# design 1

File: config.mk
export PLATFORM = sky130hd
export DESIGN_NAME = dmem_responder_flat
export DESIGN_NICKNAME = d
export VERILOG_FILES = /design/src/rtl/dmem_responder_if.sv /design/src/rtl/dmem_responder.sv /design/src/flat_wrapper.sv
export SDC_FILE = /design/constraint.sdc
export NUM_CORES = 2
export LEC_CHECK = 0
export ABC_AREA = 1
export ABC_CLOCK_PERIOD_IN_PS = 7900
export CORE_ASPECT_RATIO = 0.6
export CORE_MARGIN = 2
export CORE_UTILIZATION = 35
export CTS_BUF_LIST = sky130_fd_sc_hd__clkbuf_4 sky130_fd_sc_hd__clkbuf_8
export DETAILED_ROUTE_END_ITERATION = 10
export GPL_TIMING_DRIVEN = 0
export SYNTH_ARGS = -nofsm -noshare
export SYNTH_HDL_FRONTEND = slang
export SYNTH_SLANG_ARGS = --single-unit
File: constraint.sdc
create_clock -name clk -period 7.9 [get_ports clk]
set_input_delay 1.975 -clock clk [delete_from_list [all_inputs] [get_ports clk]]
set_output_delay 1.975 -clock clk [all_outputs]
set_load 0.01 [all_outputs]
File: src/rtl/dmem_responder_if.sv
// Request/response bundle between the datapath (master) and the
// data-memory responder (slave).
interface dmem_responder_if;
    logic        req_valid;
    logic        req_we;
    logic [31:0] req_addr;
    logic [31:0] req_wdata;
    logic [3:0]  req_be;
    logic        req_ready;
    logic        rsp_valid;
    logic [31:0] rsp_rdata;
    logic        rsp_err;

    modport master (
        output req_valid, req_we, req_addr, req_wdata, req_be,
        input  req_ready, rsp_valid, rsp_rdata, rsp_err
    );

    modport slave (
        input  req_valid, req_we, req_addr, req_wdata, req_be,
        output req_ready, rsp_valid, rsp_rdata, rsp_err
    );
endinterface

File: src/rtl/dmem_responder.sv
// Data-memory responder: word RAM with wait states, byte-lane stores,
// address/alignment errors and store-tracking status registers.
module dmem_responder #(
    parameter int          DEPTH_WORDS = 64,
    parameter int          WAIT_STATES = 1,
    parameter logic [31:0] BASE_ADDR   = 32'h0000_0000
) (
    input  logic              clk,
    input  logic              reset,
    dmem_responder_if.slave   bus,
    output logic [15:0]       store_count,
    output logic [31:0]       last_wr_addr,
    output logic [31:0]       last_wr_data
);

    localparam int IDXW = $clog2(DEPTH_WORDS);
    localparam logic [32:0] END_ADDR =
        {1'b0, BASE_ADDR} + 33'(DEPTH_WORDS * 4);

    typedef enum logic [1:0] {IDLE, WAIT, RESP} state_t;

    state_t      state, nextState;
    logic [3:0]  waitCnt, waitNext;

    logic        latWe;
    logic [31:0] latAddr, latWdata;
    logic [3:0]  latBe;

    logic        curWe;
    logic [31:0] curAddr, curWdata;
    logic [3:0]  curBe;
    logic        err, enterResp, commit;
    logic [IDXW-1:0] idx;
    logic [31:0] oldWord, newWord;

    logic        rspValid, rspErr;
    logic [31:0] rspRdata;
    logic [15:0] storeCnt;
    logic [31:0] lastWrAddr, lastWrData;

    logic [31:0] mem [DEPTH_WORDS];

    always_comb begin
        nextState = state;
        waitNext  = waitCnt;
        unique case (state)
            IDLE: begin
                if (bus.req_valid) begin
                    if (WAIT_STATES == 0) begin
                        nextState = RESP;
                    end else begin
                        nextState = WAIT;
                        waitNext  = 4'(WAIT_STATES);
                    end
                end
            end
            WAIT: begin
                waitNext = waitCnt - 4'd1;
                if (waitCnt == 4'd1) nextState = RESP;
            end
            RESP:    nextState = IDLE;
            default: nextState = IDLE;
        endcase
    end

    always_ff @(posedge clk or posedge reset) begin
        if (reset) begin
            state   <= IDLE;
            waitCnt <= '0;
        end else begin
            state   <= nextState;
            waitCnt <= waitNext;
        end
    end

    always_ff @(posedge clk or posedge reset) begin
        if (reset) begin
            latWe    <= 1'b0;
            latAddr  <= '0;
            latWdata <= '0;
            latBe    <= '0;
        end else if (state == IDLE && bus.req_valid) begin
            latWe    <= bus.req_we;
            latAddr  <= bus.req_addr;
            latWdata <= bus.req_wdata;
            latBe    <= bus.req_be;
        end
    end

    // With zero wait states the commit edge is also the accept edge,
    // so the live request is used instead of the latched copy.
    assign curWe    = (state == IDLE) ? bus.req_we    : latWe;
    assign curAddr  = (state == IDLE) ? bus.req_addr  : latAddr;
    assign curWdata = (state == IDLE) ? bus.req_wdata : latWdata;
    assign curBe    = (state == IDLE) ? bus.req_be    : latBe;

    assign err = (curAddr[1:0] != 2'b00)
               || ({1'b0, curAddr} < {1'b0, BASE_ADDR})
               || ({1'b0, curAddr} >= END_ADDR);
    assign idx       = IDXW'((curAddr - BASE_ADDR) >> 2);
    assign oldWord   = mem[idx];
    assign enterResp = (nextState == RESP);
    assign commit    = enterResp && curWe && !err;

    always_comb begin
        newWord = oldWord;
        for (int i = 0; i < 4; i++) begin
            if (curBe[i]) newWord[8*i +: 8] = curWdata[8*i +: 8];
        end
    end

    always_ff @(posedge clk) begin
        if (commit) mem[idx] <= newWord;
    end

    always_ff @(posedge clk or posedge reset) begin
        if (reset) begin
            rspValid   <= 1'b0;
            rspRdata   <= '0;
            rspErr     <= 1'b0;
            storeCnt   <= '0;
            lastWrAddr <= '0;
            lastWrData <= '0;
        end else begin
            rspValid <= enterResp;
            rspErr   <= enterResp && err;
            rspRdata <= (enterResp && !curWe && !err) ? oldWord : '0;
            if (commit) begin
                storeCnt   <= storeCnt + 16'd1;
                lastWrAddr <= curAddr;
                lastWrData <= newWord;
            end
        end
    end

    assign bus.req_ready = (state == IDLE);
    assign bus.rsp_valid = rspValid;
    assign bus.rsp_rdata = rspRdata;
    assign bus.rsp_err   = rspErr;
    assign store_count   = storeCnt;
    assign last_wr_addr  = lastWrAddr;
    assign last_wr_data  = lastWrData;

endmodule
File: src/flat_wrapper.sv
// flat-port wrapper written by rule: the top's interface ports become plain ports
module dmem_responder_flat 
#(
    parameter int          DEPTH_WORDS = 64,
    parameter int          WAIT_STATES = 1,
    parameter logic [31:0] BASE_ADDR   = 32'h0000_0000
)
  (clk, reset, store_count, last_wr_addr, last_wr_data, bus_req_valid, bus_req_we, bus_req_addr, bus_req_wdata, bus_req_be, bus_req_ready, bus_rsp_valid, bus_rsp_rdata, bus_rsp_err);
  dmem_responder_if bus_i ();
  input  logic clk;
  input  logic reset;
  output logic [15:0] store_count;
  output logic [31:0] last_wr_addr;
  output logic [31:0] last_wr_data;
  input wire logic [$bits(bus_i.req_valid)-1:0] bus_req_valid;
  input wire logic [$bits(bus_i.req_we)-1:0] bus_req_we;
  input wire logic [$bits(bus_i.req_addr)-1:0] bus_req_addr;
  input wire logic [$bits(bus_i.req_wdata)-1:0] bus_req_wdata;
  input wire logic [$bits(bus_i.req_be)-1:0] bus_req_be;
  output wire logic [$bits(bus_i.req_ready)-1:0] bus_req_ready;
  output wire logic [$bits(bus_i.rsp_valid)-1:0] bus_rsp_valid;
  output wire logic [$bits(bus_i.rsp_rdata)-1:0] bus_rsp_rdata;
  output wire logic [$bits(bus_i.rsp_err)-1:0] bus_rsp_err;
  assign bus_i.req_valid = bus_req_valid;
  assign bus_i.req_we = bus_req_we;
  assign bus_i.req_addr = bus_req_addr;
  assign bus_i.req_wdata = bus_req_wdata;
  assign bus_i.req_be = bus_req_be;
  assign bus_req_ready = bus_i.req_ready;
  assign bus_rsp_valid = bus_i.rsp_valid;
  assign bus_rsp_rdata = bus_i.rsp_rdata;
  assign bus_rsp_err = bus_i.rsp_err;
  dmem_responder #(.DEPTH_WORDS(DEPTH_WORDS), .WAIT_STATES(WAIT_STATES), .BASE_ADDR(BASE_ADDR)) u_core (.clk(clk), .reset(reset), .bus(bus_i), .store_count(store_count), .last_wr_addr(last_wr_addr), .last_wr_data(last_wr_data));
endmodule
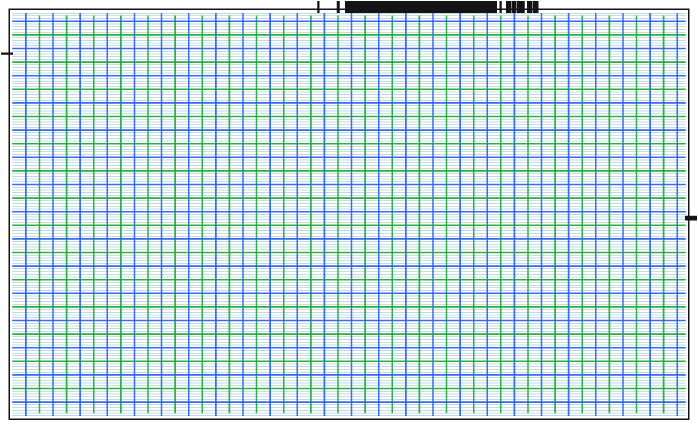
Fig. 1. Power grid (design 1).
Scale: 1 px per micron. Pins as bars on the die edge.
net	colour
VDD	green
VSS	blue
met4 straps	49
met1 rails	149
rows	148
signal pins	187

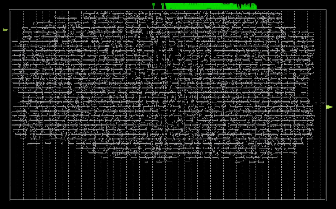
Fig. 2. Placed standard cells (design 1).
num rows: 148
filler instances: 26.2k
non-filler cells, final: 13.9k
Flops: 2237

==> impl_metrics.tcl <==
# metrics dict for downstream scripts
set metrics [dict create \
    dp_slack_ps 1140 \
    yosys_area_sq_mm 0.0954 \
    pin_count 187 \
    ant_nets 0 \
    simple_gate_share 0.260 \
    gp_congestion 1.03 \
    holdPathStages 2 \
    status "finished, violations left" \
    path_delay_family "simple AND/OR/NAND/NOR gates" \
    maxCapViolCount 1 \
    slew_viol_final 11 \
    maxUsedRoutingLayer "met5" \
    die_h_microns 408 \
    tightest_slew_ps 1540 \
    die_area_sq_mm 0.277 \
    violations "capacitance limit, slew limit" \
    synth_flops 2237 \
    met3_length_microns 78000 \
    worst-path-stages 12 \
    wl_met2_microns 144000 \
    cts.path.max_buffers 4 \
]
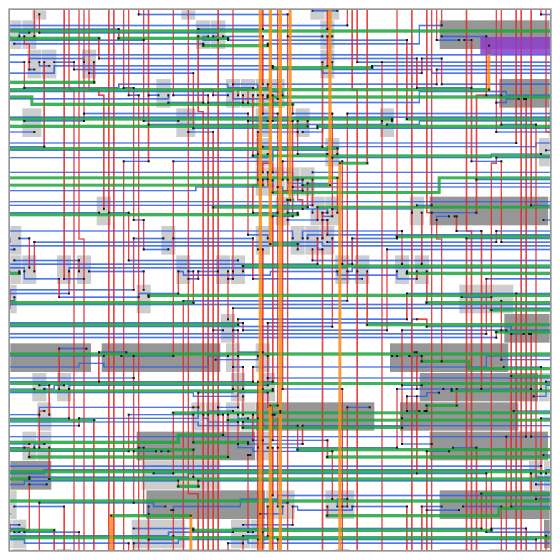
Fig. 3. A small window of the routed layout (design 1).
Region (314, 261) to (364, 311) microns. Cells in grey, sequential cells in the stronger grey; small squares are vias.
layer	colour
met5	purple
met4	orange
met2	red
met1	blue
met3	green
netlist names of flops here include	u_core.mem (12)
most frequent	nand2_1 (64), edfxtp_1 (12)
cells with their middle in the window	88
sequential cells in the window	12


# design 2

Fig. 4: design 2, power grid
Scale: 6 px per micron. Pins as bars on the die edge.
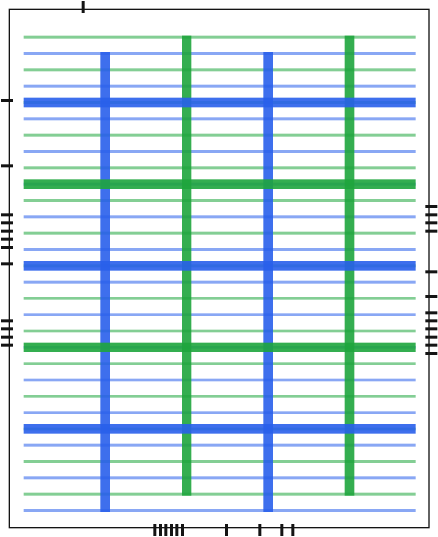
--- src/rtl/si53xx_spi_responder.sv ---
`timescale 1ns / 1ps
`default_nettype none
// ============================================================================
//  Module   : si53xx_spi_responder
//  Purpose  : SPI target that decodes command bytes (set address, write,
//             read) into a simple register strobe interface. The SPI pins
//             are oversampled on clk, so sclk must be much slower than clk.
//  Option   : define SI53XX_RESP_AUTOINC_EN to step reg_addr after each
//             register write and each completed read data byte.
//  Revision : 1.0  initial release
// ============================================================================
module si53xx_spi_responder #(
   parameter logic [7:0] SET_ADDR_CMD = 8'h15,
   parameter logic [7:0] WRITE_CMD    = 8'h4A,
   parameter logic [7:0] READ_CMD     = 8'h95,
   parameter bit         RD_LSB_FIRST = 1'b1
) (
   input  logic       clk,
   input  logic       reset,
   input  logic       nCS,
   input  logic       sclk,
   input  logic       sdi,
   output logic       sdo,
   output logic       sdo_oe,
   output logic [7:0] reg_addr,
   output logic [7:0] reg_wdata,
   output logic       reg_we,
   output logic       reg_re,
   input  logic [7:0] reg_rdata,
   output logic       cmd_err,
   output logic       frame_abort
);

   typedef enum logic [1:0] {
      S_CMD   = 2'd0,
      S_ADDR  = 2'd1,
      S_WDATA = 2'd2,
      S_RDATA = 2'd3
   } state_t;

   state_t     state, state_nxt;
   logic [1:0] ncs_sync, sclk_sync, sdi_sync;
   logic       ncs_prev, sclk_prev;
   logic       ncs_fall, ncs_rise, sclk_rise, sclk_fall;
   logic       in_frame;
   logic [3:0] bit_cnt;
   logic [7:0] shift_in;
   logic       byte_done;
   logic       abort_cond;
   logic [7:0] rd_shift;
   logic       re_dly;
   logic       we_nxt, re_nxt, err_nxt, abort_nxt, addr_ld, wdata_ld;

   // Edges are taken from the synchronised copies against a one-cycle delay.
   assign ncs_fall  =  ncs_prev  & ~ncs_sync[1];
   assign ncs_rise  = ~ncs_prev  &  ncs_sync[1];
   assign sclk_rise = ~sclk_prev &  sclk_sync[1];
   assign sclk_fall =  sclk_prev & ~sclk_sync[1];

   // A frame cut short after some but not all 8 bits is abandoned.
   assign abort_cond = ncs_rise && in_frame && (bit_cnt != 4'd0) && (bit_cnt < 4'd8);

   assign sdo = sdo_oe & (RD_LSB_FIRST ? rd_shift[0] : rd_shift[7]);

   // Two-flop synchronisers plus the delayed copies used for edge detection.
   always_ff @(posedge clk or posedge reset) begin
      if (reset) begin
         ncs_sync  <= 2'b00;
         sclk_sync <= 2'b00;
         sdi_sync  <= 2'b00;
         ncs_prev  <= 1'b0;
         sclk_prev <= 1'b0;
      end else begin
         ncs_sync  <= {ncs_sync[0], nCS};
         sclk_sync <= {sclk_sync[0], sclk};
         sdi_sync  <= {sdi_sync[0], sdi};
         ncs_prev  <= ncs_sync[1];
         sclk_prev <= sclk_sync[1];
      end
   end

   // Bit capture: a frame only opens on a seen nCS fall, so a frame already
   // running when reset is released stays ignored until nCS goes high.
   always_ff @(posedge clk or posedge reset) begin
      if (reset) begin
         in_frame  <= 1'b0;
         bit_cnt   <= 4'd0;
         shift_in  <= 8'h00;
         byte_done <= 1'b0;
      end else begin
         byte_done <= 1'b0;
         if (ncs_fall) begin
            in_frame <= 1'b1;
            bit_cnt  <= 4'd0;
         end else if (ncs_rise) begin
            in_frame <= 1'b0;
         end else if (in_frame && sclk_rise && (bit_cnt != 4'd8)) begin
            shift_in <= {shift_in[6:0], sdi_sync[1]};
            bit_cnt  <= bit_cnt + 4'd1;
            if (bit_cnt == 4'd7) begin
               byte_done <= 1'b1;
            end
         end
      end
   end

   // FSM state register.
   always_ff @(posedge clk or posedge reset) begin
      if (reset) begin
         state <= S_CMD;
      end else begin
         state <= state_nxt;
      end
   end

   // Next-state decode and strobe requests for a completed or aborted byte.
   always_comb begin
      state_nxt = state;
      we_nxt    = 1'b0;
      re_nxt    = 1'b0;
      err_nxt   = 1'b0;
      abort_nxt = 1'b0;
      addr_ld   = 1'b0;
      wdata_ld  = 1'b0;
      if (abort_cond) begin
         abort_nxt = 1'b1;
         state_nxt = S_CMD;
      end else if (byte_done) begin
         case (state)
            S_CMD: begin
               if (shift_in == SET_ADDR_CMD) begin
                  state_nxt = S_ADDR;
               end else if (shift_in == WRITE_CMD) begin
                  state_nxt = S_WDATA;
               end else if (shift_in == READ_CMD) begin
                  state_nxt = S_RDATA;
                  re_nxt    = 1'b1;
               end else begin
                  err_nxt = 1'b1;
               end
            end
            S_ADDR: begin
               addr_ld   = 1'b1;
               state_nxt = S_CMD;
            end
            S_WDATA: begin
               wdata_ld  = 1'b1;
               we_nxt    = 1'b1;
               state_nxt = S_CMD;
            end
            default: begin
               state_nxt = S_CMD;
            end
         endcase
      end
   end

   // Registered one-cycle strobes.
   always_ff @(posedge clk or posedge reset) begin
      if (reset) begin
         reg_we      <= 1'b0;
         reg_re      <= 1'b0;
         cmd_err     <= 1'b0;
         frame_abort <= 1'b0;
      end else begin
         reg_we      <= we_nxt;
         reg_re      <= re_nxt;
         cmd_err     <= err_nxt;
         frame_abort <= abort_nxt;
      end
   end

`ifdef SI53XX_RESP_AUTOINC_EN
   logic rd_done;
   assign rd_done = byte_done && (state == S_RDATA) && !abort_cond;
`endif

   // Address and write-data registers; reg_addr is stable while reg_we is high.
   always_ff @(posedge clk or posedge reset) begin
      if (reset) begin
         reg_addr  <= 8'h00;
         reg_wdata <= 8'h00;
      end else begin
         if (addr_ld) begin
            reg_addr <= shift_in;
`ifdef SI53XX_RESP_AUTOINC_EN
         end else if (reg_we || rd_done) begin
            reg_addr <= reg_addr + 8'd1;
`endif
         end
         if (wdata_ld) begin
            reg_wdata <= shift_in;
         end
      end
   end

   // Read path: capture reg_rdata one cycle after reg_re, drive it out on
   // the next frame, stepping to the following bit on each sclk fall.
   always_ff @(posedge clk or posedge reset) begin
      if (reset) begin
         re_dly   <= 1'b0;
         rd_shift <= 8'h00;
         sdo_oe   <= 1'b0;
      end else begin
         re_dly <= reg_re;
         if (ncs_rise) begin
            sdo_oe <= 1'b0;
         end else if (ncs_fall && (state == S_RDATA)) begin
            sdo_oe <= 1'b1;
         end
         if (re_dly) begin
            rd_shift <= reg_rdata;
         end else if (sdo_oe && sclk_fall && (state == S_RDATA)) begin
            rd_shift <= RD_LSB_FIRST ? {1'b0, rd_shift[7:1]} : {rd_shift[6:0], 1'b0};
         end
      end
   end

endmodule
`default_nettype wire

--- config.mk ---
export PLATFORM = sky130hd
export DESIGN_NAME = si53xx_spi_responder
export DESIGN_NICKNAME = d
export VERILOG_FILES = /design/src/rtl/si53xx_spi_responder.sv
export SDC_FILE = /design/constraint.sdc
export NUM_CORES = 1
export LEC_CHECK = 0
export CAP_MARGIN = 40
export CORE_ASPECT_RATIO = 1.25
export CORE_MARGIN = 2
export CORE_UTILIZATION = 41
export DETAILED_ROUTE_END_ITERATION = 8
export GPL_TIMING_DRIVEN = 0
export PLACE_DENSITY = 0.65
export RECOVER_POWER = 100
export SYNTH_ARGS = -nofsm -noshare
export SYNTH_HDL_FRONTEND = slang
export SYNTH_SLANG_ARGS = --single-unit
export TNS_END_PERCENT = 10
--- constraint.sdc ---
create_clock -name clk -period 1.65 [get_ports clk]
set_input_delay 0.2475 -clock clk [delete_from_list [all_inputs] [get_ports clk]]
set_output_delay 0.2475 -clock clk [all_outputs]
set_load 0.01 [all_outputs]
==> impl_metrics.tcl <==
# metrics dict for downstream scripts
set metrics [dict create \
    xor_share 0 \
    cts_tree "done" \
    start_kind "flop" \
    comb_share 0.311 \
    clock_area_frac 0.0372 \
    worstPathMaxFanout 5 \
    maxCapViolCount 0 \
    logic_area_sq_um 921 \
    sh_seq_area 0.457 \
    internal-power_mw 1.93 \
    setup_viol 24 \
    routed_wl_microns 4060 \
    met1_length_microns 1860 \
    routed_via_density 5.10 \
    grtUsageMet2 0.251 \
    critPathCapture "reg_wdata[3]$_DFFE_PP0P_" \
    ys_sh_mux 0.177 \
    inverters 8 \
    layout_setup_ws_ps -239 \
    power.group.top "registers" \
    synthFlopType "dfrtp_1" \
    clock_skew_ps 8.37 \
    top_cells_by_area "dfrtp_1 (61%), mux2_2 (8.6%), mux2_4 (5.4%)" \
    violations "setup timing" \
    fillers 428 \
    status "finished, violations left" \
    dp_cells 260 \
    mostFrequentLayoutCells "dfrtp_1 (54), dlygate4sd3_1 (24), mux2_4 (16)" \
    grt.busiest_layer "met2" \
    hold_ws_ps 355 \
]
About Fig. 4:
net	colour
VDD	green
VSS	blue
met4 straps	4
signal pins	35
met5 straps	5
met1 rails	30
rows	29


# design 3

Fig. 5: design 3, routed metal per tile
Scale: 2 px per micron. The die is cut into 21 by 30 equal tiles; dark purple is low, yellow is high, scaled to the fullest tile. Values are wire area over tile area, all layers added.
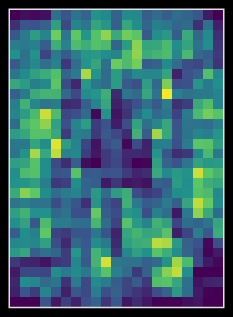
## config.mk

```make
export PLATFORM = sky130hd
export DESIGN_NAME = cdb_arbiter
export DESIGN_NICKNAME = d
export VERILOG_FILES = /design/src/rtl/cdb_arbiter.sv
export SDC_FILE = /design/constraint.sdc
export NUM_CORES = 1
export LEC_CHECK = 0
export CAP_MARGIN = 30
export CORE_ASPECT_RATIO = 1.4
export CORE_UTILIZATION = 38
export CTS_BUF_LIST = sky130_fd_sc_hd__clkbuf_16
export DETAILED_ROUTE_END_ITERATION = 6
export HOLD_SLACK_MARGIN = 0.03
export PLACE_DENSITY_LB_ADDON = 0.05
export SKIP_CTS_REPAIR_TIMING = 1
export SLEW_MARGIN = 0
export SYNTH_ARGS = -nofsm -noshare
export SYNTH_HDL_FRONTEND = slang
export SYNTH_SLANG_ARGS = --single-unit
```

## constraint.sdc

```tcl
create_clock -name clk -period 3.6 [get_ports clk]
set_input_delay 0.72 -clock clk [delete_from_list [all_inputs] [get_ports clk]]
set_output_delay 0.72 -clock clk [all_outputs]
set_load 0.01 [all_outputs]
```

## src/rtl/cdb_arbiter.sv

```systemverilog
// cdb_arbiter: round-robin arbiter that shares the two CDB writeback ports
// among NUM_FU result sources. Grants are combinational; the CDB broadcast is
// registered, so a packet granted in cycle N is visible in cycle N+1.
// Packets are carried as flattened per-FU fields (valid, dest_tag, result,
// exception); FU i occupies bit slice [i*W +: W] of each field vector.
module cdb_arbiter #(
  parameter int NUM_FU     = 4,
  parameter int PIPE_WIDTH = 2,
  parameter int CNT_BITS   = 16,
  parameter int TAG_BITS   = 6,
  parameter int DATA_BITS  = 32
) (
  input  logic                             clk,
  input  logic                             rst,
  input  logic                             i_flush,
  input  logic [NUM_FU-1:0]                i_fu_valid,
  input  logic [NUM_FU*TAG_BITS-1:0]       i_fu_dest_tag,
  input  logic [NUM_FU*DATA_BITS-1:0]      i_fu_result,
  input  logic [NUM_FU-1:0]                i_fu_exception,
  output logic [NUM_FU-1:0]                o_fu_gnt,
  output logic [PIPE_WIDTH-1:0]            o_cdb_valid,
  output logic [PIPE_WIDTH*TAG_BITS-1:0]   o_cdb_dest_tag,
  output logic [PIPE_WIDTH*DATA_BITS-1:0]  o_cdb_result,
  output logic [PIPE_WIDTH-1:0]            o_cdb_exception,
  output logic [CNT_BITS-1:0]              o_stall_cnt
);

  localparam int PTR_BITS = (NUM_FU > 1) ? $clog2(NUM_FU) : 1;
  localparam logic [PTR_BITS:0]   NUM_FU_W = NUM_FU[PTR_BITS:0];
  localparam logic [PTR_BITS-1:0] LAST_IDX = PTR_BITS'(NUM_FU - 1);

  logic [PTR_BITS-1:0]          r_ptr;
  logic [PTR_BITS-1:0]          w_ptr_nxt;
  logic [PTR_BITS:0]            w_scan;
  logic [PTR_BITS-1:0]          w_idx0;
  logic [PTR_BITS-1:0]          w_idx1;
  logic [PTR_BITS-1:0]          w_last;
  logic                         w_found0;
  logic                         w_found1;
  logic                         w_extra;
  logic                         w_grant_en;
  logic                         w_slot0;
  logic                         w_slot1;
  logic                         w_stall;
  logic [NUM_FU-1:0]            w_gnt;
  logic [PIPE_WIDTH-1:0]        r_cdb_valid;
  logic [PIPE_WIDTH*TAG_BITS-1:0]  r_cdb_dest_tag;
  logic [PIPE_WIDTH*DATA_BITS-1:0] r_cdb_result;
  logic [PIPE_WIDTH-1:0]        r_cdb_exception;
  logic [CNT_BITS-1:0]          r_stall_cnt;

  // Circular scan from r_ptr: first two requesters take slots 0/1; a third
  // requester means somebody lost arbitration this cycle.
  always_comb begin
    w_found0 = 1'b0;
    w_found1 = 1'b0;
    w_extra  = 1'b0;
    w_idx0   = '0;
    w_idx1   = '0;
    w_scan   = '0;
    for (int k = 0; k < NUM_FU; k++) begin
      w_scan = {1'b0, r_ptr} + (PTR_BITS + 1)'(k);
      if (w_scan >= NUM_FU_W) w_scan = w_scan - NUM_FU_W;
      if (i_fu_valid[w_scan[PTR_BITS-1:0]]) begin
        if (!w_found0) begin
          w_found0 = 1'b1;
          w_idx0   = w_scan[PTR_BITS-1:0];
        end else if (!w_found1) begin
          w_found1 = 1'b1;
          w_idx1   = w_scan[PTR_BITS-1:0];
        end else begin
          w_extra = 1'b1;
        end
      end
    end
  end

  // Grant vector and next pointer; reset and flush both suppress every grant.
  always_comb begin
    w_grant_en = rst & ~i_flush;
    w_slot0    = w_found0 & w_grant_en;
    w_slot1    = w_found1 & w_grant_en;
    w_gnt      = '0;
    if (w_slot0) w_gnt[w_idx0] = 1'b1;
    if (w_slot1) w_gnt[w_idx1] = 1'b1;
    w_last    = w_found1 ? w_idx1 : w_idx0;
    w_ptr_nxt = r_ptr;
    if (i_flush) begin
      w_ptr_nxt = '0;
    end else if (w_found0) begin
      w_ptr_nxt = (w_last == LAST_IDX) ? '0 : w_last + 1'b1;
    end
    // grants are min(2, requests), so a loser exists exactly when a third requester does
    w_stall = ~i_flush & w_extra;
  end

  // Priority pointer, registered CDB broadcast and saturating contention counter.
  always_ff @(posedge clk or negedge rst) begin
    if (!rst) begin
      r_ptr           <= '0;
      r_cdb_valid     <= '0;
      r_cdb_dest_tag  <= '0;
      r_cdb_result    <= '0;
      r_cdb_exception <= '0;
      r_stall_cnt     <= '0;
    end else begin
      r_ptr       <= w_ptr_nxt;
      r_cdb_valid <= {w_slot1, w_slot0};
      r_cdb_dest_tag[0 +: TAG_BITS]         <= w_slot0 ? i_fu_dest_tag[w_idx0*TAG_BITS +: TAG_BITS] : '0;
      r_cdb_dest_tag[TAG_BITS +: TAG_BITS]  <= w_slot1 ? i_fu_dest_tag[w_idx1*TAG_BITS +: TAG_BITS] : '0;
      r_cdb_result[0 +: DATA_BITS]          <= w_slot0 ? i_fu_result[w_idx0*DATA_BITS +: DATA_BITS] : '0;
      r_cdb_result[DATA_BITS +: DATA_BITS]  <= w_slot1 ? i_fu_result[w_idx1*DATA_BITS +: DATA_BITS] : '0;
      r_cdb_exception <= {w_slot1 & i_fu_exception[w_idx1], w_slot0 & i_fu_exception[w_idx0]};
      if (w_stall && (r_stall_cnt != {CNT_BITS{1'b1}})) begin
        r_stall_cnt <= r_stall_cnt + 1'b1;
      end
    end
  end

  assign o_fu_gnt        = w_gnt;
  assign o_cdb_valid     = r_cdb_valid;
  assign o_cdb_dest_tag  = r_cdb_dest_tag;
  assign o_cdb_result    = r_cdb_result;
  assign o_cdb_exception = r_cdb_exception;
  assign o_stall_cnt     = r_stall_cnt;

endmodule

```

==> impl_metrics.tcl <==
# metrics dict for downstream scripts
set metrics [dict create \
    status "finished clean" \
    edf_count 0 \
    ys_seq_share 0.422 \
    finalPower_mw 4.88 \
    cts_tree "done" \
    clock_latency_ps 340 \
    grtUsageMet3 0.0684 \
    pwr-share-comb 0.520 \
    worst_ep_arrival_time_ps 2650 \
    fin_cells 994 \
    worst-path-stages 11 \
    grt_pass1_wl_microns 29800 \
    hold_ws_ps 502 \
    reg2reg_depth 12 \
    worstPathMaxFanout 6 \
    die_h_microns 148 \
    pin_count 263 \
]
## Picture notes: Fig. 5
tiles over half the peak	31%
nearly empty tiles	3.2%
mean over tiles	0.20
emptiest ninth of the die	middle
fullest tile	0.51


# design 4

File: src/rtl/tcn_fifo_scheduler_pkg.sv
// Shared definitions for the TCN FIFO scheduler and encoder_FIFO:
// FSM states, default widths and the packed block-size layout.
package tcn_fifo_scheduler_pkg;

   localparam int TCN_ADDR_W = 14;
   localparam int TCN_TAPS_W = 4;
   localparam int TCN_SETTLE = 2;
   localparam int BSIZE_W    = 16;
   localparam int BS_WR_LSB  = 16;
   localparam int BS_RD_LSB  = 0;

   typedef enum logic [2:0] {
      ST_IDLE   = 3'd0,
      ST_WRITE  = 3'd1,
      ST_READ   = 3'd2,
      ST_UPDATE = 3'd3,
      ST_SETTLE = 3'd4
   } state_e;

   function automatic logic [31:0] pack_bsize(input logic [BSIZE_W-1:0] wr_bsize,
                                              input logic [BSIZE_W-1:0] rd_bsize);
      logic [31:0] packed_v;
      packed_v = 32'd0;
      packed_v[BS_WR_LSB +: BSIZE_W] = wr_bsize;
      packed_v[BS_RD_LSB +: BSIZE_W] = rd_bsize;
      return packed_v;
   endfunction

endpackage

File: src/rtl/tcn_addr_gen.sv
// Word/tap counters and tap_base accumulator for one TCN step.
// Provides next-cycle logical address so the top can register it.
module tcn_addr_gen
   import tcn_fifo_scheduler_pkg::*;
#(
   parameter int ADDR_W = TCN_ADDR_W,
   parameter int TAPS_W = TCN_TAPS_W
) (
   input  logic               clk,
   input  logic               reset,
   input  logic               clear,
   input  logic               advance,
   input  logic [BSIZE_W-1:0] bsize,
   input  logic [TAPS_W-1:0]  num_taps,
   input  logic [ADDR_W-1:0]  step,
   output logic               word_last,
   output logic               tap_last,
   output logic [ADDR_W-1:0]  addr_nxt
);

   logic [BSIZE_W-1:0] word_r, word_nxt_s;
   logic [TAPS_W-1:0]  tap_r, tap_nxt_s;
   logic [ADDR_W-1:0]  base_r, base_nxt_s;

   assign word_last = (word_r == (bsize - BSIZE_W'(1)));
   assign tap_last  = (tap_r == (num_taps - TAPS_W'(1)));
   assign addr_nxt  = base_nxt_s + ADDR_W'(word_nxt_s);

   // Next counter values; a finished block jumps tap_base by one dilation stride
   always_comb begin
      word_nxt_s = word_r;
      tap_nxt_s  = tap_r;
      base_nxt_s = base_r;
      if (clear) begin
         word_nxt_s = {BSIZE_W{1'b0}};
         tap_nxt_s  = {TAPS_W{1'b0}};
         base_nxt_s = {ADDR_W{1'b0}};
      end else if (advance) begin
         if (word_last) begin
            word_nxt_s = {BSIZE_W{1'b0}};
            tap_nxt_s  = tap_r + TAPS_W'(1);
            base_nxt_s = base_r + step;
         end else begin
            word_nxt_s = word_r + BSIZE_W'(1);
         end
      end else begin
         word_nxt_s = word_r;
      end
   end

   // Counter registers
   always_ff @(posedge clk or negedge reset) begin
      if (!reset) begin
         word_r <= {BSIZE_W{1'b0}};
         tap_r  <= {TAPS_W{1'b0}};
         base_r <= {ADDR_W{1'b0}};
      end else begin
         word_r <= word_nxt_s;
         tap_r  <= tap_nxt_s;
         base_r <= base_nxt_s;
      end
   end

endmodule

File: src/rtl/tcn_fifo_scheduler.sv
// Sequences one TCN time step (write new block, read dilated taps, advance
// the encoder_FIFO pointer) and emits logical addresses only.
module tcn_fifo_scheduler
   import tcn_fifo_scheduler_pkg::*;
#(
   parameter int ADDR_W = TCN_ADDR_W,
   parameter int TAPS_W = TCN_TAPS_W,
   parameter int SETTLE = TCN_SETTLE
) (
   input  logic               clk,
   input  logic               reset,
   input  logic               start,
   input  logic               abort,
   input  logic [ADDR_W-1:0]  cfg_total_blocks,
   input  logic [BSIZE_W-1:0] cfg_rd_bsize,
   input  logic [BSIZE_W-1:0] cfg_wr_bsize,
   input  logic [TAPS_W-1:0]  cfg_num_taps,
   input  logic [ADDR_W-1:0]  cfg_dilation,
   input  logic               mem_ready,
   output logic               rd_enable,
   output logic [ADDR_W-1:0]  rd_address,
   output logic               wr_enable,
   output logic [ADDR_W-1:0]  wr_address,
   output logic               fifo_active,
   output logic               fifo_update,
   output logic [31:0]        fifo_block_size,
   output logic               busy,
   output logic               done,
   output logic               cfg_err
);

   localparam int SPAN_W = TAPS_W + ADDR_W;
   localparam int FOOT_W = ADDR_W + BSIZE_W + 1;
   localparam int STEP_W = ADDR_W + BSIZE_W;
   localparam int SC_W   = (SETTLE > 1) ? $clog2(SETTLE) : 1;
   localparam logic [SC_W-1:0]   SETTLE_LAST = SC_W'(SETTLE - 1);
   localparam logic [FOOT_W-1:0] MEM_WORDS   = FOOT_W'(1) << ADDR_W;

   state_e              state_r, state_nxt_s;
   logic [SC_W-1:0]     settle_r, settle_nxt_s;
   logic                accept_s, err_start_s, clear_s, advance_s;
   logic [31:0]         block_size_r;
   logic [TAPS_W-1:0]   num_taps_r;
   logic [ADDR_W-1:0]   step_r;
   logic [BSIZE_W-1:0]  gen_bsize_s, max_bsize_s;
   logic                word_last_s, tap_last_s;
   logic [ADDR_W-1:0]   addr_nxt_s;
   logic [SPAN_W-1:0]   span_s;
   logic [FOOT_W-1:0]   footprint_s;
   logic                cfg_bad_s;
   logic                rd_enable_r, wr_enable_r, active_r, update_r, done_r, cfg_err_r;
   logic [ADDR_W-1:0]   rd_address_r, wr_address_r;

   // Furthest tap must stay inside the FIFO and the whole FIFO inside memory
   assign max_bsize_s = (cfg_wr_bsize > cfg_rd_bsize) ? cfg_wr_bsize : cfg_rd_bsize;
   assign span_s      = SPAN_W'(cfg_num_taps - TAPS_W'(1)) * SPAN_W'(cfg_dilation);
   assign footprint_s = FOOT_W'(cfg_total_blocks) * FOOT_W'(max_bsize_s);
   assign cfg_bad_s   = (cfg_total_blocks == {ADDR_W{1'b0}}) || (cfg_num_taps == {TAPS_W{1'b0}})
                     || (cfg_dilation == {ADDR_W{1'b0}}) || (cfg_wr_bsize == {BSIZE_W{1'b0}})
                     || (cfg_rd_bsize == {BSIZE_W{1'b0}})
                     || (span_s >= SPAN_W'(cfg_total_blocks)) || (footprint_s > MEM_WORDS);

   assign gen_bsize_s = (state_r == ST_READ) ? block_size_r[BS_RD_LSB +: BSIZE_W]
                                             : block_size_r[BS_WR_LSB +: BSIZE_W];

   tcn_addr_gen #(
      .ADDR_W (ADDR_W),
      .TAPS_W (TAPS_W)
   ) u_addr_gen (
      .clk       (clk),
      .reset     (reset),
      .clear     (clear_s),
      .advance   (advance_s),
      .bsize     (gen_bsize_s),
      .num_taps  (num_taps_r),
      .step      (step_r),
      .word_last (word_last_s),
      .tap_last  (tap_last_s),
      .addr_nxt  (addr_nxt_s)
   );

   // Next-state logic; abort has priority in every state
   always_comb begin
      state_nxt_s  = state_r;
      settle_nxt_s = settle_r;
      accept_s     = 1'b0;
      err_start_s  = 1'b0;
      clear_s      = 1'b0;
      advance_s    = 1'b0;
      case (state_r)
         ST_IDLE: begin
            if (abort) begin
               state_nxt_s = ST_IDLE;
            end else if (start && cfg_bad_s) begin
               err_start_s = 1'b1;
            end else if (start) begin
               accept_s    = 1'b1;
               clear_s     = 1'b1;
               state_nxt_s = ST_WRITE;
            end else begin
               state_nxt_s = ST_IDLE;
            end
         end
         ST_WRITE: begin
            if (abort) begin
               state_nxt_s = ST_IDLE;
            end else if (mem_ready) begin
               advance_s = 1'b1;
               if (word_last_s) begin
                  clear_s     = 1'b1;
                  state_nxt_s = ST_READ;
               end else begin
                  state_nxt_s = ST_WRITE;
               end
            end else begin
               state_nxt_s = ST_WRITE;
            end
         end
         ST_READ: begin
            if (abort) begin
               state_nxt_s = ST_IDLE;
            end else if (mem_ready) begin
               advance_s = 1'b1;
               if (word_last_s && tap_last_s) begin
                  state_nxt_s = ST_UPDATE;
               end else begin
                  state_nxt_s = ST_READ;
               end
            end else begin
               state_nxt_s = ST_READ;
            end
         end
         ST_UPDATE: begin
            if (abort) begin
               state_nxt_s = ST_IDLE;
            end else begin
               state_nxt_s  = ST_SETTLE;
               settle_nxt_s = {SC_W{1'b0}};
            end
         end
         ST_SETTLE: begin
            if (abort) begin
               state_nxt_s = ST_IDLE;
            end else if (settle_r == SETTLE_LAST) begin
               state_nxt_s = ST_IDLE;
            end else begin
               settle_nxt_s = settle_r + SC_W'(1);
            end
         end
         default: begin
            state_nxt_s = ST_IDLE;
         end
      endcase
   end

   // State and settle counter
   always_ff @(posedge clk or negedge reset) begin
      if (!reset) begin
         state_r  <= ST_IDLE;
         settle_r <= {SC_W{1'b0}};
      end else begin
         state_r  <= state_nxt_s;
         settle_r <= settle_nxt_s;
      end
   end

   // Config shadow, loaded only when a legal step is accepted
   always_ff @(posedge clk or negedge reset) begin
      if (!reset) begin
         block_size_r <= 32'd0;
         num_taps_r   <= {TAPS_W{1'b0}};
         step_r       <= {ADDR_W{1'b0}};
      end else if (accept_s) begin
         block_size_r <= pack_bsize(cfg_wr_bsize, cfg_rd_bsize);
         num_taps_r   <= cfg_num_taps;
         step_r       <= ADDR_W'(STEP_W'(cfg_dilation) * STEP_W'(cfg_rd_bsize));
      end else begin
         block_size_r <= block_size_r;
         num_taps_r   <= num_taps_r;
         step_r       <= step_r;
      end
   end

   // Output registers, decoded from the next state so they align with it
   always_ff @(posedge clk or negedge reset) begin
      if (!reset) begin
         wr_enable_r  <= 1'b0;
         rd_enable_r  <= 1'b0;
         wr_address_r <= {ADDR_W{1'b0}};
         rd_address_r <= {ADDR_W{1'b0}};
         active_r     <= 1'b0;
         update_r     <= 1'b0;
         done_r       <= 1'b0;
         cfg_err_r    <= 1'b0;
      end else begin
         wr_enable_r  <= (state_nxt_s == ST_WRITE);
         rd_enable_r  <= (state_nxt_s == ST_READ);
         wr_address_r <= (state_nxt_s == ST_WRITE) ? addr_nxt_s : {ADDR_W{1'b0}};
         rd_address_r <= (state_nxt_s == ST_READ) ? addr_nxt_s : {ADDR_W{1'b0}};
         active_r     <= (state_nxt_s != ST_IDLE);
         update_r     <= (state_nxt_s == ST_UPDATE);
         done_r       <= err_start_s || ((state_nxt_s == ST_SETTLE) && (settle_nxt_s == SETTLE_LAST));
         if (err_start_s) begin
            cfg_err_r <= 1'b1;
         end else if (accept_s) begin
            cfg_err_r <= 1'b0;
         end else begin
            cfg_err_r <= cfg_err_r;
         end
      end
   end

   assign rd_enable       = rd_enable_r;
   assign rd_address      = rd_address_r;
   assign wr_enable       = wr_enable_r;
   assign wr_address      = wr_address_r;
   assign fifo_active     = active_r;
   assign busy            = active_r;
   assign fifo_update     = update_r;
   assign done            = done_r;
   assign cfg_err         = cfg_err_r;
   assign fifo_block_size = block_size_r;

endmodule

File: config.mk
export PLATFORM = sky130hd
export DESIGN_NAME = tcn_fifo_scheduler
export DESIGN_NICKNAME = d
export VERILOG_FILES = /design/src/rtl/tcn_fifo_scheduler_pkg.sv /design/src/rtl/tcn_addr_gen.sv /design/src/rtl/tcn_fifo_scheduler.sv
export SDC_FILE = /design/constraint.sdc
export NUM_CORES = 1
export LEC_CHECK = 0
export ABC_AREA = 1
export CORE_MARGIN = 8
export CORE_UTILIZATION = 30
export CTS_BUF_LIST = sky130_fd_sc_hd__clkbuf_8
export DETAILED_ROUTE_END_ITERATION = 10
export GPL_ROUTABILITY_DRIVEN = 0
export PLACE_DENSITY_LB_ADDON = 0.12
export SLEW_MARGIN = 20
export SYNTH_ARGS = -nofsm -noshare
export SYNTH_HDL_FRONTEND = slang
export SYNTH_SLANG_ARGS = --single-unit
File: constraint.sdc
create_clock -name clk -period 14.5 [get_ports clk]
set_clock_uncertainty 0.1 [all_clocks]
set_input_delay 2.9 -clock clk [delete_from_list [all_inputs] [get_ports clk]]
set_output_delay 2.9 -clock clk [all_outputs]
set_load 0.02 [all_outputs]
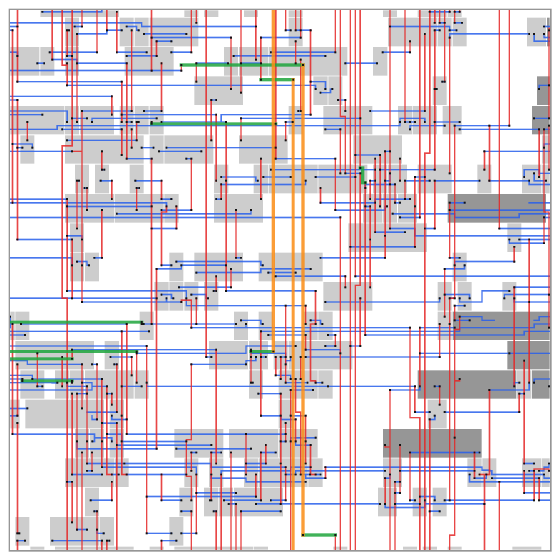
Fig. 6. A small window of the routed layout (design 4).
Region (115, 171) to (165, 221) microns. Cells in grey, sequential cells in the stronger grey; small squares are vias.
layer	colour
met1	blue
met3	green
met4	orange
met2	red
most frequent	nand2_1 (39), inv_1 (36), ha_1 (24)
cells with their middle in the window	139
sequential cells in the window	4
netlist names of flops here include	step_r (3), num_taps_r (1)

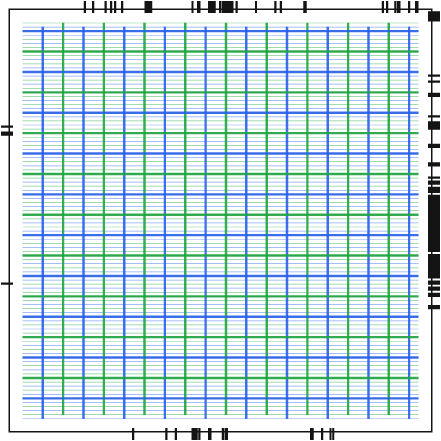
Fig. 7. Power grid (design 4).
Scale: 1.5 px per micron. Pins as bars on the die edge.
net	colour
VDD	green
VSS	blue
met5 straps	19
signal pins	136
met4 straps	19
rows	97
met1 rails	98

==> impl_metrics.tcl <==
# metrics dict for downstream scripts
set metrics [dict create \
    stdcell_area_sq_mm 0.0241 \
    synth_top_area_share 0.248 \
    mostFrequentLayoutCells "nand2_1 (701), inv_1 (571), nor2_1 (289)" \
    worst_ep_arrival_time_ps 13850 \
    cts_root_buffer "clkbuf_8" \
    path_delay_family "adder cells" \
    die_h_microns 281 \
    numCtsBuffers 17 \
    fin_cells 3933 \
    dp_cells 3901 \
    cpMostUsedCell "nand2_1" \
    drt_iter0_drc 1033 \
    wl_per_cell_microns 17.7 \
    end_kind "flop" \
    grt.busiest_layer "met2" \
    hold_start "settle_r$_DFF_PN0_" \
    status "finished clean" \
    grtUsageMet2 0.302 \
    ant_nets 0 \
    start_kind "input port" \
    setup_viol 0 \
    hold_viol_final 0 \
    synth_flops 122 \
    comb_cells 2053 \
]

# design 5

Fig. 8: design 5, power grid
Scale: 6 px per micron. Pins as bars on the die edge.
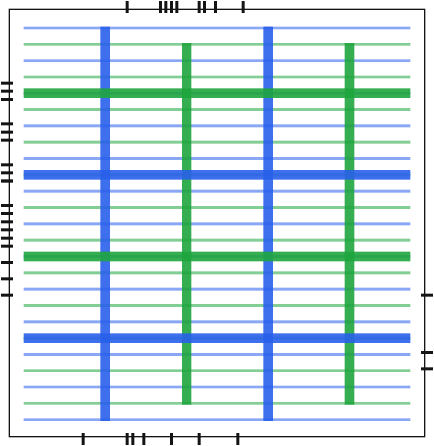
`src/rtl/hydrophone_toa_capture_if.sv`:
```
`default_nettype none
// +----------------------------------------------------------------------------+
// | hydrophone_toa_capture_if                                                  |
// | Arm / ping-detect inputs and distances handshake of the TOA capture block. |
// | Rev 1.0                                                                    |
// +----------------------------------------------------------------------------+
interface hydrophone_toa_capture_if #(
  parameter int N     = 3,
  parameter int CNT_W = 8
);
  logic               arm;
  logic [N-1:0]       ping_det;
  logic               dist_ready;
  logic               dist_valid;
  logic [N*CNT_W-1:0] distances;
  logic [N-1:0]       captured_mask;
  logic               timeout_err;
  logic               busy;

  modport master (
    output arm, ping_det, dist_ready,
    input  dist_valid, distances, captured_mask, timeout_err, busy
  );

  modport slave (
    input  arm, ping_det, dist_ready,
    output dist_valid, distances, captured_mask, timeout_err, busy
  );
endinterface
`default_nettype wire

```
`src/rtl/hydrophone_toa_capture.sv`:
```
`default_nettype none
// +----------------------------------------------------------------------------+
// | hydrophone_toa_capture                                                     |
// | Timestamps each channel's first fresh rising edge relative to the earliest |
// | and presents the delays to the triangulation stage via valid/ready.        |
// | Rev 1.0                                                                    |
// +----------------------------------------------------------------------------+
module hydrophone_toa_capture #(
  parameter int N       = 3,
  parameter int CNT_W   = 8,
  parameter int TIMEOUT = 200,
  parameter int HOLDOFF = 16
) (
  input  logic                     clk,
  input  logic                     rst_n,
  hydrophone_toa_capture_if.slave  bus
);

  // The counter serves both the arrival window and the echo holdoff.
  localparam int C_HW = $clog2(HOLDOFF + 1);
  localparam int C_CW = (CNT_W > C_HW) ? CNT_W : C_HW;

  localparam logic [C_CW-1:0]  C_TIMEOUT   = C_CW'(TIMEOUT);
  localparam logic [C_CW-1:0]  C_HOLD_LAST = C_CW'(HOLDOFF - 1);
  localparam logic [C_CW-1:0]  C_ONE       = 1;
  localparam logic [CNT_W-1:0] C_MISSING   = '1;
  localparam logic [N-1:0]     C_ALL       = '1;

  typedef enum logic [2:0] {
    S_IDLE       = 3'd0,
    S_WAIT_FIRST = 3'd1,
    S_CAPTURE    = 3'd2,
    S_PRESENT    = 3'd3,
    S_HOLD       = 3'd4
  } state_t;

  state_t             r_state, w_state_nxt;
  logic [C_CW-1:0]    r_cnt, w_cnt_nxt;
  logic [N-1:0]       r_prev;
  logic [N-1:0]       r_mask, w_mask_nxt;
  logic [N*CNT_W-1:0] r_dist, w_dist_nxt;
  logic               r_err, w_err_nxt;
  logic               r_valid, w_valid_nxt;
  logic               r_busy;
  logic [N-1:0]       w_edge;
  logic [N-1:0]       w_new;

  assign w_edge = bus.ping_det & ~r_prev;
  assign w_new  = w_edge & ~r_mask;

  always_comb begin
    w_state_nxt = r_state;
    w_cnt_nxt   = r_cnt;
    w_mask_nxt  = r_mask;
    w_dist_nxt  = r_dist;
    w_err_nxt   = r_err;
    w_valid_nxt = r_valid;
    case (r_state)
      S_IDLE: begin
        if (bus.arm) begin
          w_state_nxt = S_WAIT_FIRST;
          w_cnt_nxt   = '0;
          w_mask_nxt  = '0;
          w_dist_nxt  = '0;
          w_err_nxt   = 1'b0;
        end
      end
      S_WAIT_FIRST: begin
        if (|w_edge) begin
          for (int i = 0; i < N; i++) begin
            if (w_edge[i]) begin
              w_dist_nxt[i*CNT_W +: CNT_W] = '0;
            end
          end
          w_mask_nxt = w_edge;
          w_cnt_nxt  = C_ONE;
          if (w_edge == C_ALL) begin
            w_state_nxt = S_PRESENT;
            w_valid_nxt = 1'b1;
          end else begin
            w_state_nxt = S_CAPTURE;
          end
        end
      end
      S_CAPTURE: begin
        // Edges landing exactly on the timeout cycle are deliberately dropped.
        if (r_cnt == C_TIMEOUT) begin
          for (int i = 0; i < N; i++) begin
            if (!r_mask[i]) begin
              w_dist_nxt[i*CNT_W +: CNT_W] = C_MISSING;
            end
          end
          w_err_nxt   = 1'b1;
          w_state_nxt = S_PRESENT;
          w_valid_nxt = 1'b1;
        end else begin
          for (int i = 0; i < N; i++) begin
            if (w_new[i]) begin
              w_dist_nxt[i*CNT_W +: CNT_W] = r_cnt[CNT_W-1:0];
            end
          end
          w_mask_nxt = r_mask | w_new;
          if ((r_mask | w_new) == C_ALL) begin
            w_state_nxt = S_PRESENT;
            w_valid_nxt = 1'b1;
          end else begin
            w_cnt_nxt = r_cnt + C_ONE;
          end
        end
      end
      S_PRESENT: begin
        if (bus.dist_ready) begin
          w_valid_nxt = 1'b0;
          w_cnt_nxt   = '0;
          w_state_nxt = S_HOLD;
        end
      end
      S_HOLD: begin
        if (r_cnt == C_HOLD_LAST) begin
          w_state_nxt = S_IDLE;
        end else begin
          w_cnt_nxt = r_cnt + C_ONE;
        end
      end
      default: begin
        w_state_nxt = S_IDLE;
      end
    endcase
  end

  always_ff @(posedge clk or negedge rst_n) begin
    if (!rst_n) begin
      r_state <= S_IDLE;
      r_cnt   <= '0;
      r_prev  <= '0;
      r_mask  <= '0;
      r_dist  <= '0;
      r_err   <= 1'b0;
      r_valid <= 1'b0;
      r_busy  <= 1'b0;
    end else begin
      r_state <= w_state_nxt;
      r_cnt   <= w_cnt_nxt;
      r_prev  <= bus.ping_det;
      r_mask  <= w_mask_nxt;
      r_dist  <= w_dist_nxt;
      r_err   <= w_err_nxt;
      r_valid <= w_valid_nxt;
      r_busy  <= (w_state_nxt != S_IDLE);
    end
  end

  assign bus.dist_valid    = r_valid;
  assign bus.distances     = r_dist;
  assign bus.captured_mask = r_mask;
  assign bus.timeout_err   = r_err;
  assign bus.busy          = r_busy;

endmodule
`default_nettype wire

```
`src/flat_wrapper.sv`:
```
// flat-port wrapper written by rule: the top's interface ports become plain ports
module hydrophone_toa_capture_flat 
#(
  parameter int N       = 3,
  parameter int CNT_W   = 8,
  parameter int TIMEOUT = 200,
  parameter int HOLDOFF = 16
)
  (clk, rst_n, bus_arm, bus_ping_det, bus_dist_ready, bus_dist_valid, bus_distances, bus_captured_mask, bus_timeout_err, bus_busy);
  hydrophone_toa_capture_if #(.N(N), .CNT_W(CNT_W)) bus_i ();
  input  logic clk;
  input  logic rst_n;
  input wire logic [$bits(bus_i.arm)-1:0] bus_arm;
  input wire logic [$bits(bus_i.ping_det)-1:0] bus_ping_det;
  input wire logic [$bits(bus_i.dist_ready)-1:0] bus_dist_ready;
  output wire logic [$bits(bus_i.dist_valid)-1:0] bus_dist_valid;
  output wire logic [$bits(bus_i.distances)-1:0] bus_distances;
  output wire logic [$bits(bus_i.captured_mask)-1:0] bus_captured_mask;
  output wire logic [$bits(bus_i.timeout_err)-1:0] bus_timeout_err;
  output wire logic [$bits(bus_i.busy)-1:0] bus_busy;
  assign bus_i.arm = bus_arm;
  assign bus_i.ping_det = bus_ping_det;
  assign bus_i.dist_ready = bus_dist_ready;
  assign bus_dist_valid = bus_i.dist_valid;
  assign bus_distances = bus_i.distances;
  assign bus_captured_mask = bus_i.captured_mask;
  assign bus_timeout_err = bus_i.timeout_err;
  assign bus_busy = bus_i.busy;
  hydrophone_toa_capture #(.N(N), .CNT_W(CNT_W), .TIMEOUT(TIMEOUT), .HOLDOFF(HOLDOFF)) u_core (.clk(clk), .rst_n(rst_n), .bus(bus_i));
endmodule
```
`config.mk`:
```
export PLATFORM = sky130hd
export DESIGN_NAME = hydrophone_toa_capture_flat
export DESIGN_NICKNAME = d
export VERILOG_FILES = /design/src/rtl/hydrophone_toa_capture_if.sv /design/src/rtl/hydrophone_toa_capture.sv /design/src/flat_wrapper.sv
export SDC_FILE = /design/constraint.sdc
export NUM_CORES = 1
export LEC_CHECK = 0
export CAP_MARGIN = 40
export CORE_AREA = 2 2 67 69
export CTS_CLUSTER_DIAMETER = 200
export DETAILED_ROUTE_END_ITERATION = 10
export DIE_AREA = 0 0 69 71
export PLACE_DENSITY = 0.88
export SKIP_CTS_REPAIR_TIMING = 1
export SYNTH_ARGS = -nofsm -noshare
export SYNTH_HDL_FRONTEND = slang
export SYNTH_SLANG_ARGS = --single-unit
```
`constraint.sdc`:
```
create_clock -name clk -period 4.9 [get_ports clk]
set_input_delay 1.47 -clock clk [delete_from_list [all_inputs] [get_ports clk]]
set_output_delay 1.47 -clock clk [all_outputs]
set_load 0.02 [all_outputs]
```
==> impl_metrics.tcl <==
# metrics dict for downstream scripts
set metrics [dict create \
    status "finished clean" \
    critPathCapture "u_core.r_cnt[6]$_DFFE_PN0P_" \
    critPathKind "in2reg" \
    clock_latency_ps 310 \
    holdPathStages 1 \
    required_ps 5100 \
    xor_share 0.00385 \
    postSynthCellCount 194 \
    fmax_mhz 300 \
    die_h_microns 71 \
    mostFrequentLayoutCells "dfrtp_1 (44), clkdlybuf4s50_1 (35), mux2_2 (24)" \
    warnings 27 \
    syn-num-nets 203 \
    finalPower_mw 1.36 \
    ant_nets 0 \
    core_area_sq_mm 0.00420 \
    routed_wl_microns 4940 \
    clock_area_frac 0.0420 \
    setup_viol 0 \
    sequentialPowerShare 0.369 \
]
About Fig. 8:
net	colour
VSS	blue
VDD	green
met4 straps	4
met1 rails	25


# design 6

[src/rtl/i2c_bus_arbiter_if.sv]
// ---------------------------------------------------------------------------
// i2c_bus_arbiter_if
// Bundles the requester-side and I2C-core-side signals of i2c_bus_arbiter.
//   req_*            : per-requester transaction requests (packed, 8 bits/requester)
//   grant_o/done_o   : one-hot ownership and completion pulse back to requesters
//   err_o/rdata_o    : completion status and last captured read byte
//   i2c_*_i          : status coming back from the single I2C master core
//   i2c_*_o          : strobes and latched transaction fields going to the core
// Modports:
//   master : the arbiter's view (drives grant/done/err/rdata and the core inputs)
//   slave  : the environment's view (requesters plus the I2C core)
// ---------------------------------------------------------------------------
interface i2c_bus_arbiter_if #(
  parameter int N_REQ = 2
);
  logic [N_REQ-1:0]   req_i;
  logic [N_REQ-1:0]   req_rnw_i;
  logic [8*N_REQ-1:0] req_slave_addr_i;
  logic [8*N_REQ-1:0] req_command_byte_i;
  logic [8*N_REQ-1:0] req_din_i;
  logic [8*N_REQ-1:0] req_num_bytes_i;
  logic [N_REQ-1:0]   grant_o;
  logic [N_REQ-1:0]   done_o;
  logic               err_o;
  logic [7:0]         rdata_o;

  logic               i2c_busy_i;
  logic               i2c_rxak_i;
  logic               i2c_arb_lost_i;
  logic               i2c_data_out_valid_i;
  logic [7:0]         i2c_data_out_i;
  logic               i2c_write_o;
  logic               i2c_read_o;
  logic [7:0]         i2c_slave_addr_o;
  logic [7:0]         i2c_command_byte_o;
  logic [7:0]         i2c_din_o;
  logic [7:0]         i2c_num_bytes_o;

  modport master (
    input  req_i, req_rnw_i, req_slave_addr_i, req_command_byte_i,
           req_din_i, req_num_bytes_i,
           i2c_busy_i, i2c_rxak_i, i2c_arb_lost_i, i2c_data_out_valid_i,
           i2c_data_out_i,
    output grant_o, done_o, err_o, rdata_o,
           i2c_write_o, i2c_read_o, i2c_slave_addr_o, i2c_command_byte_o,
           i2c_din_o, i2c_num_bytes_o
  );

  modport slave (
    output req_i, req_rnw_i, req_slave_addr_i, req_command_byte_i,
           req_din_i, req_num_bytes_i,
           i2c_busy_i, i2c_rxak_i, i2c_arb_lost_i, i2c_data_out_valid_i,
           i2c_data_out_i,
    input  grant_o, done_o, err_o, rdata_o,
           i2c_write_o, i2c_read_o, i2c_slave_addr_o, i2c_command_byte_o,
           i2c_din_o, i2c_num_bytes_o
  );
endinterface

[src/rtl/i2c_bus_arbiter.sv]
// ---------------------------------------------------------------------------
// i2c_bus_arbiter
// Shares one I2C master core between N_REQ requesters. The bus is granted
// round-robin, one complete transaction at a time: the owner's fields are
// latched onto the core inputs, a single read/write strobe is issued, and the
// core's busy rise/fall handshake is tracked. The owner then gets a one-cycle
// done pulse together with err_o and the last captured read byte.
// Ports:
//   clk_i    : clock
//   reset_i  : asynchronous active-high reset (aborts any transaction, no done)
//   bus      : i2c_bus_arbiter_if.master (requester and I2C-core signals)
// Parameters:
//   N_REQ         : number of requesters (2..8)
//   START_TIMEOUT : cycles to wait for busy to rise after the strobe
// ---------------------------------------------------------------------------
module i2c_bus_arbiter #(
  parameter int N_REQ         = 2,
  parameter int START_TIMEOUT = 255
) (
  input  logic                   clk_i,
  input  logic                   reset_i,
  i2c_bus_arbiter_if.master      bus
);

  localparam int IDX_W = (N_REQ > 1) ? $clog2(N_REQ) : 1;
  localparam int TMR_W = $clog2(START_TIMEOUT + 1);

  typedef enum logic [2:0] {
    S_IDLE,
    S_ISSUE,
    S_WAIT_START,
    S_WAIT_END,
    S_COMPLETE
  } state_t;

  state_t             state_q;
  logic [IDX_W-1:0]   last_q;
  logic [N_REQ-1:0]   grant_q;
  logic [N_REQ-1:0]   done_q;
  logic               err_q;
  logic [7:0]         rdata_q;
  logic               write_q;
  logic               read_q;
  logic               rnw_q;
  logic [7:0]         addr_q;
  logic [7:0]         cmd_q;
  logic [7:0]         din_q;
  logic [7:0]         num_q;
  logic [TMR_W-1:0]   timer_q;
  logic               arb_err_q;

  logic [IDX_W-1:0]   pick_d;
  logic [TMR_W-1:0]   timer_d;

  // Round-robin search starting just above the previous owner. Offsets are
  // scanned from farthest to nearest so the nearest requesting index wins.
  function automatic logic [IDX_W-1:0] rr_pick(input logic [N_REQ-1:0] req,
                                              input logic [IDX_W-1:0] last);
    int idx;
    rr_pick = last;
    for (int i = N_REQ; i >= 1; i--) begin
      idx = int'(last) + i;
      if (idx >= N_REQ) idx = idx - N_REQ;
      if (req[idx]) rr_pick = IDX_W'(idx);
    end
  endfunction

  assign pick_d  = rr_pick(bus.req_i, last_q);
  assign timer_d = timer_q + 1'b1;

  always_ff @(posedge clk_i or posedge reset_i) begin
    if (reset_i) begin
      state_q   <= S_IDLE;
      last_q    <= IDX_W'(N_REQ - 1);
      grant_q   <= '0;
      done_q    <= '0;
      err_q     <= 1'b0;
      rdata_q   <= '0;
      write_q   <= 1'b0;
      read_q    <= 1'b0;
      rnw_q     <= 1'b0;
      addr_q    <= '0;
      cmd_q     <= '0;
      din_q     <= '0;
      num_q     <= '0;
      timer_q   <= '0;
      arb_err_q <= 1'b0;
    end else begin
      // Strobes and the done/err pair are single-cycle; default them low.
      write_q <= 1'b0;
      read_q  <= 1'b0;
      done_q  <= '0;
      err_q   <= 1'b0;

      case (state_q)
        S_IDLE: begin
          // A busy core here means another master owns the wire; hold off.
          if (!bus.i2c_busy_i && (bus.req_i != '0)) begin
            grant_q <= N_REQ'(1) << pick_d;
            last_q  <= pick_d;
            rnw_q   <= bus.req_rnw_i[pick_d];
            addr_q  <= bus.req_slave_addr_i[{pick_d, 3'b000} +: 8];
            cmd_q   <= bus.req_command_byte_i[{pick_d, 3'b000} +: 8];
            din_q   <= bus.req_din_i[{pick_d, 3'b000} +: 8];
            num_q   <= bus.req_num_bytes_i[{pick_d, 3'b000} +: 8];
            // The strobe is registered here so it is high for the ISSUE cycle.
            read_q  <= bus.req_rnw_i[pick_d];
            write_q <= ~bus.req_rnw_i[pick_d];
            state_q <= S_ISSUE;
          end
        end

        S_ISSUE: begin
          timer_q   <= '0;
          arb_err_q <= 1'b0;
          state_q   <= S_WAIT_START;
        end

        S_WAIT_START: begin
          if (bus.i2c_busy_i) begin
            state_q <= S_WAIT_END;
          end else if (timer_d == TMR_W'(START_TIMEOUT)) begin
            done_q  <= grant_q;
            err_q   <= 1'b1;
            state_q <= S_COMPLETE;
          end else begin
            timer_q <= timer_d;
          end
        end

        S_WAIT_END: begin
          if (bus.i2c_arb_lost_i) arb_err_q <= 1'b1;
          if (bus.i2c_data_out_valid_i) rdata_q <= bus.i2c_data_out_i;
          if (!bus.i2c_busy_i) begin
            // On a read the final rxak is the master's own NACK, not an error.
            done_q  <= grant_q;
            err_q   <= arb_err_q | bus.i2c_arb_lost_i | (bus.i2c_rxak_i & ~rnw_q);
            state_q <= S_COMPLETE;
          end
        end

        S_COMPLETE: begin
          grant_q <= '0;
          state_q <= S_IDLE;
        end

        default: begin
          grant_q <= '0;
          state_q <= S_IDLE;
        end
      endcase
    end
  end

  assign bus.grant_o            = grant_q;
  assign bus.done_o             = done_q;
  assign bus.err_o              = err_q;
  assign bus.rdata_o            = rdata_q;
  assign bus.i2c_write_o        = write_q;
  assign bus.i2c_read_o         = read_q;
  assign bus.i2c_slave_addr_o   = addr_q;
  assign bus.i2c_command_byte_o = cmd_q;
  assign bus.i2c_din_o          = din_q;
  assign bus.i2c_num_bytes_o    = num_q;

endmodule

[src/flat_wrapper.sv]
// flat-port wrapper written by rule: the top's interface ports become plain ports
module i2c_bus_arbiter_flat 
#(
  parameter int N_REQ         = 2,
  parameter int START_TIMEOUT = 255
)
  (clk_i, reset_i, bus_req_i, bus_req_rnw_i, bus_req_slave_addr_i, bus_req_command_byte_i, bus_req_din_i, bus_req_num_bytes_i, bus_i2c_busy_i, bus_i2c_rxak_i, bus_i2c_arb_lost_i, bus_i2c_data_out_valid_i, bus_i2c_data_out_i, bus_grant_o, bus_done_o, bus_err_o, bus_rdata_o, bus_i2c_write_o, bus_i2c_read_o, bus_i2c_slave_addr_o, bus_i2c_command_byte_o, bus_i2c_din_o, bus_i2c_num_bytes_o);
  i2c_bus_arbiter_if #(.N_REQ(N_REQ)) bus_i ();
  input  logic clk_i;
  input  logic reset_i;
  input wire logic [$bits(bus_i.req_i)-1:0] bus_req_i;
  input wire logic [$bits(bus_i.req_rnw_i)-1:0] bus_req_rnw_i;
  input wire logic [$bits(bus_i.req_slave_addr_i)-1:0] bus_req_slave_addr_i;
  input wire logic [$bits(bus_i.req_command_byte_i)-1:0] bus_req_command_byte_i;
  input wire logic [$bits(bus_i.req_din_i)-1:0] bus_req_din_i;
  input wire logic [$bits(bus_i.req_num_bytes_i)-1:0] bus_req_num_bytes_i;
  input wire logic [$bits(bus_i.i2c_busy_i)-1:0] bus_i2c_busy_i;
  input wire logic [$bits(bus_i.i2c_rxak_i)-1:0] bus_i2c_rxak_i;
  input wire logic [$bits(bus_i.i2c_arb_lost_i)-1:0] bus_i2c_arb_lost_i;
  input wire logic [$bits(bus_i.i2c_data_out_valid_i)-1:0] bus_i2c_data_out_valid_i;
  input wire logic [$bits(bus_i.i2c_data_out_i)-1:0] bus_i2c_data_out_i;
  output wire logic [$bits(bus_i.grant_o)-1:0] bus_grant_o;
  output wire logic [$bits(bus_i.done_o)-1:0] bus_done_o;
  output wire logic [$bits(bus_i.err_o)-1:0] bus_err_o;
  output wire logic [$bits(bus_i.rdata_o)-1:0] bus_rdata_o;
  output wire logic [$bits(bus_i.i2c_write_o)-1:0] bus_i2c_write_o;
  output wire logic [$bits(bus_i.i2c_read_o)-1:0] bus_i2c_read_o;
  output wire logic [$bits(bus_i.i2c_slave_addr_o)-1:0] bus_i2c_slave_addr_o;
  output wire logic [$bits(bus_i.i2c_command_byte_o)-1:0] bus_i2c_command_byte_o;
  output wire logic [$bits(bus_i.i2c_din_o)-1:0] bus_i2c_din_o;
  output wire logic [$bits(bus_i.i2c_num_bytes_o)-1:0] bus_i2c_num_bytes_o;
  assign bus_i.req_i = bus_req_i;
  assign bus_i.req_rnw_i = bus_req_rnw_i;
  assign bus_i.req_slave_addr_i = bus_req_slave_addr_i;
  assign bus_i.req_command_byte_i = bus_req_command_byte_i;
  assign bus_i.req_din_i = bus_req_din_i;
  assign bus_i.req_num_bytes_i = bus_req_num_bytes_i;
  assign bus_i.i2c_busy_i = bus_i2c_busy_i;
  assign bus_i.i2c_rxak_i = bus_i2c_rxak_i;
  assign bus_i.i2c_arb_lost_i = bus_i2c_arb_lost_i;
  assign bus_i.i2c_data_out_valid_i = bus_i2c_data_out_valid_i;
  assign bus_i.i2c_data_out_i = bus_i2c_data_out_i;
  assign bus_grant_o = bus_i.grant_o;
  assign bus_done_o = bus_i.done_o;
  assign bus_err_o = bus_i.err_o;
  assign bus_rdata_o = bus_i.rdata_o;
  assign bus_i2c_write_o = bus_i.i2c_write_o;
  assign bus_i2c_read_o = bus_i.i2c_read_o;
  assign bus_i2c_slave_addr_o = bus_i.i2c_slave_addr_o;
  assign bus_i2c_command_byte_o = bus_i.i2c_command_byte_o;
  assign bus_i2c_din_o = bus_i.i2c_din_o;
  assign bus_i2c_num_bytes_o = bus_i.i2c_num_bytes_o;
  i2c_bus_arbiter #(.N_REQ(N_REQ), .START_TIMEOUT(START_TIMEOUT)) u_core (.clk_i(clk_i), .reset_i(reset_i), .bus(bus_i));
endmodule
[config.mk]
export PLATFORM = sky130hd
export DESIGN_NAME = i2c_bus_arbiter_flat
export DESIGN_NICKNAME = d
export VERILOG_FILES = /design/src/rtl/i2c_bus_arbiter_if.sv /design/src/rtl/i2c_bus_arbiter.sv /design/src/flat_wrapper.sv
export SDC_FILE = /design/constraint.sdc
export NUM_CORES = 1
export LEC_CHECK = 0
export CAP_MARGIN = 20
export CORE_UTILIZATION = 38
export DETAILED_ROUTE_END_ITERATION = 6
export PLACE_DENSITY = 0.82
export SLEW_MARGIN = 20
export SYNTH_ARGS = -nofsm -noshare
export SYNTH_HDL_FRONTEND = slang
export SYNTH_SLANG_ARGS = --single-unit
[constraint.sdc]
create_clock -name clk_i -period 1.9 [get_ports clk_i]
set_input_delay 0.475 -clock clk_i [delete_from_list [all_inputs] [get_ports clk_i]]
set_output_delay 0.475 -clock clk_i [all_outputs]
set_load 0.01 [all_outputs]
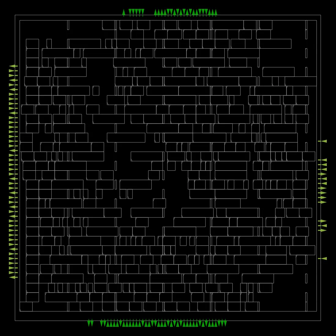
Fig. 9. Placed standard cells (design 6).
register fraction of the total cell area: 0.327
filler instances: 607
num rows: 31

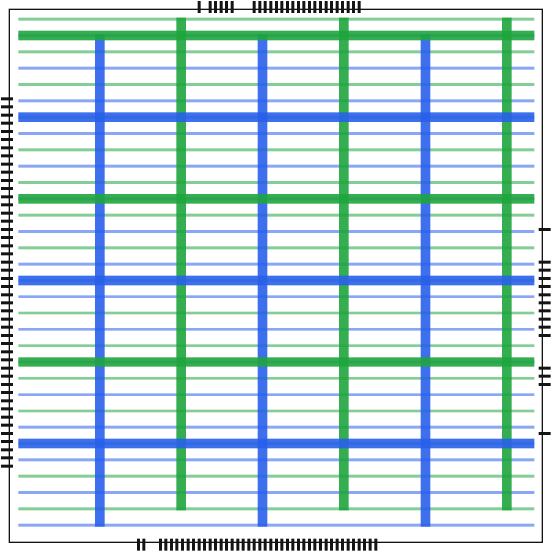
Fig. 10. Power grid (design 6).
Scale: 6 px per micron. Pins as bars on the die edge.
net	colour
VSS	blue
VDD	green
met1 rails	32
met4 straps	6
rows	31
met5 straps	6

==> impl_metrics.tcl <==
# metrics dict for downstream scripts
set metrics [dict create \
    status "finished clean" \
    layout.nonclk_buf_frac 0.314 \
    clock_buffers 12 \
    mostFrequentLayoutCells "clkdlybuf4s50_1 (128), dfrtp_1 (59), nand2_1 (38)" \
    ys_sh_mux 0.166 \
    grtUsageMet3 0.0709 \
    xor_share 0.00922 \
    cp_num_buf_inv 1 \
    clock_latency_ps 330 \
    adder_share 0.00878 \
    edf_count 0 \
    htreeDepth 3 \
    critPathKind "reg2reg" \
    leakage_nw 2.05 \
    largest_area_cell "dfrtp_1" \
    cts.path.max_buffers 2 \
    p_sw_mw 2.04 \
    crit_path_max_incr_delay_ps 460 \
    fin_nets 485 \
    setup_viol 0 \
]

# design 7

Fig. 11: design 7, placed standard cells
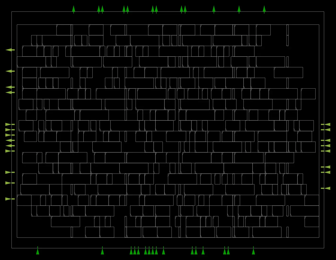
Fig. 12: design 7, sequential cells grouped by signal name
Scale: 4 px per micron. Other sequential cells in the stronger grey, the rest of the logic in the fainter grey.
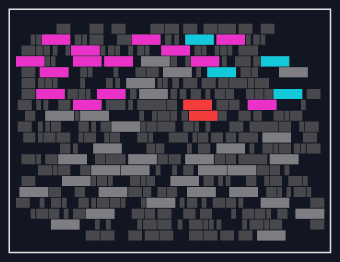
[src/rtl/serial_subtractor_14_pkg.sv]
// Shared arithmetic package for the serial adder/subtractor family:
// default operand width, FSM state encoding and counter sizing helper.
package arith_pkg;

    localparam int WIDTH_DEFAULT = 14;

    typedef enum logic [1:0] {
        IDLE = 2'd0,
        RUN  = 2'd1,
        DONE = 2'd2
    } state_e;

    function automatic int cnt_width(input int width);
        return (width < 2) ? 1 : $clog2(width);
    endfunction

endpackage

[src/rtl/serial_subtractor_14_if.sv]
// Start/done operation bus between a controller (master) and the serial
// subtractor (slave).
interface serial_subtractor_14_if
    import arith_pkg::*;
#(
    parameter int WIDTH = WIDTH_DEFAULT
);
    logic             start;
    logic [WIDTH-1:0] a;
    logic [WIDTH-1:0] b;
    logic [WIDTH-1:0] diff;
    logic             borrow_out;
    logic             overflow;
    logic             busy;
    logic             done;

    modport master (
        output start, a, b,
        input  diff, borrow_out, overflow, busy, done
    );

    modport slave (
        input  start, a, b,
        output diff, borrow_out, overflow, busy, done
    );

endinterface

[src/rtl/serial_subtractor_14_full_adder_1b.sv]
// Single-bit full-adder cell shared by the serial adder and subtractor.
module full_adder_1b (
    input  logic a,
    input  logic b,
    input  logic cin,
    output logic s,
    output logic cout
);

    assign s    = a ^ b ^ cin;
    assign cout = (a & b) | (a & cin) | (b & cin);

endmodule

[src/rtl/serial_subtractor_14.sv]
// Bit-serial a - b (LSB first) computed as a + ~b + 1 through one full-adder
// cell, behind a start/done handshake. One result bit per clock.
module serial_subtractor_14
    import arith_pkg::*;
#(
    parameter int WIDTH = WIDTH_DEFAULT
) (
    input  logic                   clk,
    input  logic                   rst,
    serial_subtractor_14_if.slave  bus
);

    localparam int                CNT_W    = cnt_width(WIDTH);
    localparam logic [CNT_W-1:0]  CNT_LAST = CNT_W'(WIDTH - 1);
    localparam logic [CNT_W-1:0]  CNT_ONE  = CNT_W'(1);

    state_e           state_q,  state_d;
    logic [CNT_W-1:0] cnt_q,    cnt_d;
    logic             carry_q,  carry_d;
    logic [WIDTH-1:0] a_q,      a_d;
    logic [WIDTH-1:0] b_q,      b_d;
    logic [WIDTH-1:0] diff_q,   diff_d;
    logic             borrow_q, borrow_d;
    logic             ovf_q,    ovf_d;

    logic b_inv;
    logic fa_s;
    logic fa_cout;

    assign b_inv = ~b_q[0];

    full_adder_1b u_fa (
        .a    (a_q[0]),
        .b    (b_inv),
        .cin  (carry_q),
        .s    (fa_s),
        .cout (fa_cout)
    );

    always_ff @(posedge clk) begin
        if (rst) begin
            state_q  <= IDLE;
            cnt_q    <= '0;
            carry_q  <= 1'b0;
            a_q      <= '0;
            b_q      <= '0;
            diff_q   <= '0;
            borrow_q <= 1'b0;
            ovf_q    <= 1'b0;
        end else begin
            state_q  <= state_d;
            cnt_q    <= cnt_d;
            carry_q  <= carry_d;
            a_q      <= a_d;
            b_q      <= b_d;
            diff_q   <= diff_d;
            borrow_q <= borrow_d;
            ovf_q    <= ovf_d;
        end
    end

    // Operands rotate rather than shift so that, on the final bit, a_q[0] and
    // b_q[0] are the original sign bits needed for the overflow flag.
    always_comb begin
        state_d  = state_q;
        cnt_d    = cnt_q;
        carry_d  = carry_q;
        a_d      = a_q;
        b_d      = b_q;
        diff_d   = diff_q;
        borrow_d = borrow_q;
        ovf_d    = ovf_q;

        case (state_q)
            IDLE: begin
                if (bus.start) begin
                    a_d     = bus.a;
                    b_d     = bus.b;
                    carry_d = 1'b1;
                    cnt_d   = '0;
                    state_d = RUN;
                end
            end
            RUN: begin
                a_d     = {a_q[0], a_q[WIDTH-1:1]};
                b_d     = {b_q[0], b_q[WIDTH-1:1]};
                diff_d  = {fa_s, diff_q[WIDTH-1:1]};
                carry_d = fa_cout;
                cnt_d   = cnt_q + CNT_ONE;
                if (cnt_q == CNT_LAST) begin
                    cnt_d    = '0;
                    state_d  = DONE;
                    borrow_d = ~fa_cout;
                    ovf_d    = (a_q[0] != b_q[0]) && (fa_s != a_q[0]);
                end
            end
            DONE: begin
                state_d = IDLE;
            end
            default: begin
                state_d = IDLE;
            end
        endcase
    end

    assign bus.diff       = diff_q;
    assign bus.borrow_out = borrow_q;
    assign bus.overflow   = ovf_q;
    assign bus.busy       = (state_q != IDLE);
    assign bus.done       = (state_q == DONE);

endmodule
[src/flat_wrapper.sv]
// flat-port wrapper written by rule: the top's interface ports become plain ports
module serial_subtractor_14_flat import arith_pkg::*;
#(
    parameter int WIDTH = WIDTH_DEFAULT
)
  (clk, rst, bus_start, bus_a, bus_b, bus_diff, bus_borrow_out, bus_overflow, bus_busy, bus_done);
  serial_subtractor_14_if #(.WIDTH(WIDTH)) bus_i ();
  input  logic clk;
  input  logic rst;
  input wire logic [$bits(bus_i.start)-1:0] bus_start;
  input wire logic [$bits(bus_i.a)-1:0] bus_a;
  input wire logic [$bits(bus_i.b)-1:0] bus_b;
  output wire logic [$bits(bus_i.diff)-1:0] bus_diff;
  output wire logic [$bits(bus_i.borrow_out)-1:0] bus_borrow_out;
  output wire logic [$bits(bus_i.overflow)-1:0] bus_overflow;
  output wire logic [$bits(bus_i.busy)-1:0] bus_busy;
  output wire logic [$bits(bus_i.done)-1:0] bus_done;
  assign bus_i.start = bus_start;
  assign bus_i.a = bus_a;
  assign bus_i.b = bus_b;
  assign bus_diff = bus_i.diff;
  assign bus_borrow_out = bus_i.borrow_out;
  assign bus_overflow = bus_i.overflow;
  assign bus_busy = bus_i.busy;
  assign bus_done = bus_i.done;
  serial_subtractor_14 #(.WIDTH(WIDTH)) u_core (.clk(clk), .rst(rst), .bus(bus_i));
endmodule
[config.mk]
export PLATFORM = sky130hd
export DESIGN_NAME = serial_subtractor_14_flat
export DESIGN_NICKNAME = d
export VERILOG_FILES = /design/src/rtl/serial_subtractor_14_pkg.sv /design/src/rtl/serial_subtractor_14_if.sv /design/src/rtl/serial_subtractor_14_full_adder_1b.sv /design/src/rtl/serial_subtractor_14.sv /design/src/flat_wrapper.sv
export SDC_FILE = /design/constraint.sdc
export NUM_CORES = 1
export LEC_CHECK = 0
export ABC_CLOCK_PERIOD_IN_PS = 1800
export CAP_MARGIN = 20
export CORE_ASPECT_RATIO = 0.75
export CORE_UTILIZATION = 50
export DETAILED_ROUTE_END_ITERATION = 7
export PLACE_DENSITY = 0.79
export SLEW_MARGIN = 20
export SYNTH_ARGS = -nofsm -noshare
export SYNTH_HDL_FRONTEND = slang
export SYNTH_SLANG_ARGS = --single-unit
[constraint.sdc]
create_clock -name clk -period 1.8 [get_ports clk]
set_input_delay 0.18 -clock clk [delete_from_list [all_inputs] [get_ports clk]]
set_output_delay 0.18 -clock clk [all_outputs]
set_load 0.03 [all_outputs]
==> impl_metrics.tcl <==
# metrics dict for downstream scripts
set metrics [dict create \
    status "finished clean" \
    pwr-share-comb 0.175 \
    gr-usage-met1 0.288 \
    stdcell_area_sq_mm 0.00286 \
    cts_root_buffer "clkbuf_8" \
    warnings 28 \
    lay_top_count "nor2_1" \
    setup_viol 0 \
    hold_buffers 0 \
    placed_cell_area_sq_mm 0.00277 \
    routed_via_density 5.46 \
    xor_share 0.00385 \
    synth_flops 51 \
    crit_path_max_incr_delay_ps 490 \
    worstHoldPathType "in2reg" \
    fp-utilization 0.542 \
    crit_start "u_core.b_q[0]$_SDFFE_PP0P_" \
    p_sw_mw 0.644 \
    finalPower_mw 2.32 \
    flops 51 \
]
About Fig. 11:
register fraction of the total cell area: 0.356
num rows: 20

About Fig. 12:
netlist name	colour	flops
u_core.cnt_q	cyan	4
u_core.state_q	red	2
u_core.bus.diff	magenta	14


# design 8

Fig. 13: design 8, routed metal per tile
Scale: 2 px per micron. The die is cut into 28 by 35 equal tiles; dark purple is low, yellow is high, scaled to the fullest tile. Values are wire area over tile area, all layers added.
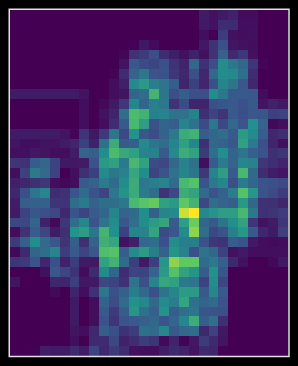
Fig. 14: design 8, a small window of the routed layout
Region (45, 96) to (95, 146) microns. Cells in grey, sequential cells in the stronger grey; small squares are vias.
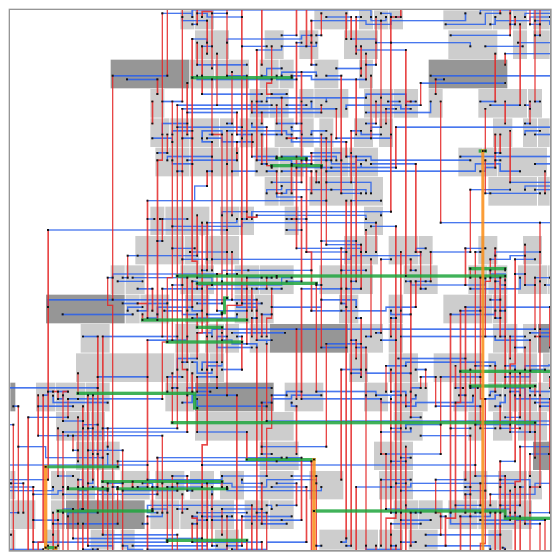
Fig. 15: design 8, drive-strength map
Scale: 1.5 px per micron.
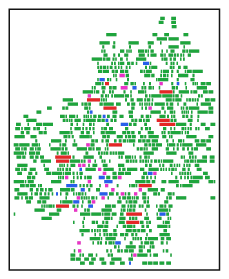
--- src/rtl/note_dispenser.sv ---
// Note dispenser: splits an approved amount greedily into 2000/500/100 notes within cassette stock,
// then feeds them one at a time over a fire/ack handshake while tracking the cassette inventory.
module note_dispenser #(
  parameter int                NOTE_W      = 8,
  parameter logic [NOTE_W-1:0] INIT_2000   = 8'd20,
  parameter logic [NOTE_W-1:0] INIT_500    = 8'd40,
  parameter logic [NOTE_W-1:0] INIT_100    = 8'd100,
  parameter logic [14:0]       MAX_AMOUNT  = 15'd20000,
  parameter int                ACK_TIMEOUT = 16
) (
  input  logic              clk,
  input  logic              reset,
  input  logic              req,
  input  logic [14:0]       amount,
  output logic              busy,
  output logic              note_fire,
  output logic [1:0]        note_sel,
  input  logic              note_ack,
  output logic              done,
  output logic              error,
  output logic [1:0]        err_code,
  output logic [14:0]       dispensed,
  input  logic              refill,
  input  logic [1:0]        refill_sel,
  input  logic [NOTE_W-1:0] refill_cnt,
  output logic [NOTE_W-1:0] cnt_2000,
  output logic [NOTE_W-1:0] cnt_500,
  output logic [NOTE_W-1:0] cnt_100
);

  typedef enum logic [2:0] {
    S_IDLE, S_CHECK, S_PLAN, S_DISPENSE, S_WAIT_ACK, S_DONE, S_FAIL
  } state_t;

  localparam int TMR_W = $clog2(ACK_TIMEOUT + 1);

  state_t            state_reg, state_next;
  logic [14:0]       rem_reg, rem_next;
  logic [14:0]       disp_reg, disp_next;
  logic [1:0]        sel_reg, sel_next;
  logic [1:0]        err_reg, err_next;
  logic [TMR_W-1:0]  tmr_reg, tmr_next;
  logic [NOTE_W-1:0] cnt_reg  [3];
  logic [NOTE_W-1:0] cnt_next [3];
  logic [NOTE_W-1:0] plan_reg [3];
  logic [NOTE_W-1:0] plan_next[3];
  logic [2:0]        can_take;
  logic [1:0]        pick;

  // Index 0/1/2 maps to 2000/500/100 everywhere in this module.
  function automatic logic [14:0] denom(input logic [1:0] sel);
    case (sel)
      2'd0:    denom = 15'd2000;
      2'd1:    denom = 15'd500;
      default: denom = 15'd100;
    endcase
  endfunction

  function automatic logic [NOTE_W-1:0] init_cnt(input int idx);
    case (idx)
      0:       init_cnt = INIT_2000;
      1:       init_cnt = INIT_500;
      default: init_cnt = INIT_100;
    endcase
  endfunction

  genvar gi;
  generate
    for (gi = 0; gi < 3; gi++) begin : g_take
      assign can_take[gi] = (rem_reg >= denom(2'(gi))) && (plan_reg[gi] < cnt_reg[gi]);
    end
  endgenerate

  // Largest denomination still owed by the plan.
  always_comb begin
    pick = 2'd2;
    if (plan_reg[1] != '0) pick = 2'd1;
    if (plan_reg[0] != '0) pick = 2'd0;
  end

  always_ff @(posedge clk) begin
    if (reset) begin
      state_reg <= S_IDLE;
      rem_reg   <= '0;
      disp_reg  <= '0;
      sel_reg   <= '0;
      err_reg   <= '0;
      tmr_reg   <= '0;
      for (int i = 0; i < 3; i++) begin
        cnt_reg[i]  <= init_cnt(i);
        plan_reg[i] <= '0;
      end
    end else begin
      state_reg <= state_next;
      rem_reg   <= rem_next;
      disp_reg  <= disp_next;
      sel_reg   <= sel_next;
      err_reg   <= err_next;
      tmr_reg   <= tmr_next;
      for (int i = 0; i < 3; i++) begin
        cnt_reg[i]  <= cnt_next[i];
        plan_reg[i] <= plan_next[i];
      end
    end
  end

  always_comb begin
    logic more;
    more       = 1'b0;
    state_next = state_reg;
    rem_next   = rem_reg;
    disp_next  = disp_reg;
    sel_next   = sel_reg;
    err_next   = err_reg;
    tmr_next   = tmr_reg;
    for (int i = 0; i < 3; i++) begin
      cnt_next[i]  = cnt_reg[i];
      plan_next[i] = plan_reg[i];
    end

    case (state_reg)
      S_IDLE: begin
        if (req) begin
          rem_next   = amount;
          disp_next  = '0;
          err_next   = 2'd0;
          state_next = S_CHECK;
        end else if (refill) begin
          for (int i = 0; i < 3; i++)
            if (refill_sel == 2'(i)) cnt_next[i] = refill_cnt;
        end
      end
      S_CHECK: begin
        if (rem_reg == '0 || rem_reg > MAX_AMOUNT) begin
          err_next   = 2'd1;
          state_next = S_FAIL;
        end else begin
          for (int i = 0; i < 3; i++) plan_next[i] = '0;
          state_next = S_PLAN;
        end
      end
      S_PLAN: begin
        if (can_take[0]) begin
          rem_next     = rem_reg - denom(2'd0);
          plan_next[0] = plan_reg[0] + 1'b1;
        end else if (can_take[1]) begin
          rem_next     = rem_reg - denom(2'd1);
          plan_next[1] = plan_reg[1] + 1'b1;
        end else if (can_take[2]) begin
          rem_next     = rem_reg - denom(2'd2);
          plan_next[2] = plan_reg[2] + 1'b1;
        end else if (rem_reg == '0) begin
          state_next = S_DISPENSE;
        end else begin
          // A sub-100 residue can never be paid out; anything larger is a stock shortage.
          err_next   = (rem_reg < 15'd100) ? 2'd1 : 2'd2;
          state_next = S_FAIL;
        end
      end
      S_DISPENSE: begin
        sel_next   = pick;
        tmr_next   = '0;
        state_next = S_WAIT_ACK;
      end
      S_WAIT_ACK: begin
        if (note_ack) begin
          for (int i = 0; i < 3; i++) begin
            if (sel_reg == 2'(i)) begin
              cnt_next[i]  = cnt_reg[i] - 1'b1;
              plan_next[i] = plan_reg[i] - 1'b1;
            end
            if (plan_next[i] != '0) more = 1'b1;
          end
          disp_next  = disp_reg + denom(sel_reg);
          state_next = more ? S_DISPENSE : S_DONE;
        end else if (tmr_reg == TMR_W'(ACK_TIMEOUT - 1)) begin
          for (int i = 0; i < 3; i++) plan_next[i] = '0;
          err_next   = 2'd3;
          state_next = S_FAIL;
        end else begin
          tmr_next = tmr_reg + 1'b1;
        end
      end
      S_DONE:  state_next = S_IDLE;
      S_FAIL:  state_next = S_IDLE;
      default: state_next = S_IDLE;
    endcase
  end

  assign busy      = (state_reg != S_IDLE);
  assign note_fire = (state_reg == S_DISPENSE);
  assign note_sel  = (state_reg == S_DISPENSE) ? pick : sel_reg;
  assign done      = (state_reg == S_DONE);
  assign error     = (state_reg == S_FAIL);
  assign err_code  = err_reg;
  assign dispensed = disp_reg;
  assign cnt_2000  = cnt_reg[0];
  assign cnt_500   = cnt_reg[1];
  assign cnt_100   = cnt_reg[2];

endmodule

--- config.mk ---
export PLATFORM = sky130hd
export DESIGN_NAME = note_dispenser
export DESIGN_NICKNAME = d
export VERILOG_FILES = /design/src/rtl/note_dispenser.sv
export SDC_FILE = /design/constraint.sdc
export NUM_CORES = 1
export LEC_CHECK = 0
export CAP_MARGIN = 20
export CORE_ASPECT_RATIO = 1.25
export CORE_MARGIN = 2
export CORE_UTILIZATION = 30
export DETAILED_ROUTE_END_ITERATION = 8
export MAX_ROUTING_LAYER = met4
export SYNTH_ARGS = -nofsm -noshare
export SYNTH_HDL_FRONTEND = slang
export SYNTH_SLANG_ARGS = --single-unit
--- constraint.sdc ---
create_clock -name clk -period 3.8 [get_ports clk]
set_input_delay 1.14 -clock clk [delete_from_list [all_inputs] [get_ports clk]]
set_output_delay 1.14 -clock clk [all_outputs]
set_load 0.03 [all_outputs]
==> impl_metrics.tcl <==
# metrics dict for downstream scripts
set metrics [dict create \
    p_per_area_mw_per_mm2 635 \
    gr-usage-met1 0.236 \
    yosys_cells 932 \
    swShare 0.470 \
    cts_tree "done" \
    dp_hpwl_microns 15600 \
    antenna_found_initial 0 \
    path_clk_slew_ps 60 \
    status "finished clean" \
    tap_cells 283 \
    fin_crit_sh 0.946 \
    path_delay_family "buffers and inverters" \
    setup_viol 0 \
    vias 7204 \
    largest_area_cell "dfxtp_1" \
    seqCellArea_sq_mm 0.00176 \
    comb_share 0.563 \
    maxCapViolCount 0 \
]
About Fig. 13:
tiles over half the peak	8.7%
fullest tile	0.72
emptiest ninth of the die	top left
nearly empty tiles	28%
densest ninth of the die	middle
mean over tiles	0.14

About Fig. 14:
layer	colour
met3	green
met2	red
met1	blue
met4	orange
most frequent	nand2_1 (24), nor2_1 (20), o21ai_0 (13)
sequential cells in the window	6
cells with their middle in the window	174
netlist names of flops here include	plan_reg (6)

About Fig. 15:
size	colour	cells	share	most used
drive 1 or less	green	921	94%	nor2_1
drive 6 and up	red	13	1.3%	clkbuf_16
drive 2	blue	21	2.1%	or2_2
drive 3 to 4	magenta	27	2.7%	buf_4


# design 9

===== src/rtl/bin2bcd_seq.sv =====
// Sequential binary-to-BCD converter (double dabble, one input bit per clock).
// Drives per-digit BCD codes for seven-segment decoders; overflow shows code 12 (dash) on every digit.
module bin2bcd_seq #(
    parameter int unsigned IN_W   = 16,
    parameter int unsigned DIGITS = 5
) (
    input  logic                  clk,
    input  logic                  rstn,
    input  logic                  start,
    input  logic [IN_W-1:0]       bin,
    output logic                  busy,
    output logic                  done,
    output logic [4*DIGITS-1:0]   bcd,
    output logic                  ovf
);

    localparam int unsigned SW = 4 * DIGITS;
    localparam int unsigned CW = $clog2(IN_W + 1);

    typedef enum logic {
        IDLE = 1'b0,
        CONV = 1'b1
    } state_t;

    state_t          state;
    logic [IN_W-1:0] sh;
    logic [SW-1:0]   scratch;
    logic [CW-1:0]   cnt;
    logic            ovf_acc;

    logic [SW-1:0]   adj;
    logic [SW-1:0]   nxt_scratch;
    logic [IN_W-1:0] nxt_sh;
    logic            carry_out;
    logic            last;

    // Add-3 correction on every digit >= 5, then one left shift of {scratch, sh}.
    always_comb begin
        adj = scratch;
        for (int unsigned i = 0; i < DIGITS; i++) begin
            if (scratch[4*i +: 4] >= 4'd5) begin
                adj[4*i +: 4] = scratch[4*i +: 4] + 4'd3;
            end
        end
        carry_out   = adj[SW-1];
        nxt_scratch = {adj[SW-2:0], sh[IN_W-1]};
        nxt_sh      = {sh[IN_W-2:0], 1'b0};
        last        = (cnt == CW'(IN_W - 1));
    end

    always_ff @(posedge clk or negedge rstn) begin
        if (!rstn) begin
            state   <= IDLE;
            sh      <= '0;
            scratch <= '0;
            cnt     <= '0;
            ovf_acc <= 1'b0;
            busy    <= 1'b0;
            done    <= 1'b0;
            bcd     <= '0;
            ovf     <= 1'b0;
        end else begin
            done <= 1'b0;
            case (state)
                IDLE: begin
                    if (start) begin
                        sh      <= bin;
                        scratch <= '0;
                        cnt     <= '0;
                        ovf_acc <= 1'b0;
                        busy    <= 1'b1;
                        state   <= CONV;
                    end
                end
                CONV: begin
                    sh      <= nxt_sh;
                    scratch <= nxt_scratch;
                    cnt     <= cnt + CW'(1);
                    ovf_acc <= ovf_acc | carry_out;
                    // Final iteration publishes the result; intermediate scratch never reaches bcd.
                    if (last) begin
                        if (ovf_acc | carry_out) begin
                            bcd <= {DIGITS{4'd12}};
                            ovf <= 1'b1;
                        end else begin
                            bcd <= nxt_scratch;
                            ovf <= 1'b0;
                        end
                        done  <= 1'b1;
                        busy  <= 1'b0;
                        state <= IDLE;
                    end
                end
            endcase
        end
    end

endmodule


===== config.mk =====
export PLATFORM = sky130hd
export DESIGN_NAME = bin2bcd_seq
export DESIGN_NICKNAME = d
export VERILOG_FILES = /design/src/rtl/bin2bcd_seq.sv
export SDC_FILE = /design/constraint.sdc
export NUM_CORES = 1
export LEC_CHECK = 0
export CAP_MARGIN = 10
export CORE_MARGIN = 4
export CORE_UTILIZATION = 40
export DETAILED_ROUTE_END_ITERATION = 6
export GPL_TIMING_DRIVEN = 0
export MAX_ROUTING_LAYER = met4
export SETUP_SLACK_MARGIN = 0.02
export SYNTH_ARGS = -nofsm -noshare
export SYNTH_HDL_FRONTEND = slang
export SYNTH_SLANG_ARGS = --single-unit

===== constraint.sdc =====
create_clock -name clk -period 2.5 [get_ports clk]
set_input_delay 0.5 -clock clk [delete_from_list [all_inputs] [get_ports clk]]
set_output_delay 0.5 -clock clk [all_outputs]
set_load 0.02 [all_outputs]

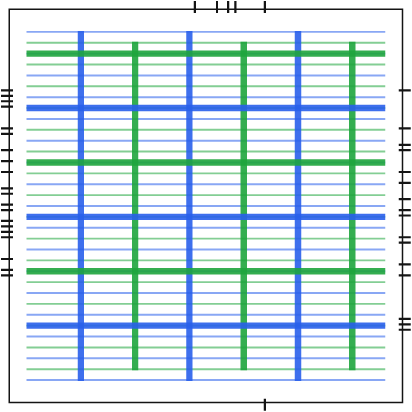
Fig. 16. Power grid (design 9).
Scale: 4 px per micron. Pins as bars on the die edge.
net	colour
VDD	green
VSS	blue
met5 straps	6
rows	32
met1 rails	33
met4 straps	6

==> impl_metrics.tcl <==
# metrics dict for downstream scripts
set metrics [dict create \
    edf_count 0 \
    fp-utilization 0.415 \
    ctsResizeCount 0 \
    drt_drc_violations_left 0 \
    dp_cells 452 \
    fin_crit_ps 2350 \
    gp_congestion 0.743 \
    swShare 0.387 \
    status "finished clean" \
    yosys_area_sq_mm 0.00324 \
    rows 32 \
    grtUsageMet2 0.253 \
    cts_tree "done" \
    seqCellArea_sq_mm 0.00165 \
    ant_nets 0 \
    postSynthCellCount 310 \
    drt_iter0_drc 79 \
    antenna_found_initial 0 \
    wl_per_cell_microns 15.1 \
    logic_area_sq_mm 0.00145 \
    crit_start "cnt[0]$_DFFE_PN0P_" \
    comb_cell_power_mw 2.21 \
    sh_seq_area 0.421 \
    syn-num-nets 341 \
    worstHoldPathType "in2async" \
    synth_warnings 0 \
]
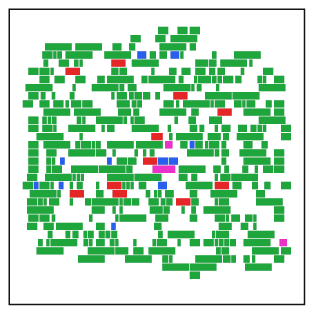
Fig. 17. Drive-strength map (design 9).
Scale: 3 px per micron.
size	colour	cells	share
drive 6 and up	red	11	3.0%
drive 2	blue	11	3.0%
drive 3 to 4	magenta	3	0.82%
drive 1 or less	green	339	93%


# design 10

Fig. 18: design 10, routed metal per tile
Scale: 4 px per micron. The die is cut into 17 by 17 equal tiles; dark purple is low, yellow is high, scaled to the fullest tile. Values are wire area over tile area, all layers added.
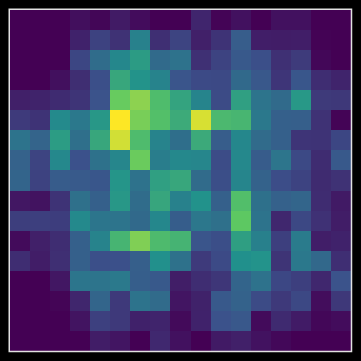
Fig. 19: design 10, a small window of the routed layout
Region (18, 35) to (68, 85) microns. Cells in grey, sequential cells in the stronger grey; small squares are vias.
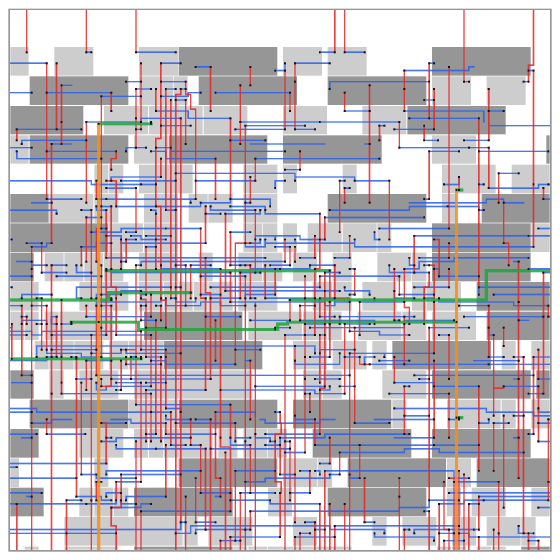
File: src/rtl/square_meter.sv
// Square-wave meter: a hysteresis comparator recovers a binary level from 8-bit samples,
// then period and high time are counted in accepted samples and reported once per cycle.
module square_meter #(
  parameter logic [7:0] HI_TH = 8'd192,
  parameter logic [7:0] LO_TH = 8'd64,
  parameter int         CNT_W = 16
) (
  input  logic             clk,
  input  logic             rst,
  input  logic             sample_en,
  input  logic [7:0]       sample,
  output logic             level,
  output logic             locked,
  output logic [CNT_W-1:0] period,
  output logic [CNT_W-1:0] high_time,
  output logic             meas_valid,
  output logic             timeout
);

  typedef enum logic {SYNC, MEASURE} state_t;

  localparam logic [CNT_W-1:0] CNT_MAX = '1;
  localparam logic [CNT_W-1:0] CNT_ONE = {{(CNT_W-1){1'b0}}, 1'b1};

  state_t           state_reg, state_next;
  logic             level_reg, level_next;
  logic [CNT_W-1:0] period_cnt_reg, period_cnt_next;
  logic [CNT_W-1:0] high_cnt_reg, high_cnt_next;
  logic [CNT_W-1:0] period_reg, period_next;
  logic [CNT_W-1:0] high_time_reg, high_time_next;
  logic             meas_valid_reg, meas_valid_next;
  logic             timeout_reg, timeout_next;
  logic             rise_evt, fall_evt;

  assign rise_evt = sample_en && !level_reg && (sample >= HI_TH);
  assign fall_evt = sample_en &&  level_reg && (sample <= LO_TH);

  always_ff @(posedge clk or negedge rst) begin
    if (!rst) begin
      state_reg      <= SYNC;
      level_reg      <= 1'b0;
      period_cnt_reg <= '0;
      high_cnt_reg   <= '0;
      period_reg     <= '0;
      high_time_reg  <= '0;
      meas_valid_reg <= 1'b0;
      timeout_reg    <= 1'b0;
    end else begin
      state_reg      <= state_next;
      level_reg      <= level_next;
      period_cnt_reg <= period_cnt_next;
      high_cnt_reg   <= high_cnt_next;
      period_reg     <= period_next;
      high_time_reg  <= high_time_next;
      meas_valid_reg <= meas_valid_next;
      timeout_reg    <= timeout_next;
    end
  end

  always_comb begin
    state_next      = state_reg;
    period_cnt_next = period_cnt_reg;
    high_cnt_next   = high_cnt_reg;
    period_next     = period_reg;
    high_time_next  = high_time_reg;
    meas_valid_next = 1'b0;
    timeout_next    = 1'b0;
    level_next      = level_reg;
    if (rise_evt)
      level_next = 1'b1;
    else if (fall_evt)
      level_next = 1'b0;

    if (sample_en) begin
      case (state_reg)
        SYNC: begin
          if (rise_evt) begin
            period_cnt_next = CNT_ONE;
            high_cnt_next   = CNT_ONE;
            state_next      = MEASURE;
          end
        end
        MEASURE: begin
          // A rise closes the cycle even if the counter has just saturated.
          if (rise_evt) begin
            period_next     = period_cnt_reg;
            high_time_next  = high_cnt_reg;
            meas_valid_next = 1'b1;
            period_cnt_next = CNT_ONE;
            high_cnt_next   = CNT_ONE;
          end else if (period_cnt_reg != CNT_MAX) begin
            period_cnt_next = period_cnt_reg + CNT_ONE;
            high_cnt_next   = high_cnt_reg + {{(CNT_W-1){1'b0}}, level_next};
          end else begin
            timeout_next = 1'b1;
            state_next   = SYNC;
          end
        end
        default: state_next = SYNC;
      endcase
    end
  end

  assign level      = level_reg;
  assign locked     = (state_reg == MEASURE);
  assign period     = period_reg;
  assign high_time  = high_time_reg;
  assign meas_valid = meas_valid_reg;
  assign timeout    = timeout_reg;

endmodule

File: config.mk
export PLATFORM = sky130hd
export DESIGN_NAME = square_meter
export DESIGN_NICKNAME = d
export VERILOG_FILES = /design/src/rtl/square_meter.sv
export SDC_FILE = /design/constraint.sdc
export NUM_CORES = 1
export LEC_CHECK = 0
export CAP_MARGIN = 40
export CORE_UTILIZATION = 45
export CTS_BUF_LIST = sky130_fd_sc_hd__clkbuf_8
export DETAILED_ROUTE_END_ITERATION = 10
export GPL_TIMING_DRIVEN = 0
export PLACE_DENSITY = 0.76
export SLEW_MARGIN = 20
export SYNTH_ARGS = -nofsm -noshare
export SYNTH_HDL_FRONTEND = slang
export SYNTH_SLANG_ARGS = --single-unit
File: constraint.sdc
create_clock -name clk -period 4.68 [get_ports clk]
set_input_delay 0.702 -clock clk [delete_from_list [all_inputs] [get_ports clk]]
set_output_delay 0.702 -clock clk [all_outputs]
set_load 0.01 [all_outputs]
==> impl_metrics.tcl <==
# metrics dict for downstream scripts
set metrics [dict create \
    largest_area_cell "dfrtp_1" \
    comb_share 0.346 \
    grtUsageMet2 0.315 \
    status "finished clean" \
    comb_cell_power_mw 0.261 \
    fillers 536 \
    power.group.top "registers" \
    fp-utilization 0.479 \
    warnings 27 \
    grt.overflow.total 0 \
    fin_util 0.605 \
    worstPathMaxFanout 5 \
    yosys_area_sq_mm 0.00311 \
    yosys_cells 270 \
    maxCapViolCount 0 \
    synthAoiAreaFrac 0.0314 \
    edf_count 0 \
    inverters 2 \
    pwr.group.clock_mw 0.558 \
]
About Fig. 18:
tiles over half the peak	13%
densest ninth of the die	middle
fullest tile	0.53
mean over tiles	0.14
nearly empty tiles	14%

About Fig. 19:
layer	colour
met4	orange
met1	blue
met2	red
met3	green
most frequent	dfrtp_1 (31), nor2_1 (15), nand2_1 (13)
sequential cells in the window	31
cells with their middle in the window	151
netlist names of flops here include	high_cnt_reg (16), high_time (12), period_cnt_reg (3)


# design 11

Fig. 20: design 11, placed standard cells
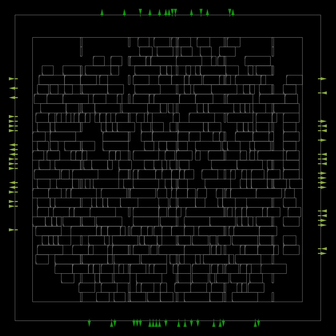
--- src/rtl/sv_pipeline_pkg.sv ---
// Shared types for the sv_pipeline_rs register-slice pipeline.
// Holds the slice mode selector, the per-stage state encoding and the occupancy width helper.
package sv_pipeline_pkg;

    typedef enum logic [1:0] {
        RS_BYPASS,
        RS_FWD,
        RS_FULL
    } rs_mode_e;

    typedef enum logic [1:0] {
        RS_EMPTY,
        RS_BUSY,
        RS_FULLST
    } rs_state_e;

    // Counter width that can hold 0..2*stages beats.
    function automatic int occ_width(input int stages);
        return $clog2(2 * stages + 1);
    endfunction

endpackage

--- src/rtl/sv_rs_stage.sv ---
// One valid/ready slice stage: RS_FWD is a single register with a combinational ready,
// RS_FULL is a main + skid pair with a registered ready (no combinational path either way).
module sv_rs_stage
    import sv_pipeline_pkg::*;
#(
    parameter int       WIDTH = 32,
    parameter rs_mode_e MODE  = RS_FULL
) (
    input  logic             clk_i,
    input  logic             rst_i,
    input  logic             flush_i,
    input  logic             in_valid_i,
    output logic             in_ready_o,
    input  logic [WIDTH-1:0] in_data_i,
    output logic             out_valid_o,
    input  logic             out_ready_i,
    output logic [WIDTH-1:0] out_data_o
);

    generate
        if (MODE == RS_FWD) begin : g_fwd
            logic             valid_q, valid_d;
            logic [WIDTH-1:0] data_q, data_d;

            assign in_ready_o  = !valid_q || out_ready_i;
            assign out_valid_o = valid_q;
            assign out_data_o  = data_q;

            always_comb begin
                valid_d = valid_q;
                data_d  = data_q;
                if (in_valid_i && in_ready_o) begin
                    valid_d = 1'b1;
                    data_d  = in_data_i;
                end else if (out_ready_i) begin
                    valid_d = 1'b0;
                end
                if (flush_i) valid_d = 1'b0;
            end

            always_ff @(posedge clk_i) begin
                if (rst_i) begin
                    valid_q <= 1'b0;
                    data_q  <= '0;
                end else begin
                    valid_q <= valid_d;
                    data_q  <= data_d;
                end
            end
        end else begin : g_full
            rs_state_e        state_q, state_d;
            logic             ready_q;
            logic [WIDTH-1:0] main_q, main_d;
            logic [WIDTH-1:0] skid_q, skid_d;
            logic             in_xfer, out_xfer;

            assign in_ready_o  = ready_q;
            assign out_valid_o = (state_q != RS_EMPTY);
            assign out_data_o  = main_q;
            assign in_xfer     = in_valid_i && ready_q;
            assign out_xfer    = out_valid_o && out_ready_i;

            always_comb begin
                state_d = state_q;
                main_d  = main_q;
                skid_d  = skid_q;
                case (state_q)
                    RS_EMPTY: begin
                        if (in_xfer) begin
                            main_d  = in_data_i;
                            state_d = RS_BUSY;
                        end
                    end
                    RS_BUSY: begin
                        if (in_xfer && !out_xfer) begin
                            skid_d  = in_data_i;
                            state_d = RS_FULLST;
                        end else if (out_xfer && !in_xfer) begin
                            state_d = RS_EMPTY;
                        end else if (in_xfer && out_xfer) begin
                            main_d  = in_data_i;
                        end
                    end
                    RS_FULLST: begin
                        // Skid promotes to main; ready reopens on the following cycle.
                        if (out_xfer) begin
                            main_d  = skid_q;
                            state_d = RS_BUSY;
                        end
                    end
                    default: state_d = RS_EMPTY;
                endcase
                if (flush_i) state_d = RS_EMPTY;
            end

            always_ff @(posedge clk_i) begin
                if (rst_i) begin
                    state_q <= RS_EMPTY;
                    ready_q <= 1'b1;
                    main_q  <= '0;
                    skid_q  <= '0;
                end else begin
                    state_q <= state_d;
                    ready_q <= (state_d != RS_FULLST);
                    main_q  <= main_d;
                    skid_q  <= skid_d;
                end
            end
        end
    endgenerate

endmodule

--- src/rtl/sv_pipeline_rs.sv ---
// Multi-stage valid/ready register slice (bypass / forward / full) with a beat occupancy counter.
// Optional synchronous flush input enabled by defining SV_PIPELINE_RS_FLUSH_EN.
module sv_pipeline_rs
    import sv_pipeline_pkg::*;
#(
    parameter int       WIDTH  = 32,
    parameter int       STAGES = 1,
    parameter rs_mode_e MODE   = RS_FULL
) (
    input  logic                         clk,
    input  logic                         rst,
`ifdef SV_PIPELINE_RS_FLUSH_EN
    input  logic                         flush,
`endif
    input  logic                         s_valid,
    output logic                         s_ready,
    input  logic [WIDTH-1:0]             s_data,
    output logic                         m_valid,
    input  logic                         m_ready,
    output logic [WIDTH-1:0]             m_data,
    output logic [occ_width(STAGES)-1:0] occupancy
);

    localparam int OW = occ_width(STAGES);

    logic flush_w;
`ifdef SV_PIPELINE_RS_FLUSH_EN
    assign flush_w = flush;
`else
    assign flush_w = 1'b0;
`endif

    generate
        if (MODE == RS_BYPASS) begin : g_bypass
            assign m_valid   = s_valid;
            assign m_data    = s_data;
            assign s_ready   = m_ready;
            assign occupancy = '0;
        end else begin : g_pipe
            localparam logic [OW-1:0] ONE = OW'(1);

            logic [STAGES:0]  vld;
            logic [STAGES:0]  rdy;
            logic [WIDTH-1:0] dat [STAGES+1];
            logic [OW-1:0]    occ_q, occ_d;
            logic             s_xfer, m_xfer;

            // Upstream sees no ready during reset or flush, so nothing is accepted then.
            assign s_ready       = rdy[0] && !rst && !flush_w;
            assign vld[0]        = s_valid && s_ready;
            assign dat[0]        = s_data;
            assign rdy[STAGES]   = m_ready;
            assign m_valid       = vld[STAGES];
            assign m_data        = dat[STAGES];

            for (genvar i = 0; i < STAGES; i++) begin : g_stage
                sv_rs_stage #(
                    .WIDTH (WIDTH),
                    .MODE  (MODE)
                ) u_stage (
                    .clk_i       (clk),
                    .rst_i       (rst),
                    .flush_i     (flush_w),
                    .in_valid_i  (vld[i]),
                    .in_ready_o  (rdy[i]),
                    .in_data_i   (dat[i]),
                    .out_valid_o (vld[i+1]),
                    .out_ready_i (rdy[i+1]),
                    .out_data_o  (dat[i+1])
                );
            end

            assign s_xfer    = s_valid && s_ready;
            assign m_xfer    = m_valid && m_ready;
            assign occupancy = occ_q;

            always_comb begin
                occ_d = occ_q;
                if (s_xfer && !m_xfer) begin
                    occ_d = occ_q + ONE;
                end else if (m_xfer && !s_xfer) begin
                    occ_d = occ_q - ONE;
                end
                if (flush_w) occ_d = '0;
            end

            always_ff @(posedge clk) begin
                if (rst) begin
                    occ_q <= '0;
                end else begin
                    occ_q <= occ_d;
                end
            end
        end
    endgenerate

endmodule
--- config.mk ---
export PLATFORM = sky130hd
export DESIGN_NAME = sv_pipeline_rs
export DESIGN_NICKNAME = d
export VERILOG_FILES = /design/src/rtl/sv_pipeline_pkg.sv /design/src/rtl/sv_rs_stage.sv /design/src/rtl/sv_pipeline_rs.sv
export SDC_FILE = /design/constraint.sdc
export NUM_CORES = 1
export LEC_CHECK = 0
export CAP_MARGIN = 0
export CORE_MARGIN = 5
export CORE_UTILIZATION = 49
export CTS_CLUSTER_SIZE = 12
export DETAILED_ROUTE_END_ITERATION = 6
export PLACE_DENSITY = 0.79
export SYNTH_ARGS = -nofsm -noshare
export SYNTH_HDL_FRONTEND = slang
export SYNTH_SLANG_ARGS = --single-unit
export TNS_END_PERCENT = 20
--- constraint.sdc ---
create_clock -name clk -period 1.74 [get_ports clk]
set_input_delay 0.348 -clock clk [delete_from_list [all_inputs] [get_ports clk]]
set_output_delay 0.348 -clock clk [all_outputs]
set_load 0.03 [all_outputs]
==> impl_metrics.tcl <==
# metrics dict for downstream scripts
set metrics [dict create \
    status "finished clean" \
    placed_cell_area_sq_mm 0.00380 \
    first_global_vias 2385 \
    met3_length_microns 473 \
    drt_drc_violations_left 0 \
    start_kind "flop" \
    fp.dieW_microns 88.1 \
    wl_met2_microns 3310 \
    postSynthCellCount 315 \
    clockPowerShare 0.352 \
    grt_max_degree 45 \
    p_per_area_mw_per_mm2 915 \
    htreeDepth 3 \
    critPathCapture "m_data[21]" \
    inverters 1 \
    end_kind "primary output" \
    synth_flops 69 \
    p_seq_mw 1.71 \
    drt_iter0_drc 91 \
    grt_pass1_wl_microns 11200 \
    grt.busiest_layer "met2" \
    swShare 0.268 \
    cts_root_buffer "clkbuf_8" \
    top_cell "dfxtp_1" \
    layout_setup_ws_ps 56.8 \
]
Notes on Fig. 20 above:
Tap Cells: 75
non-filler cells, final: 470
CORE AREA: 0.00592 sq mm


# design 12

## src/rtl/stickman_physics_if.sv

```systemverilog
// Signal bundle between the game-state controller side (master) and the
// stickman vertical-motion engine (slave).
interface stickman_physics_if;
    // No valid/ready pair: frame_clk is a level strobe whose rising edge (seen in the
    // Clk domain) requests exactly one motion update; outputs are always valid registers.
    logic       frame_clk;
    logic [3:0] status;
    logic [9:0] GroundY;
    logic [7:0] keycode;
    logic [9:0] StickmanBottom;
    logic       Airborne;
    logic [1:0] JumpsLeft;
    logic [1:0] mstate_dbg;

    modport master (
        output frame_clk, status, GroundY, keycode,
        input  StickmanBottom, Airborne, JumpsLeft, mstate_dbg
    );

    modport slave (
        input  frame_clk, status, GroundY, keycode,
        output StickmanBottom, Airborne, JumpsLeft, mstate_dbg
    );
endinterface

```

## src/rtl/stickman_physics.sv

```systemverilog
// Per-frame jump/gravity integrator producing the stickman's foot y-coordinate,
// with a double-jump budget refilled on landing.
module stickman_physics #(
    parameter int START_Y   = 400,
    parameter int JUMP_V    = 12,
    parameter int GRAVITY   = 1,
    parameter int MAX_FALL  = 15,
    parameter int Y_MAX     = 479,
    parameter int MAX_JUMPS = 2
) (
    input  logic Clk,
    input  logic Reset,
    stickman_physics_if.slave sif
);
    typedef enum logic [1:0] {
        GROUNDED = 2'd0,
        RISING   = 2'd1,
        FALLING  = 2'd2
    } mstate_t;

    localparam logic        [9:0]  START_YV = 10'(START_Y);
    localparam logic signed [7:0]  JUMP_S   = 8'(JUMP_V);
    localparam logic signed [8:0]  GRAV_S   = 9'(GRAVITY);
    localparam logic signed [8:0]  MAXF_S   = 9'(MAX_FALL);
    localparam logic signed [10:0] YMAX_S   = 11'(Y_MAX);
    localparam logic        [9:0]  YMAX_U   = 10'(Y_MAX);
    localparam logic        [1:0]  JUMPS_V  = 2'(MAX_JUMPS);

    mstate_t            mstate, state_nxt;
    logic        [9:0]  y, y_nxt;
    logic signed [7:0]  vel, vel_nxt;
    logic        [1:0]  jumps, jumps_nxt;
    logic               jump_req, req_nxt;
    logic               fc_d;
    logic        [7:0]  key_d;

    logic               tick, press, waiting, motion, do_jump, gap, land;
    logic signed [7:0]  v_eff, vel_grav;
    logic signed [8:0]  v_grav;
    logic signed [10:0] y_new, gnd_s;

    always_comb begin
        tick     = sif.frame_clk & ~fc_d;
        press    = (sif.keycode == 8'h2c) & (key_d != 8'h2c);
        waiting  = sif.status[3];
        motion   = sif.status[2] & tick & ~waiting;
        do_jump  = jump_req & (jumps != 2'd0);
        v_eff    = do_jump ? -JUMP_S : vel;
        y_new    = $signed({1'b0, y}) + 11'(v_eff);
        gnd_s    = $signed({1'b0, sif.GroundY});
        gap      = sif.GroundY > y;
        land     = (v_eff > 8'sd0) && (sif.GroundY >= y) && (y_new >= gnd_s);
        v_grav   = 9'(v_eff) + GRAV_S;
        vel_grav = (v_grav > MAXF_S) ? MAXF_S[7:0] : v_grav[7:0];
        // A tick always consumes the request, and it can only exist during PLAY.
        req_nxt  = ~sif.status[2] ? 1'b0 : tick ? 1'b0 : press ? 1'b1 : jump_req;
    end

    always_comb begin
        y_nxt     = y;
        vel_nxt   = vel;
        jumps_nxt = jumps;
        if (waiting) begin
            y_nxt     = START_YV;
            vel_nxt   = 8'sd0;
            jumps_nxt = JUMPS_V;
        end else if (motion) begin
            if (do_jump)
                jumps_nxt = 2'(jumps - 2'd1);
            if (mstate == GROUNDED && !do_jump) begin
                if (gap)
                    vel_nxt = 8'sd0;
            end else if (land) begin
                y_nxt     = sif.GroundY;
                vel_nxt   = 8'sd0;
                jumps_nxt = JUMPS_V;
            end else if (y_new[10]) begin
                y_nxt   = 10'd0;
                vel_nxt = 8'sd0;
            end else begin
                y_nxt   = (y_new > YMAX_S) ? YMAX_U : y_new[9:0];
                vel_nxt = vel_grav;
            end
        end
    end

    always_ff @(posedge Clk) begin
        if (Reset) begin
            y        <= START_YV;
            vel      <= 8'sd0;
            jumps    <= JUMPS_V;
            jump_req <= 1'b0;
            fc_d     <= 1'b0;
            key_d    <= 8'h00;
        end else begin
            y        <= y_nxt;
            vel      <= vel_nxt;
            jumps    <= jumps_nxt;
            jump_req <= req_nxt;
            fc_d     <= sif.frame_clk;
            key_d    <= sif.keycode;
        end
    end

    always_ff @(posedge Clk) begin
        if (Reset)
            mstate <= GROUNDED;
        else
            mstate <= state_nxt;
    end

    always_comb begin
        state_nxt = mstate;
        if (waiting) begin
            state_nxt = GROUNDED;
        end else if (motion) begin
            if (mstate == GROUNDED && !do_jump)
                state_nxt = gap ? FALLING : GROUNDED;
            else if (land)
                state_nxt = GROUNDED;
            else if (y_new[10])
                state_nxt = FALLING;
            else
                state_nxt = (vel_grav < 8'sd0) ? RISING : FALLING;
        end
    end

    always_comb begin
        sif.StickmanBottom = y;
        sif.Airborne       = (mstate != GROUNDED);
        sif.JumpsLeft      = jumps;
        sif.mstate_dbg     = mstate;
    end
endmodule

```

## src/flat_wrapper.sv

```systemverilog
// flat-port wrapper written by rule: the top's interface ports become plain ports
module stickman_physics_flat 
#(
    parameter int START_Y   = 400,
    parameter int JUMP_V    = 12,
    parameter int GRAVITY   = 1,
    parameter int MAX_FALL  = 15,
    parameter int Y_MAX     = 479,
    parameter int MAX_JUMPS = 2
)
  (Clk, Reset, sif_frame_clk, sif_status, sif_GroundY, sif_keycode, sif_StickmanBottom, sif_Airborne, sif_JumpsLeft, sif_mstate_dbg);
  stickman_physics_if sif_i ();
  input  logic Clk;
  input  logic Reset;
  input wire logic [$bits(sif_i.frame_clk)-1:0] sif_frame_clk;
  input wire logic [$bits(sif_i.status)-1:0] sif_status;
  input wire logic [$bits(sif_i.GroundY)-1:0] sif_GroundY;
  input wire logic [$bits(sif_i.keycode)-1:0] sif_keycode;
  output wire logic [$bits(sif_i.StickmanBottom)-1:0] sif_StickmanBottom;
  output wire logic [$bits(sif_i.Airborne)-1:0] sif_Airborne;
  output wire logic [$bits(sif_i.JumpsLeft)-1:0] sif_JumpsLeft;
  output wire logic [$bits(sif_i.mstate_dbg)-1:0] sif_mstate_dbg;
  assign sif_i.frame_clk = sif_frame_clk;
  assign sif_i.status = sif_status;
  assign sif_i.GroundY = sif_GroundY;
  assign sif_i.keycode = sif_keycode;
  assign sif_StickmanBottom = sif_i.StickmanBottom;
  assign sif_Airborne = sif_i.Airborne;
  assign sif_JumpsLeft = sif_i.JumpsLeft;
  assign sif_mstate_dbg = sif_i.mstate_dbg;
  stickman_physics #(.START_Y(START_Y), .JUMP_V(JUMP_V), .GRAVITY(GRAVITY), .MAX_FALL(MAX_FALL), .Y_MAX(Y_MAX), .MAX_JUMPS(MAX_JUMPS)) u_core (.Clk(Clk), .Reset(Reset), .sif(sif_i));
endmodule
```

## config.mk

```make
export PLATFORM = sky130hd
export DESIGN_NAME = stickman_physics_flat
export DESIGN_NICKNAME = d
export VERILOG_FILES = /design/src/rtl/stickman_physics_if.sv /design/src/rtl/stickman_physics.sv /design/src/flat_wrapper.sv
export SDC_FILE = /design/constraint.sdc
export NUM_CORES = 1
export LEC_CHECK = 0
export CAP_MARGIN = 20
export CORE_ASPECT_RATIO = 0.7
export CORE_MARGIN = 5
export CORE_UTILIZATION = 50
export DETAILED_ROUTE_END_ITERATION = 7
export PLACE_DENSITY = 0.71
export RECOVER_POWER = 100
export SETUP_SLACK_MARGIN = 0.15
export SLEW_MARGIN = 10
export SYNTH_ARGS = -nofsm -noshare
export SYNTH_HDL_FRONTEND = slang
export SYNTH_SLANG_ARGS = --single-unit
export TNS_END_PERCENT = 20
```

## constraint.sdc

```tcl
create_clock -name Clk -period 8.9 [get_ports Clk]
set_input_delay 0.89 -clock Clk [delete_from_list [all_inputs] [get_ports Clk]]
set_output_delay 0.89 -clock Clk [all_outputs]
set_load 0.005 [all_outputs]
```

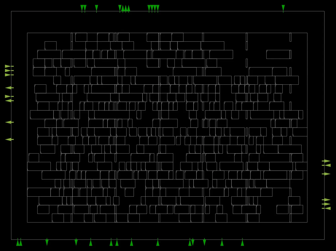
Fig. 21. Placed standard cells (design 12).
Tap Cells: 72
Final Util: 0.607
non-filler cells, final: 443

==> impl_metrics.tcl <==
# metrics dict for downstream scripts
set metrics [dict create \
    status "finished, violations left" \
    violations "capacitance limit, slew limit" \
    maxCapViolCount 1 \
    leakage_nw 1.38 \
    finalPower_mw 0.319 \
    edf_count 0 \
    htreeDepth 2 \
    slowest_stage "a2111oi_0" \
    pwr-share-comb 0.100 \
    placed_cell_area_sq_mm 0.00316 \
    holdPathStages 2 \
    adder_share 0.152 \
    io_buffers 37 \
    numCtsBuffers 5 \
    slew_viol_final 5 \
    fp.dieW_microns 98.8 \
    logic_area_sq_mm 0.00187 \
    grt_setup_unrepaired "false" \
    synth_flops 32 \
    min_to "u_core.sif.mstate_dbg[0]$_SDFFE_PP0P_" \
]


==> layout pictures side by side <==
Power grid.
Plate I
Scale: 6 px per micron. Pins as bars on the die edge.
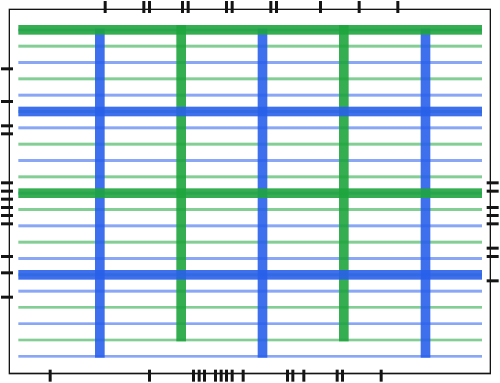
Plate II
Scale: 6 px per micron. Pins as bars on the die edge.
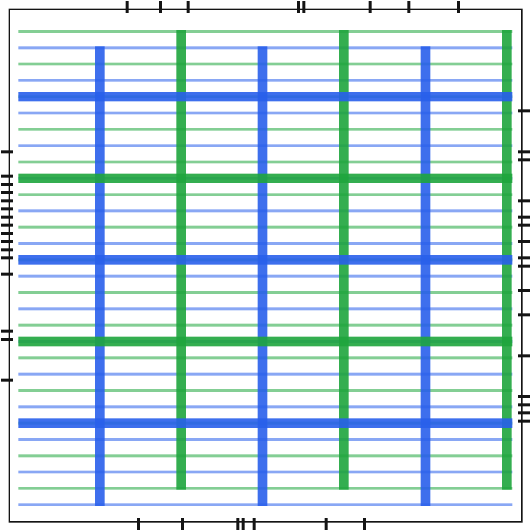
Plate III
Scale: 3 px per micron. Pins as bars on the die edge.
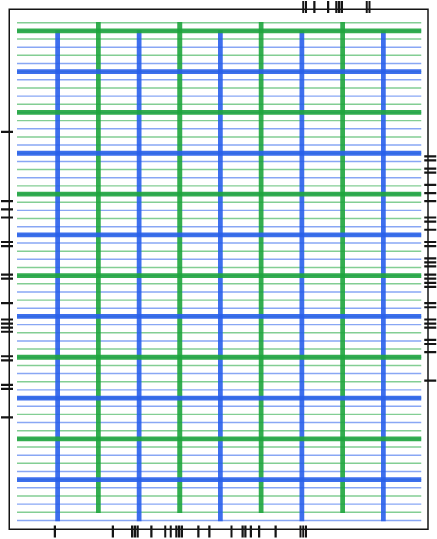
Plate IV
Scale: 3 px per micron. Pins as bars on the die edge.
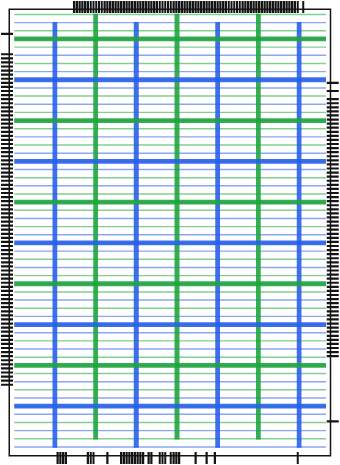
Plate V
Scale: 4 px per micron. Pins as bars on the die edge.
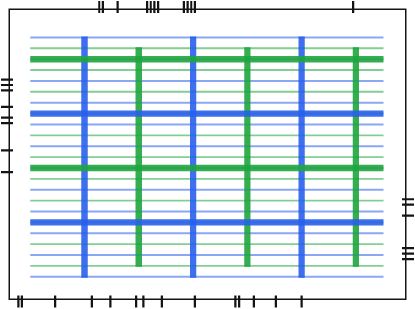
Plate VI
Scale: 6 px per micron. Pins as bars on the die edge.
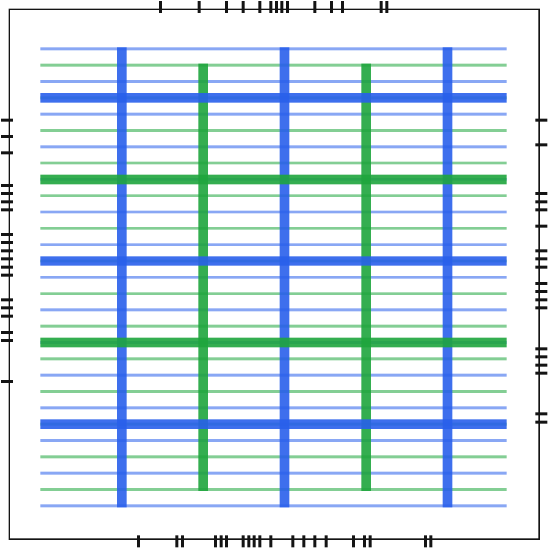
Of these, largest die: Plate III
design 8 -> Plate III
design 12 -> Plate V
design 7 -> Plate I
design 11 -> Plate VI
design 10 -> Plate II
design 3 -> Plate IV

Key to Plate IV:
net	colour
VDD	green
VSS	blue
rows	53
signal pins	263
met5 straps	10
met4 straps	7
met1 rails	54


==> screenshots <==
Sequential cells grouped by signal name.
(a)
Scale: 6 px per micron. Other sequential cells in the stronger grey, the rest of the logic in the fainter grey.
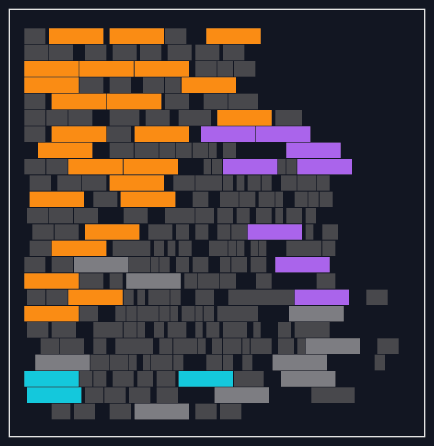
(b)
Scale: 4 px per micron. Other sequential cells in the stronger grey, the rest of the logic in the fainter grey.
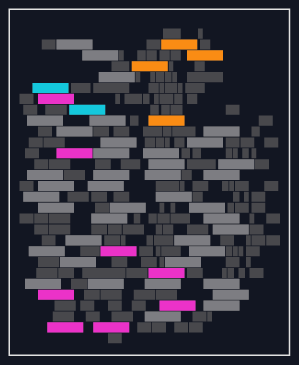
(c)
Scale: 4 px per micron. Other sequential cells in the stronger grey, the rest of the logic in the fainter grey.
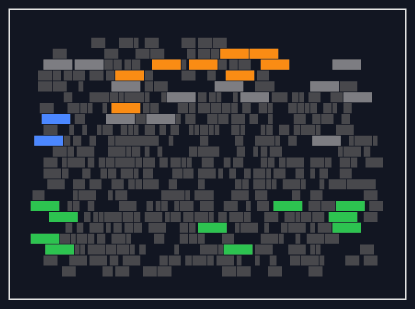
Design 12 is (c).
Design 2 is (b).
Design 5 is (a).
Of these, most cells: (c)
Of these, fewest sequential cells: (c)

No activity file was given, so power comes from the tool's default toggle rates.
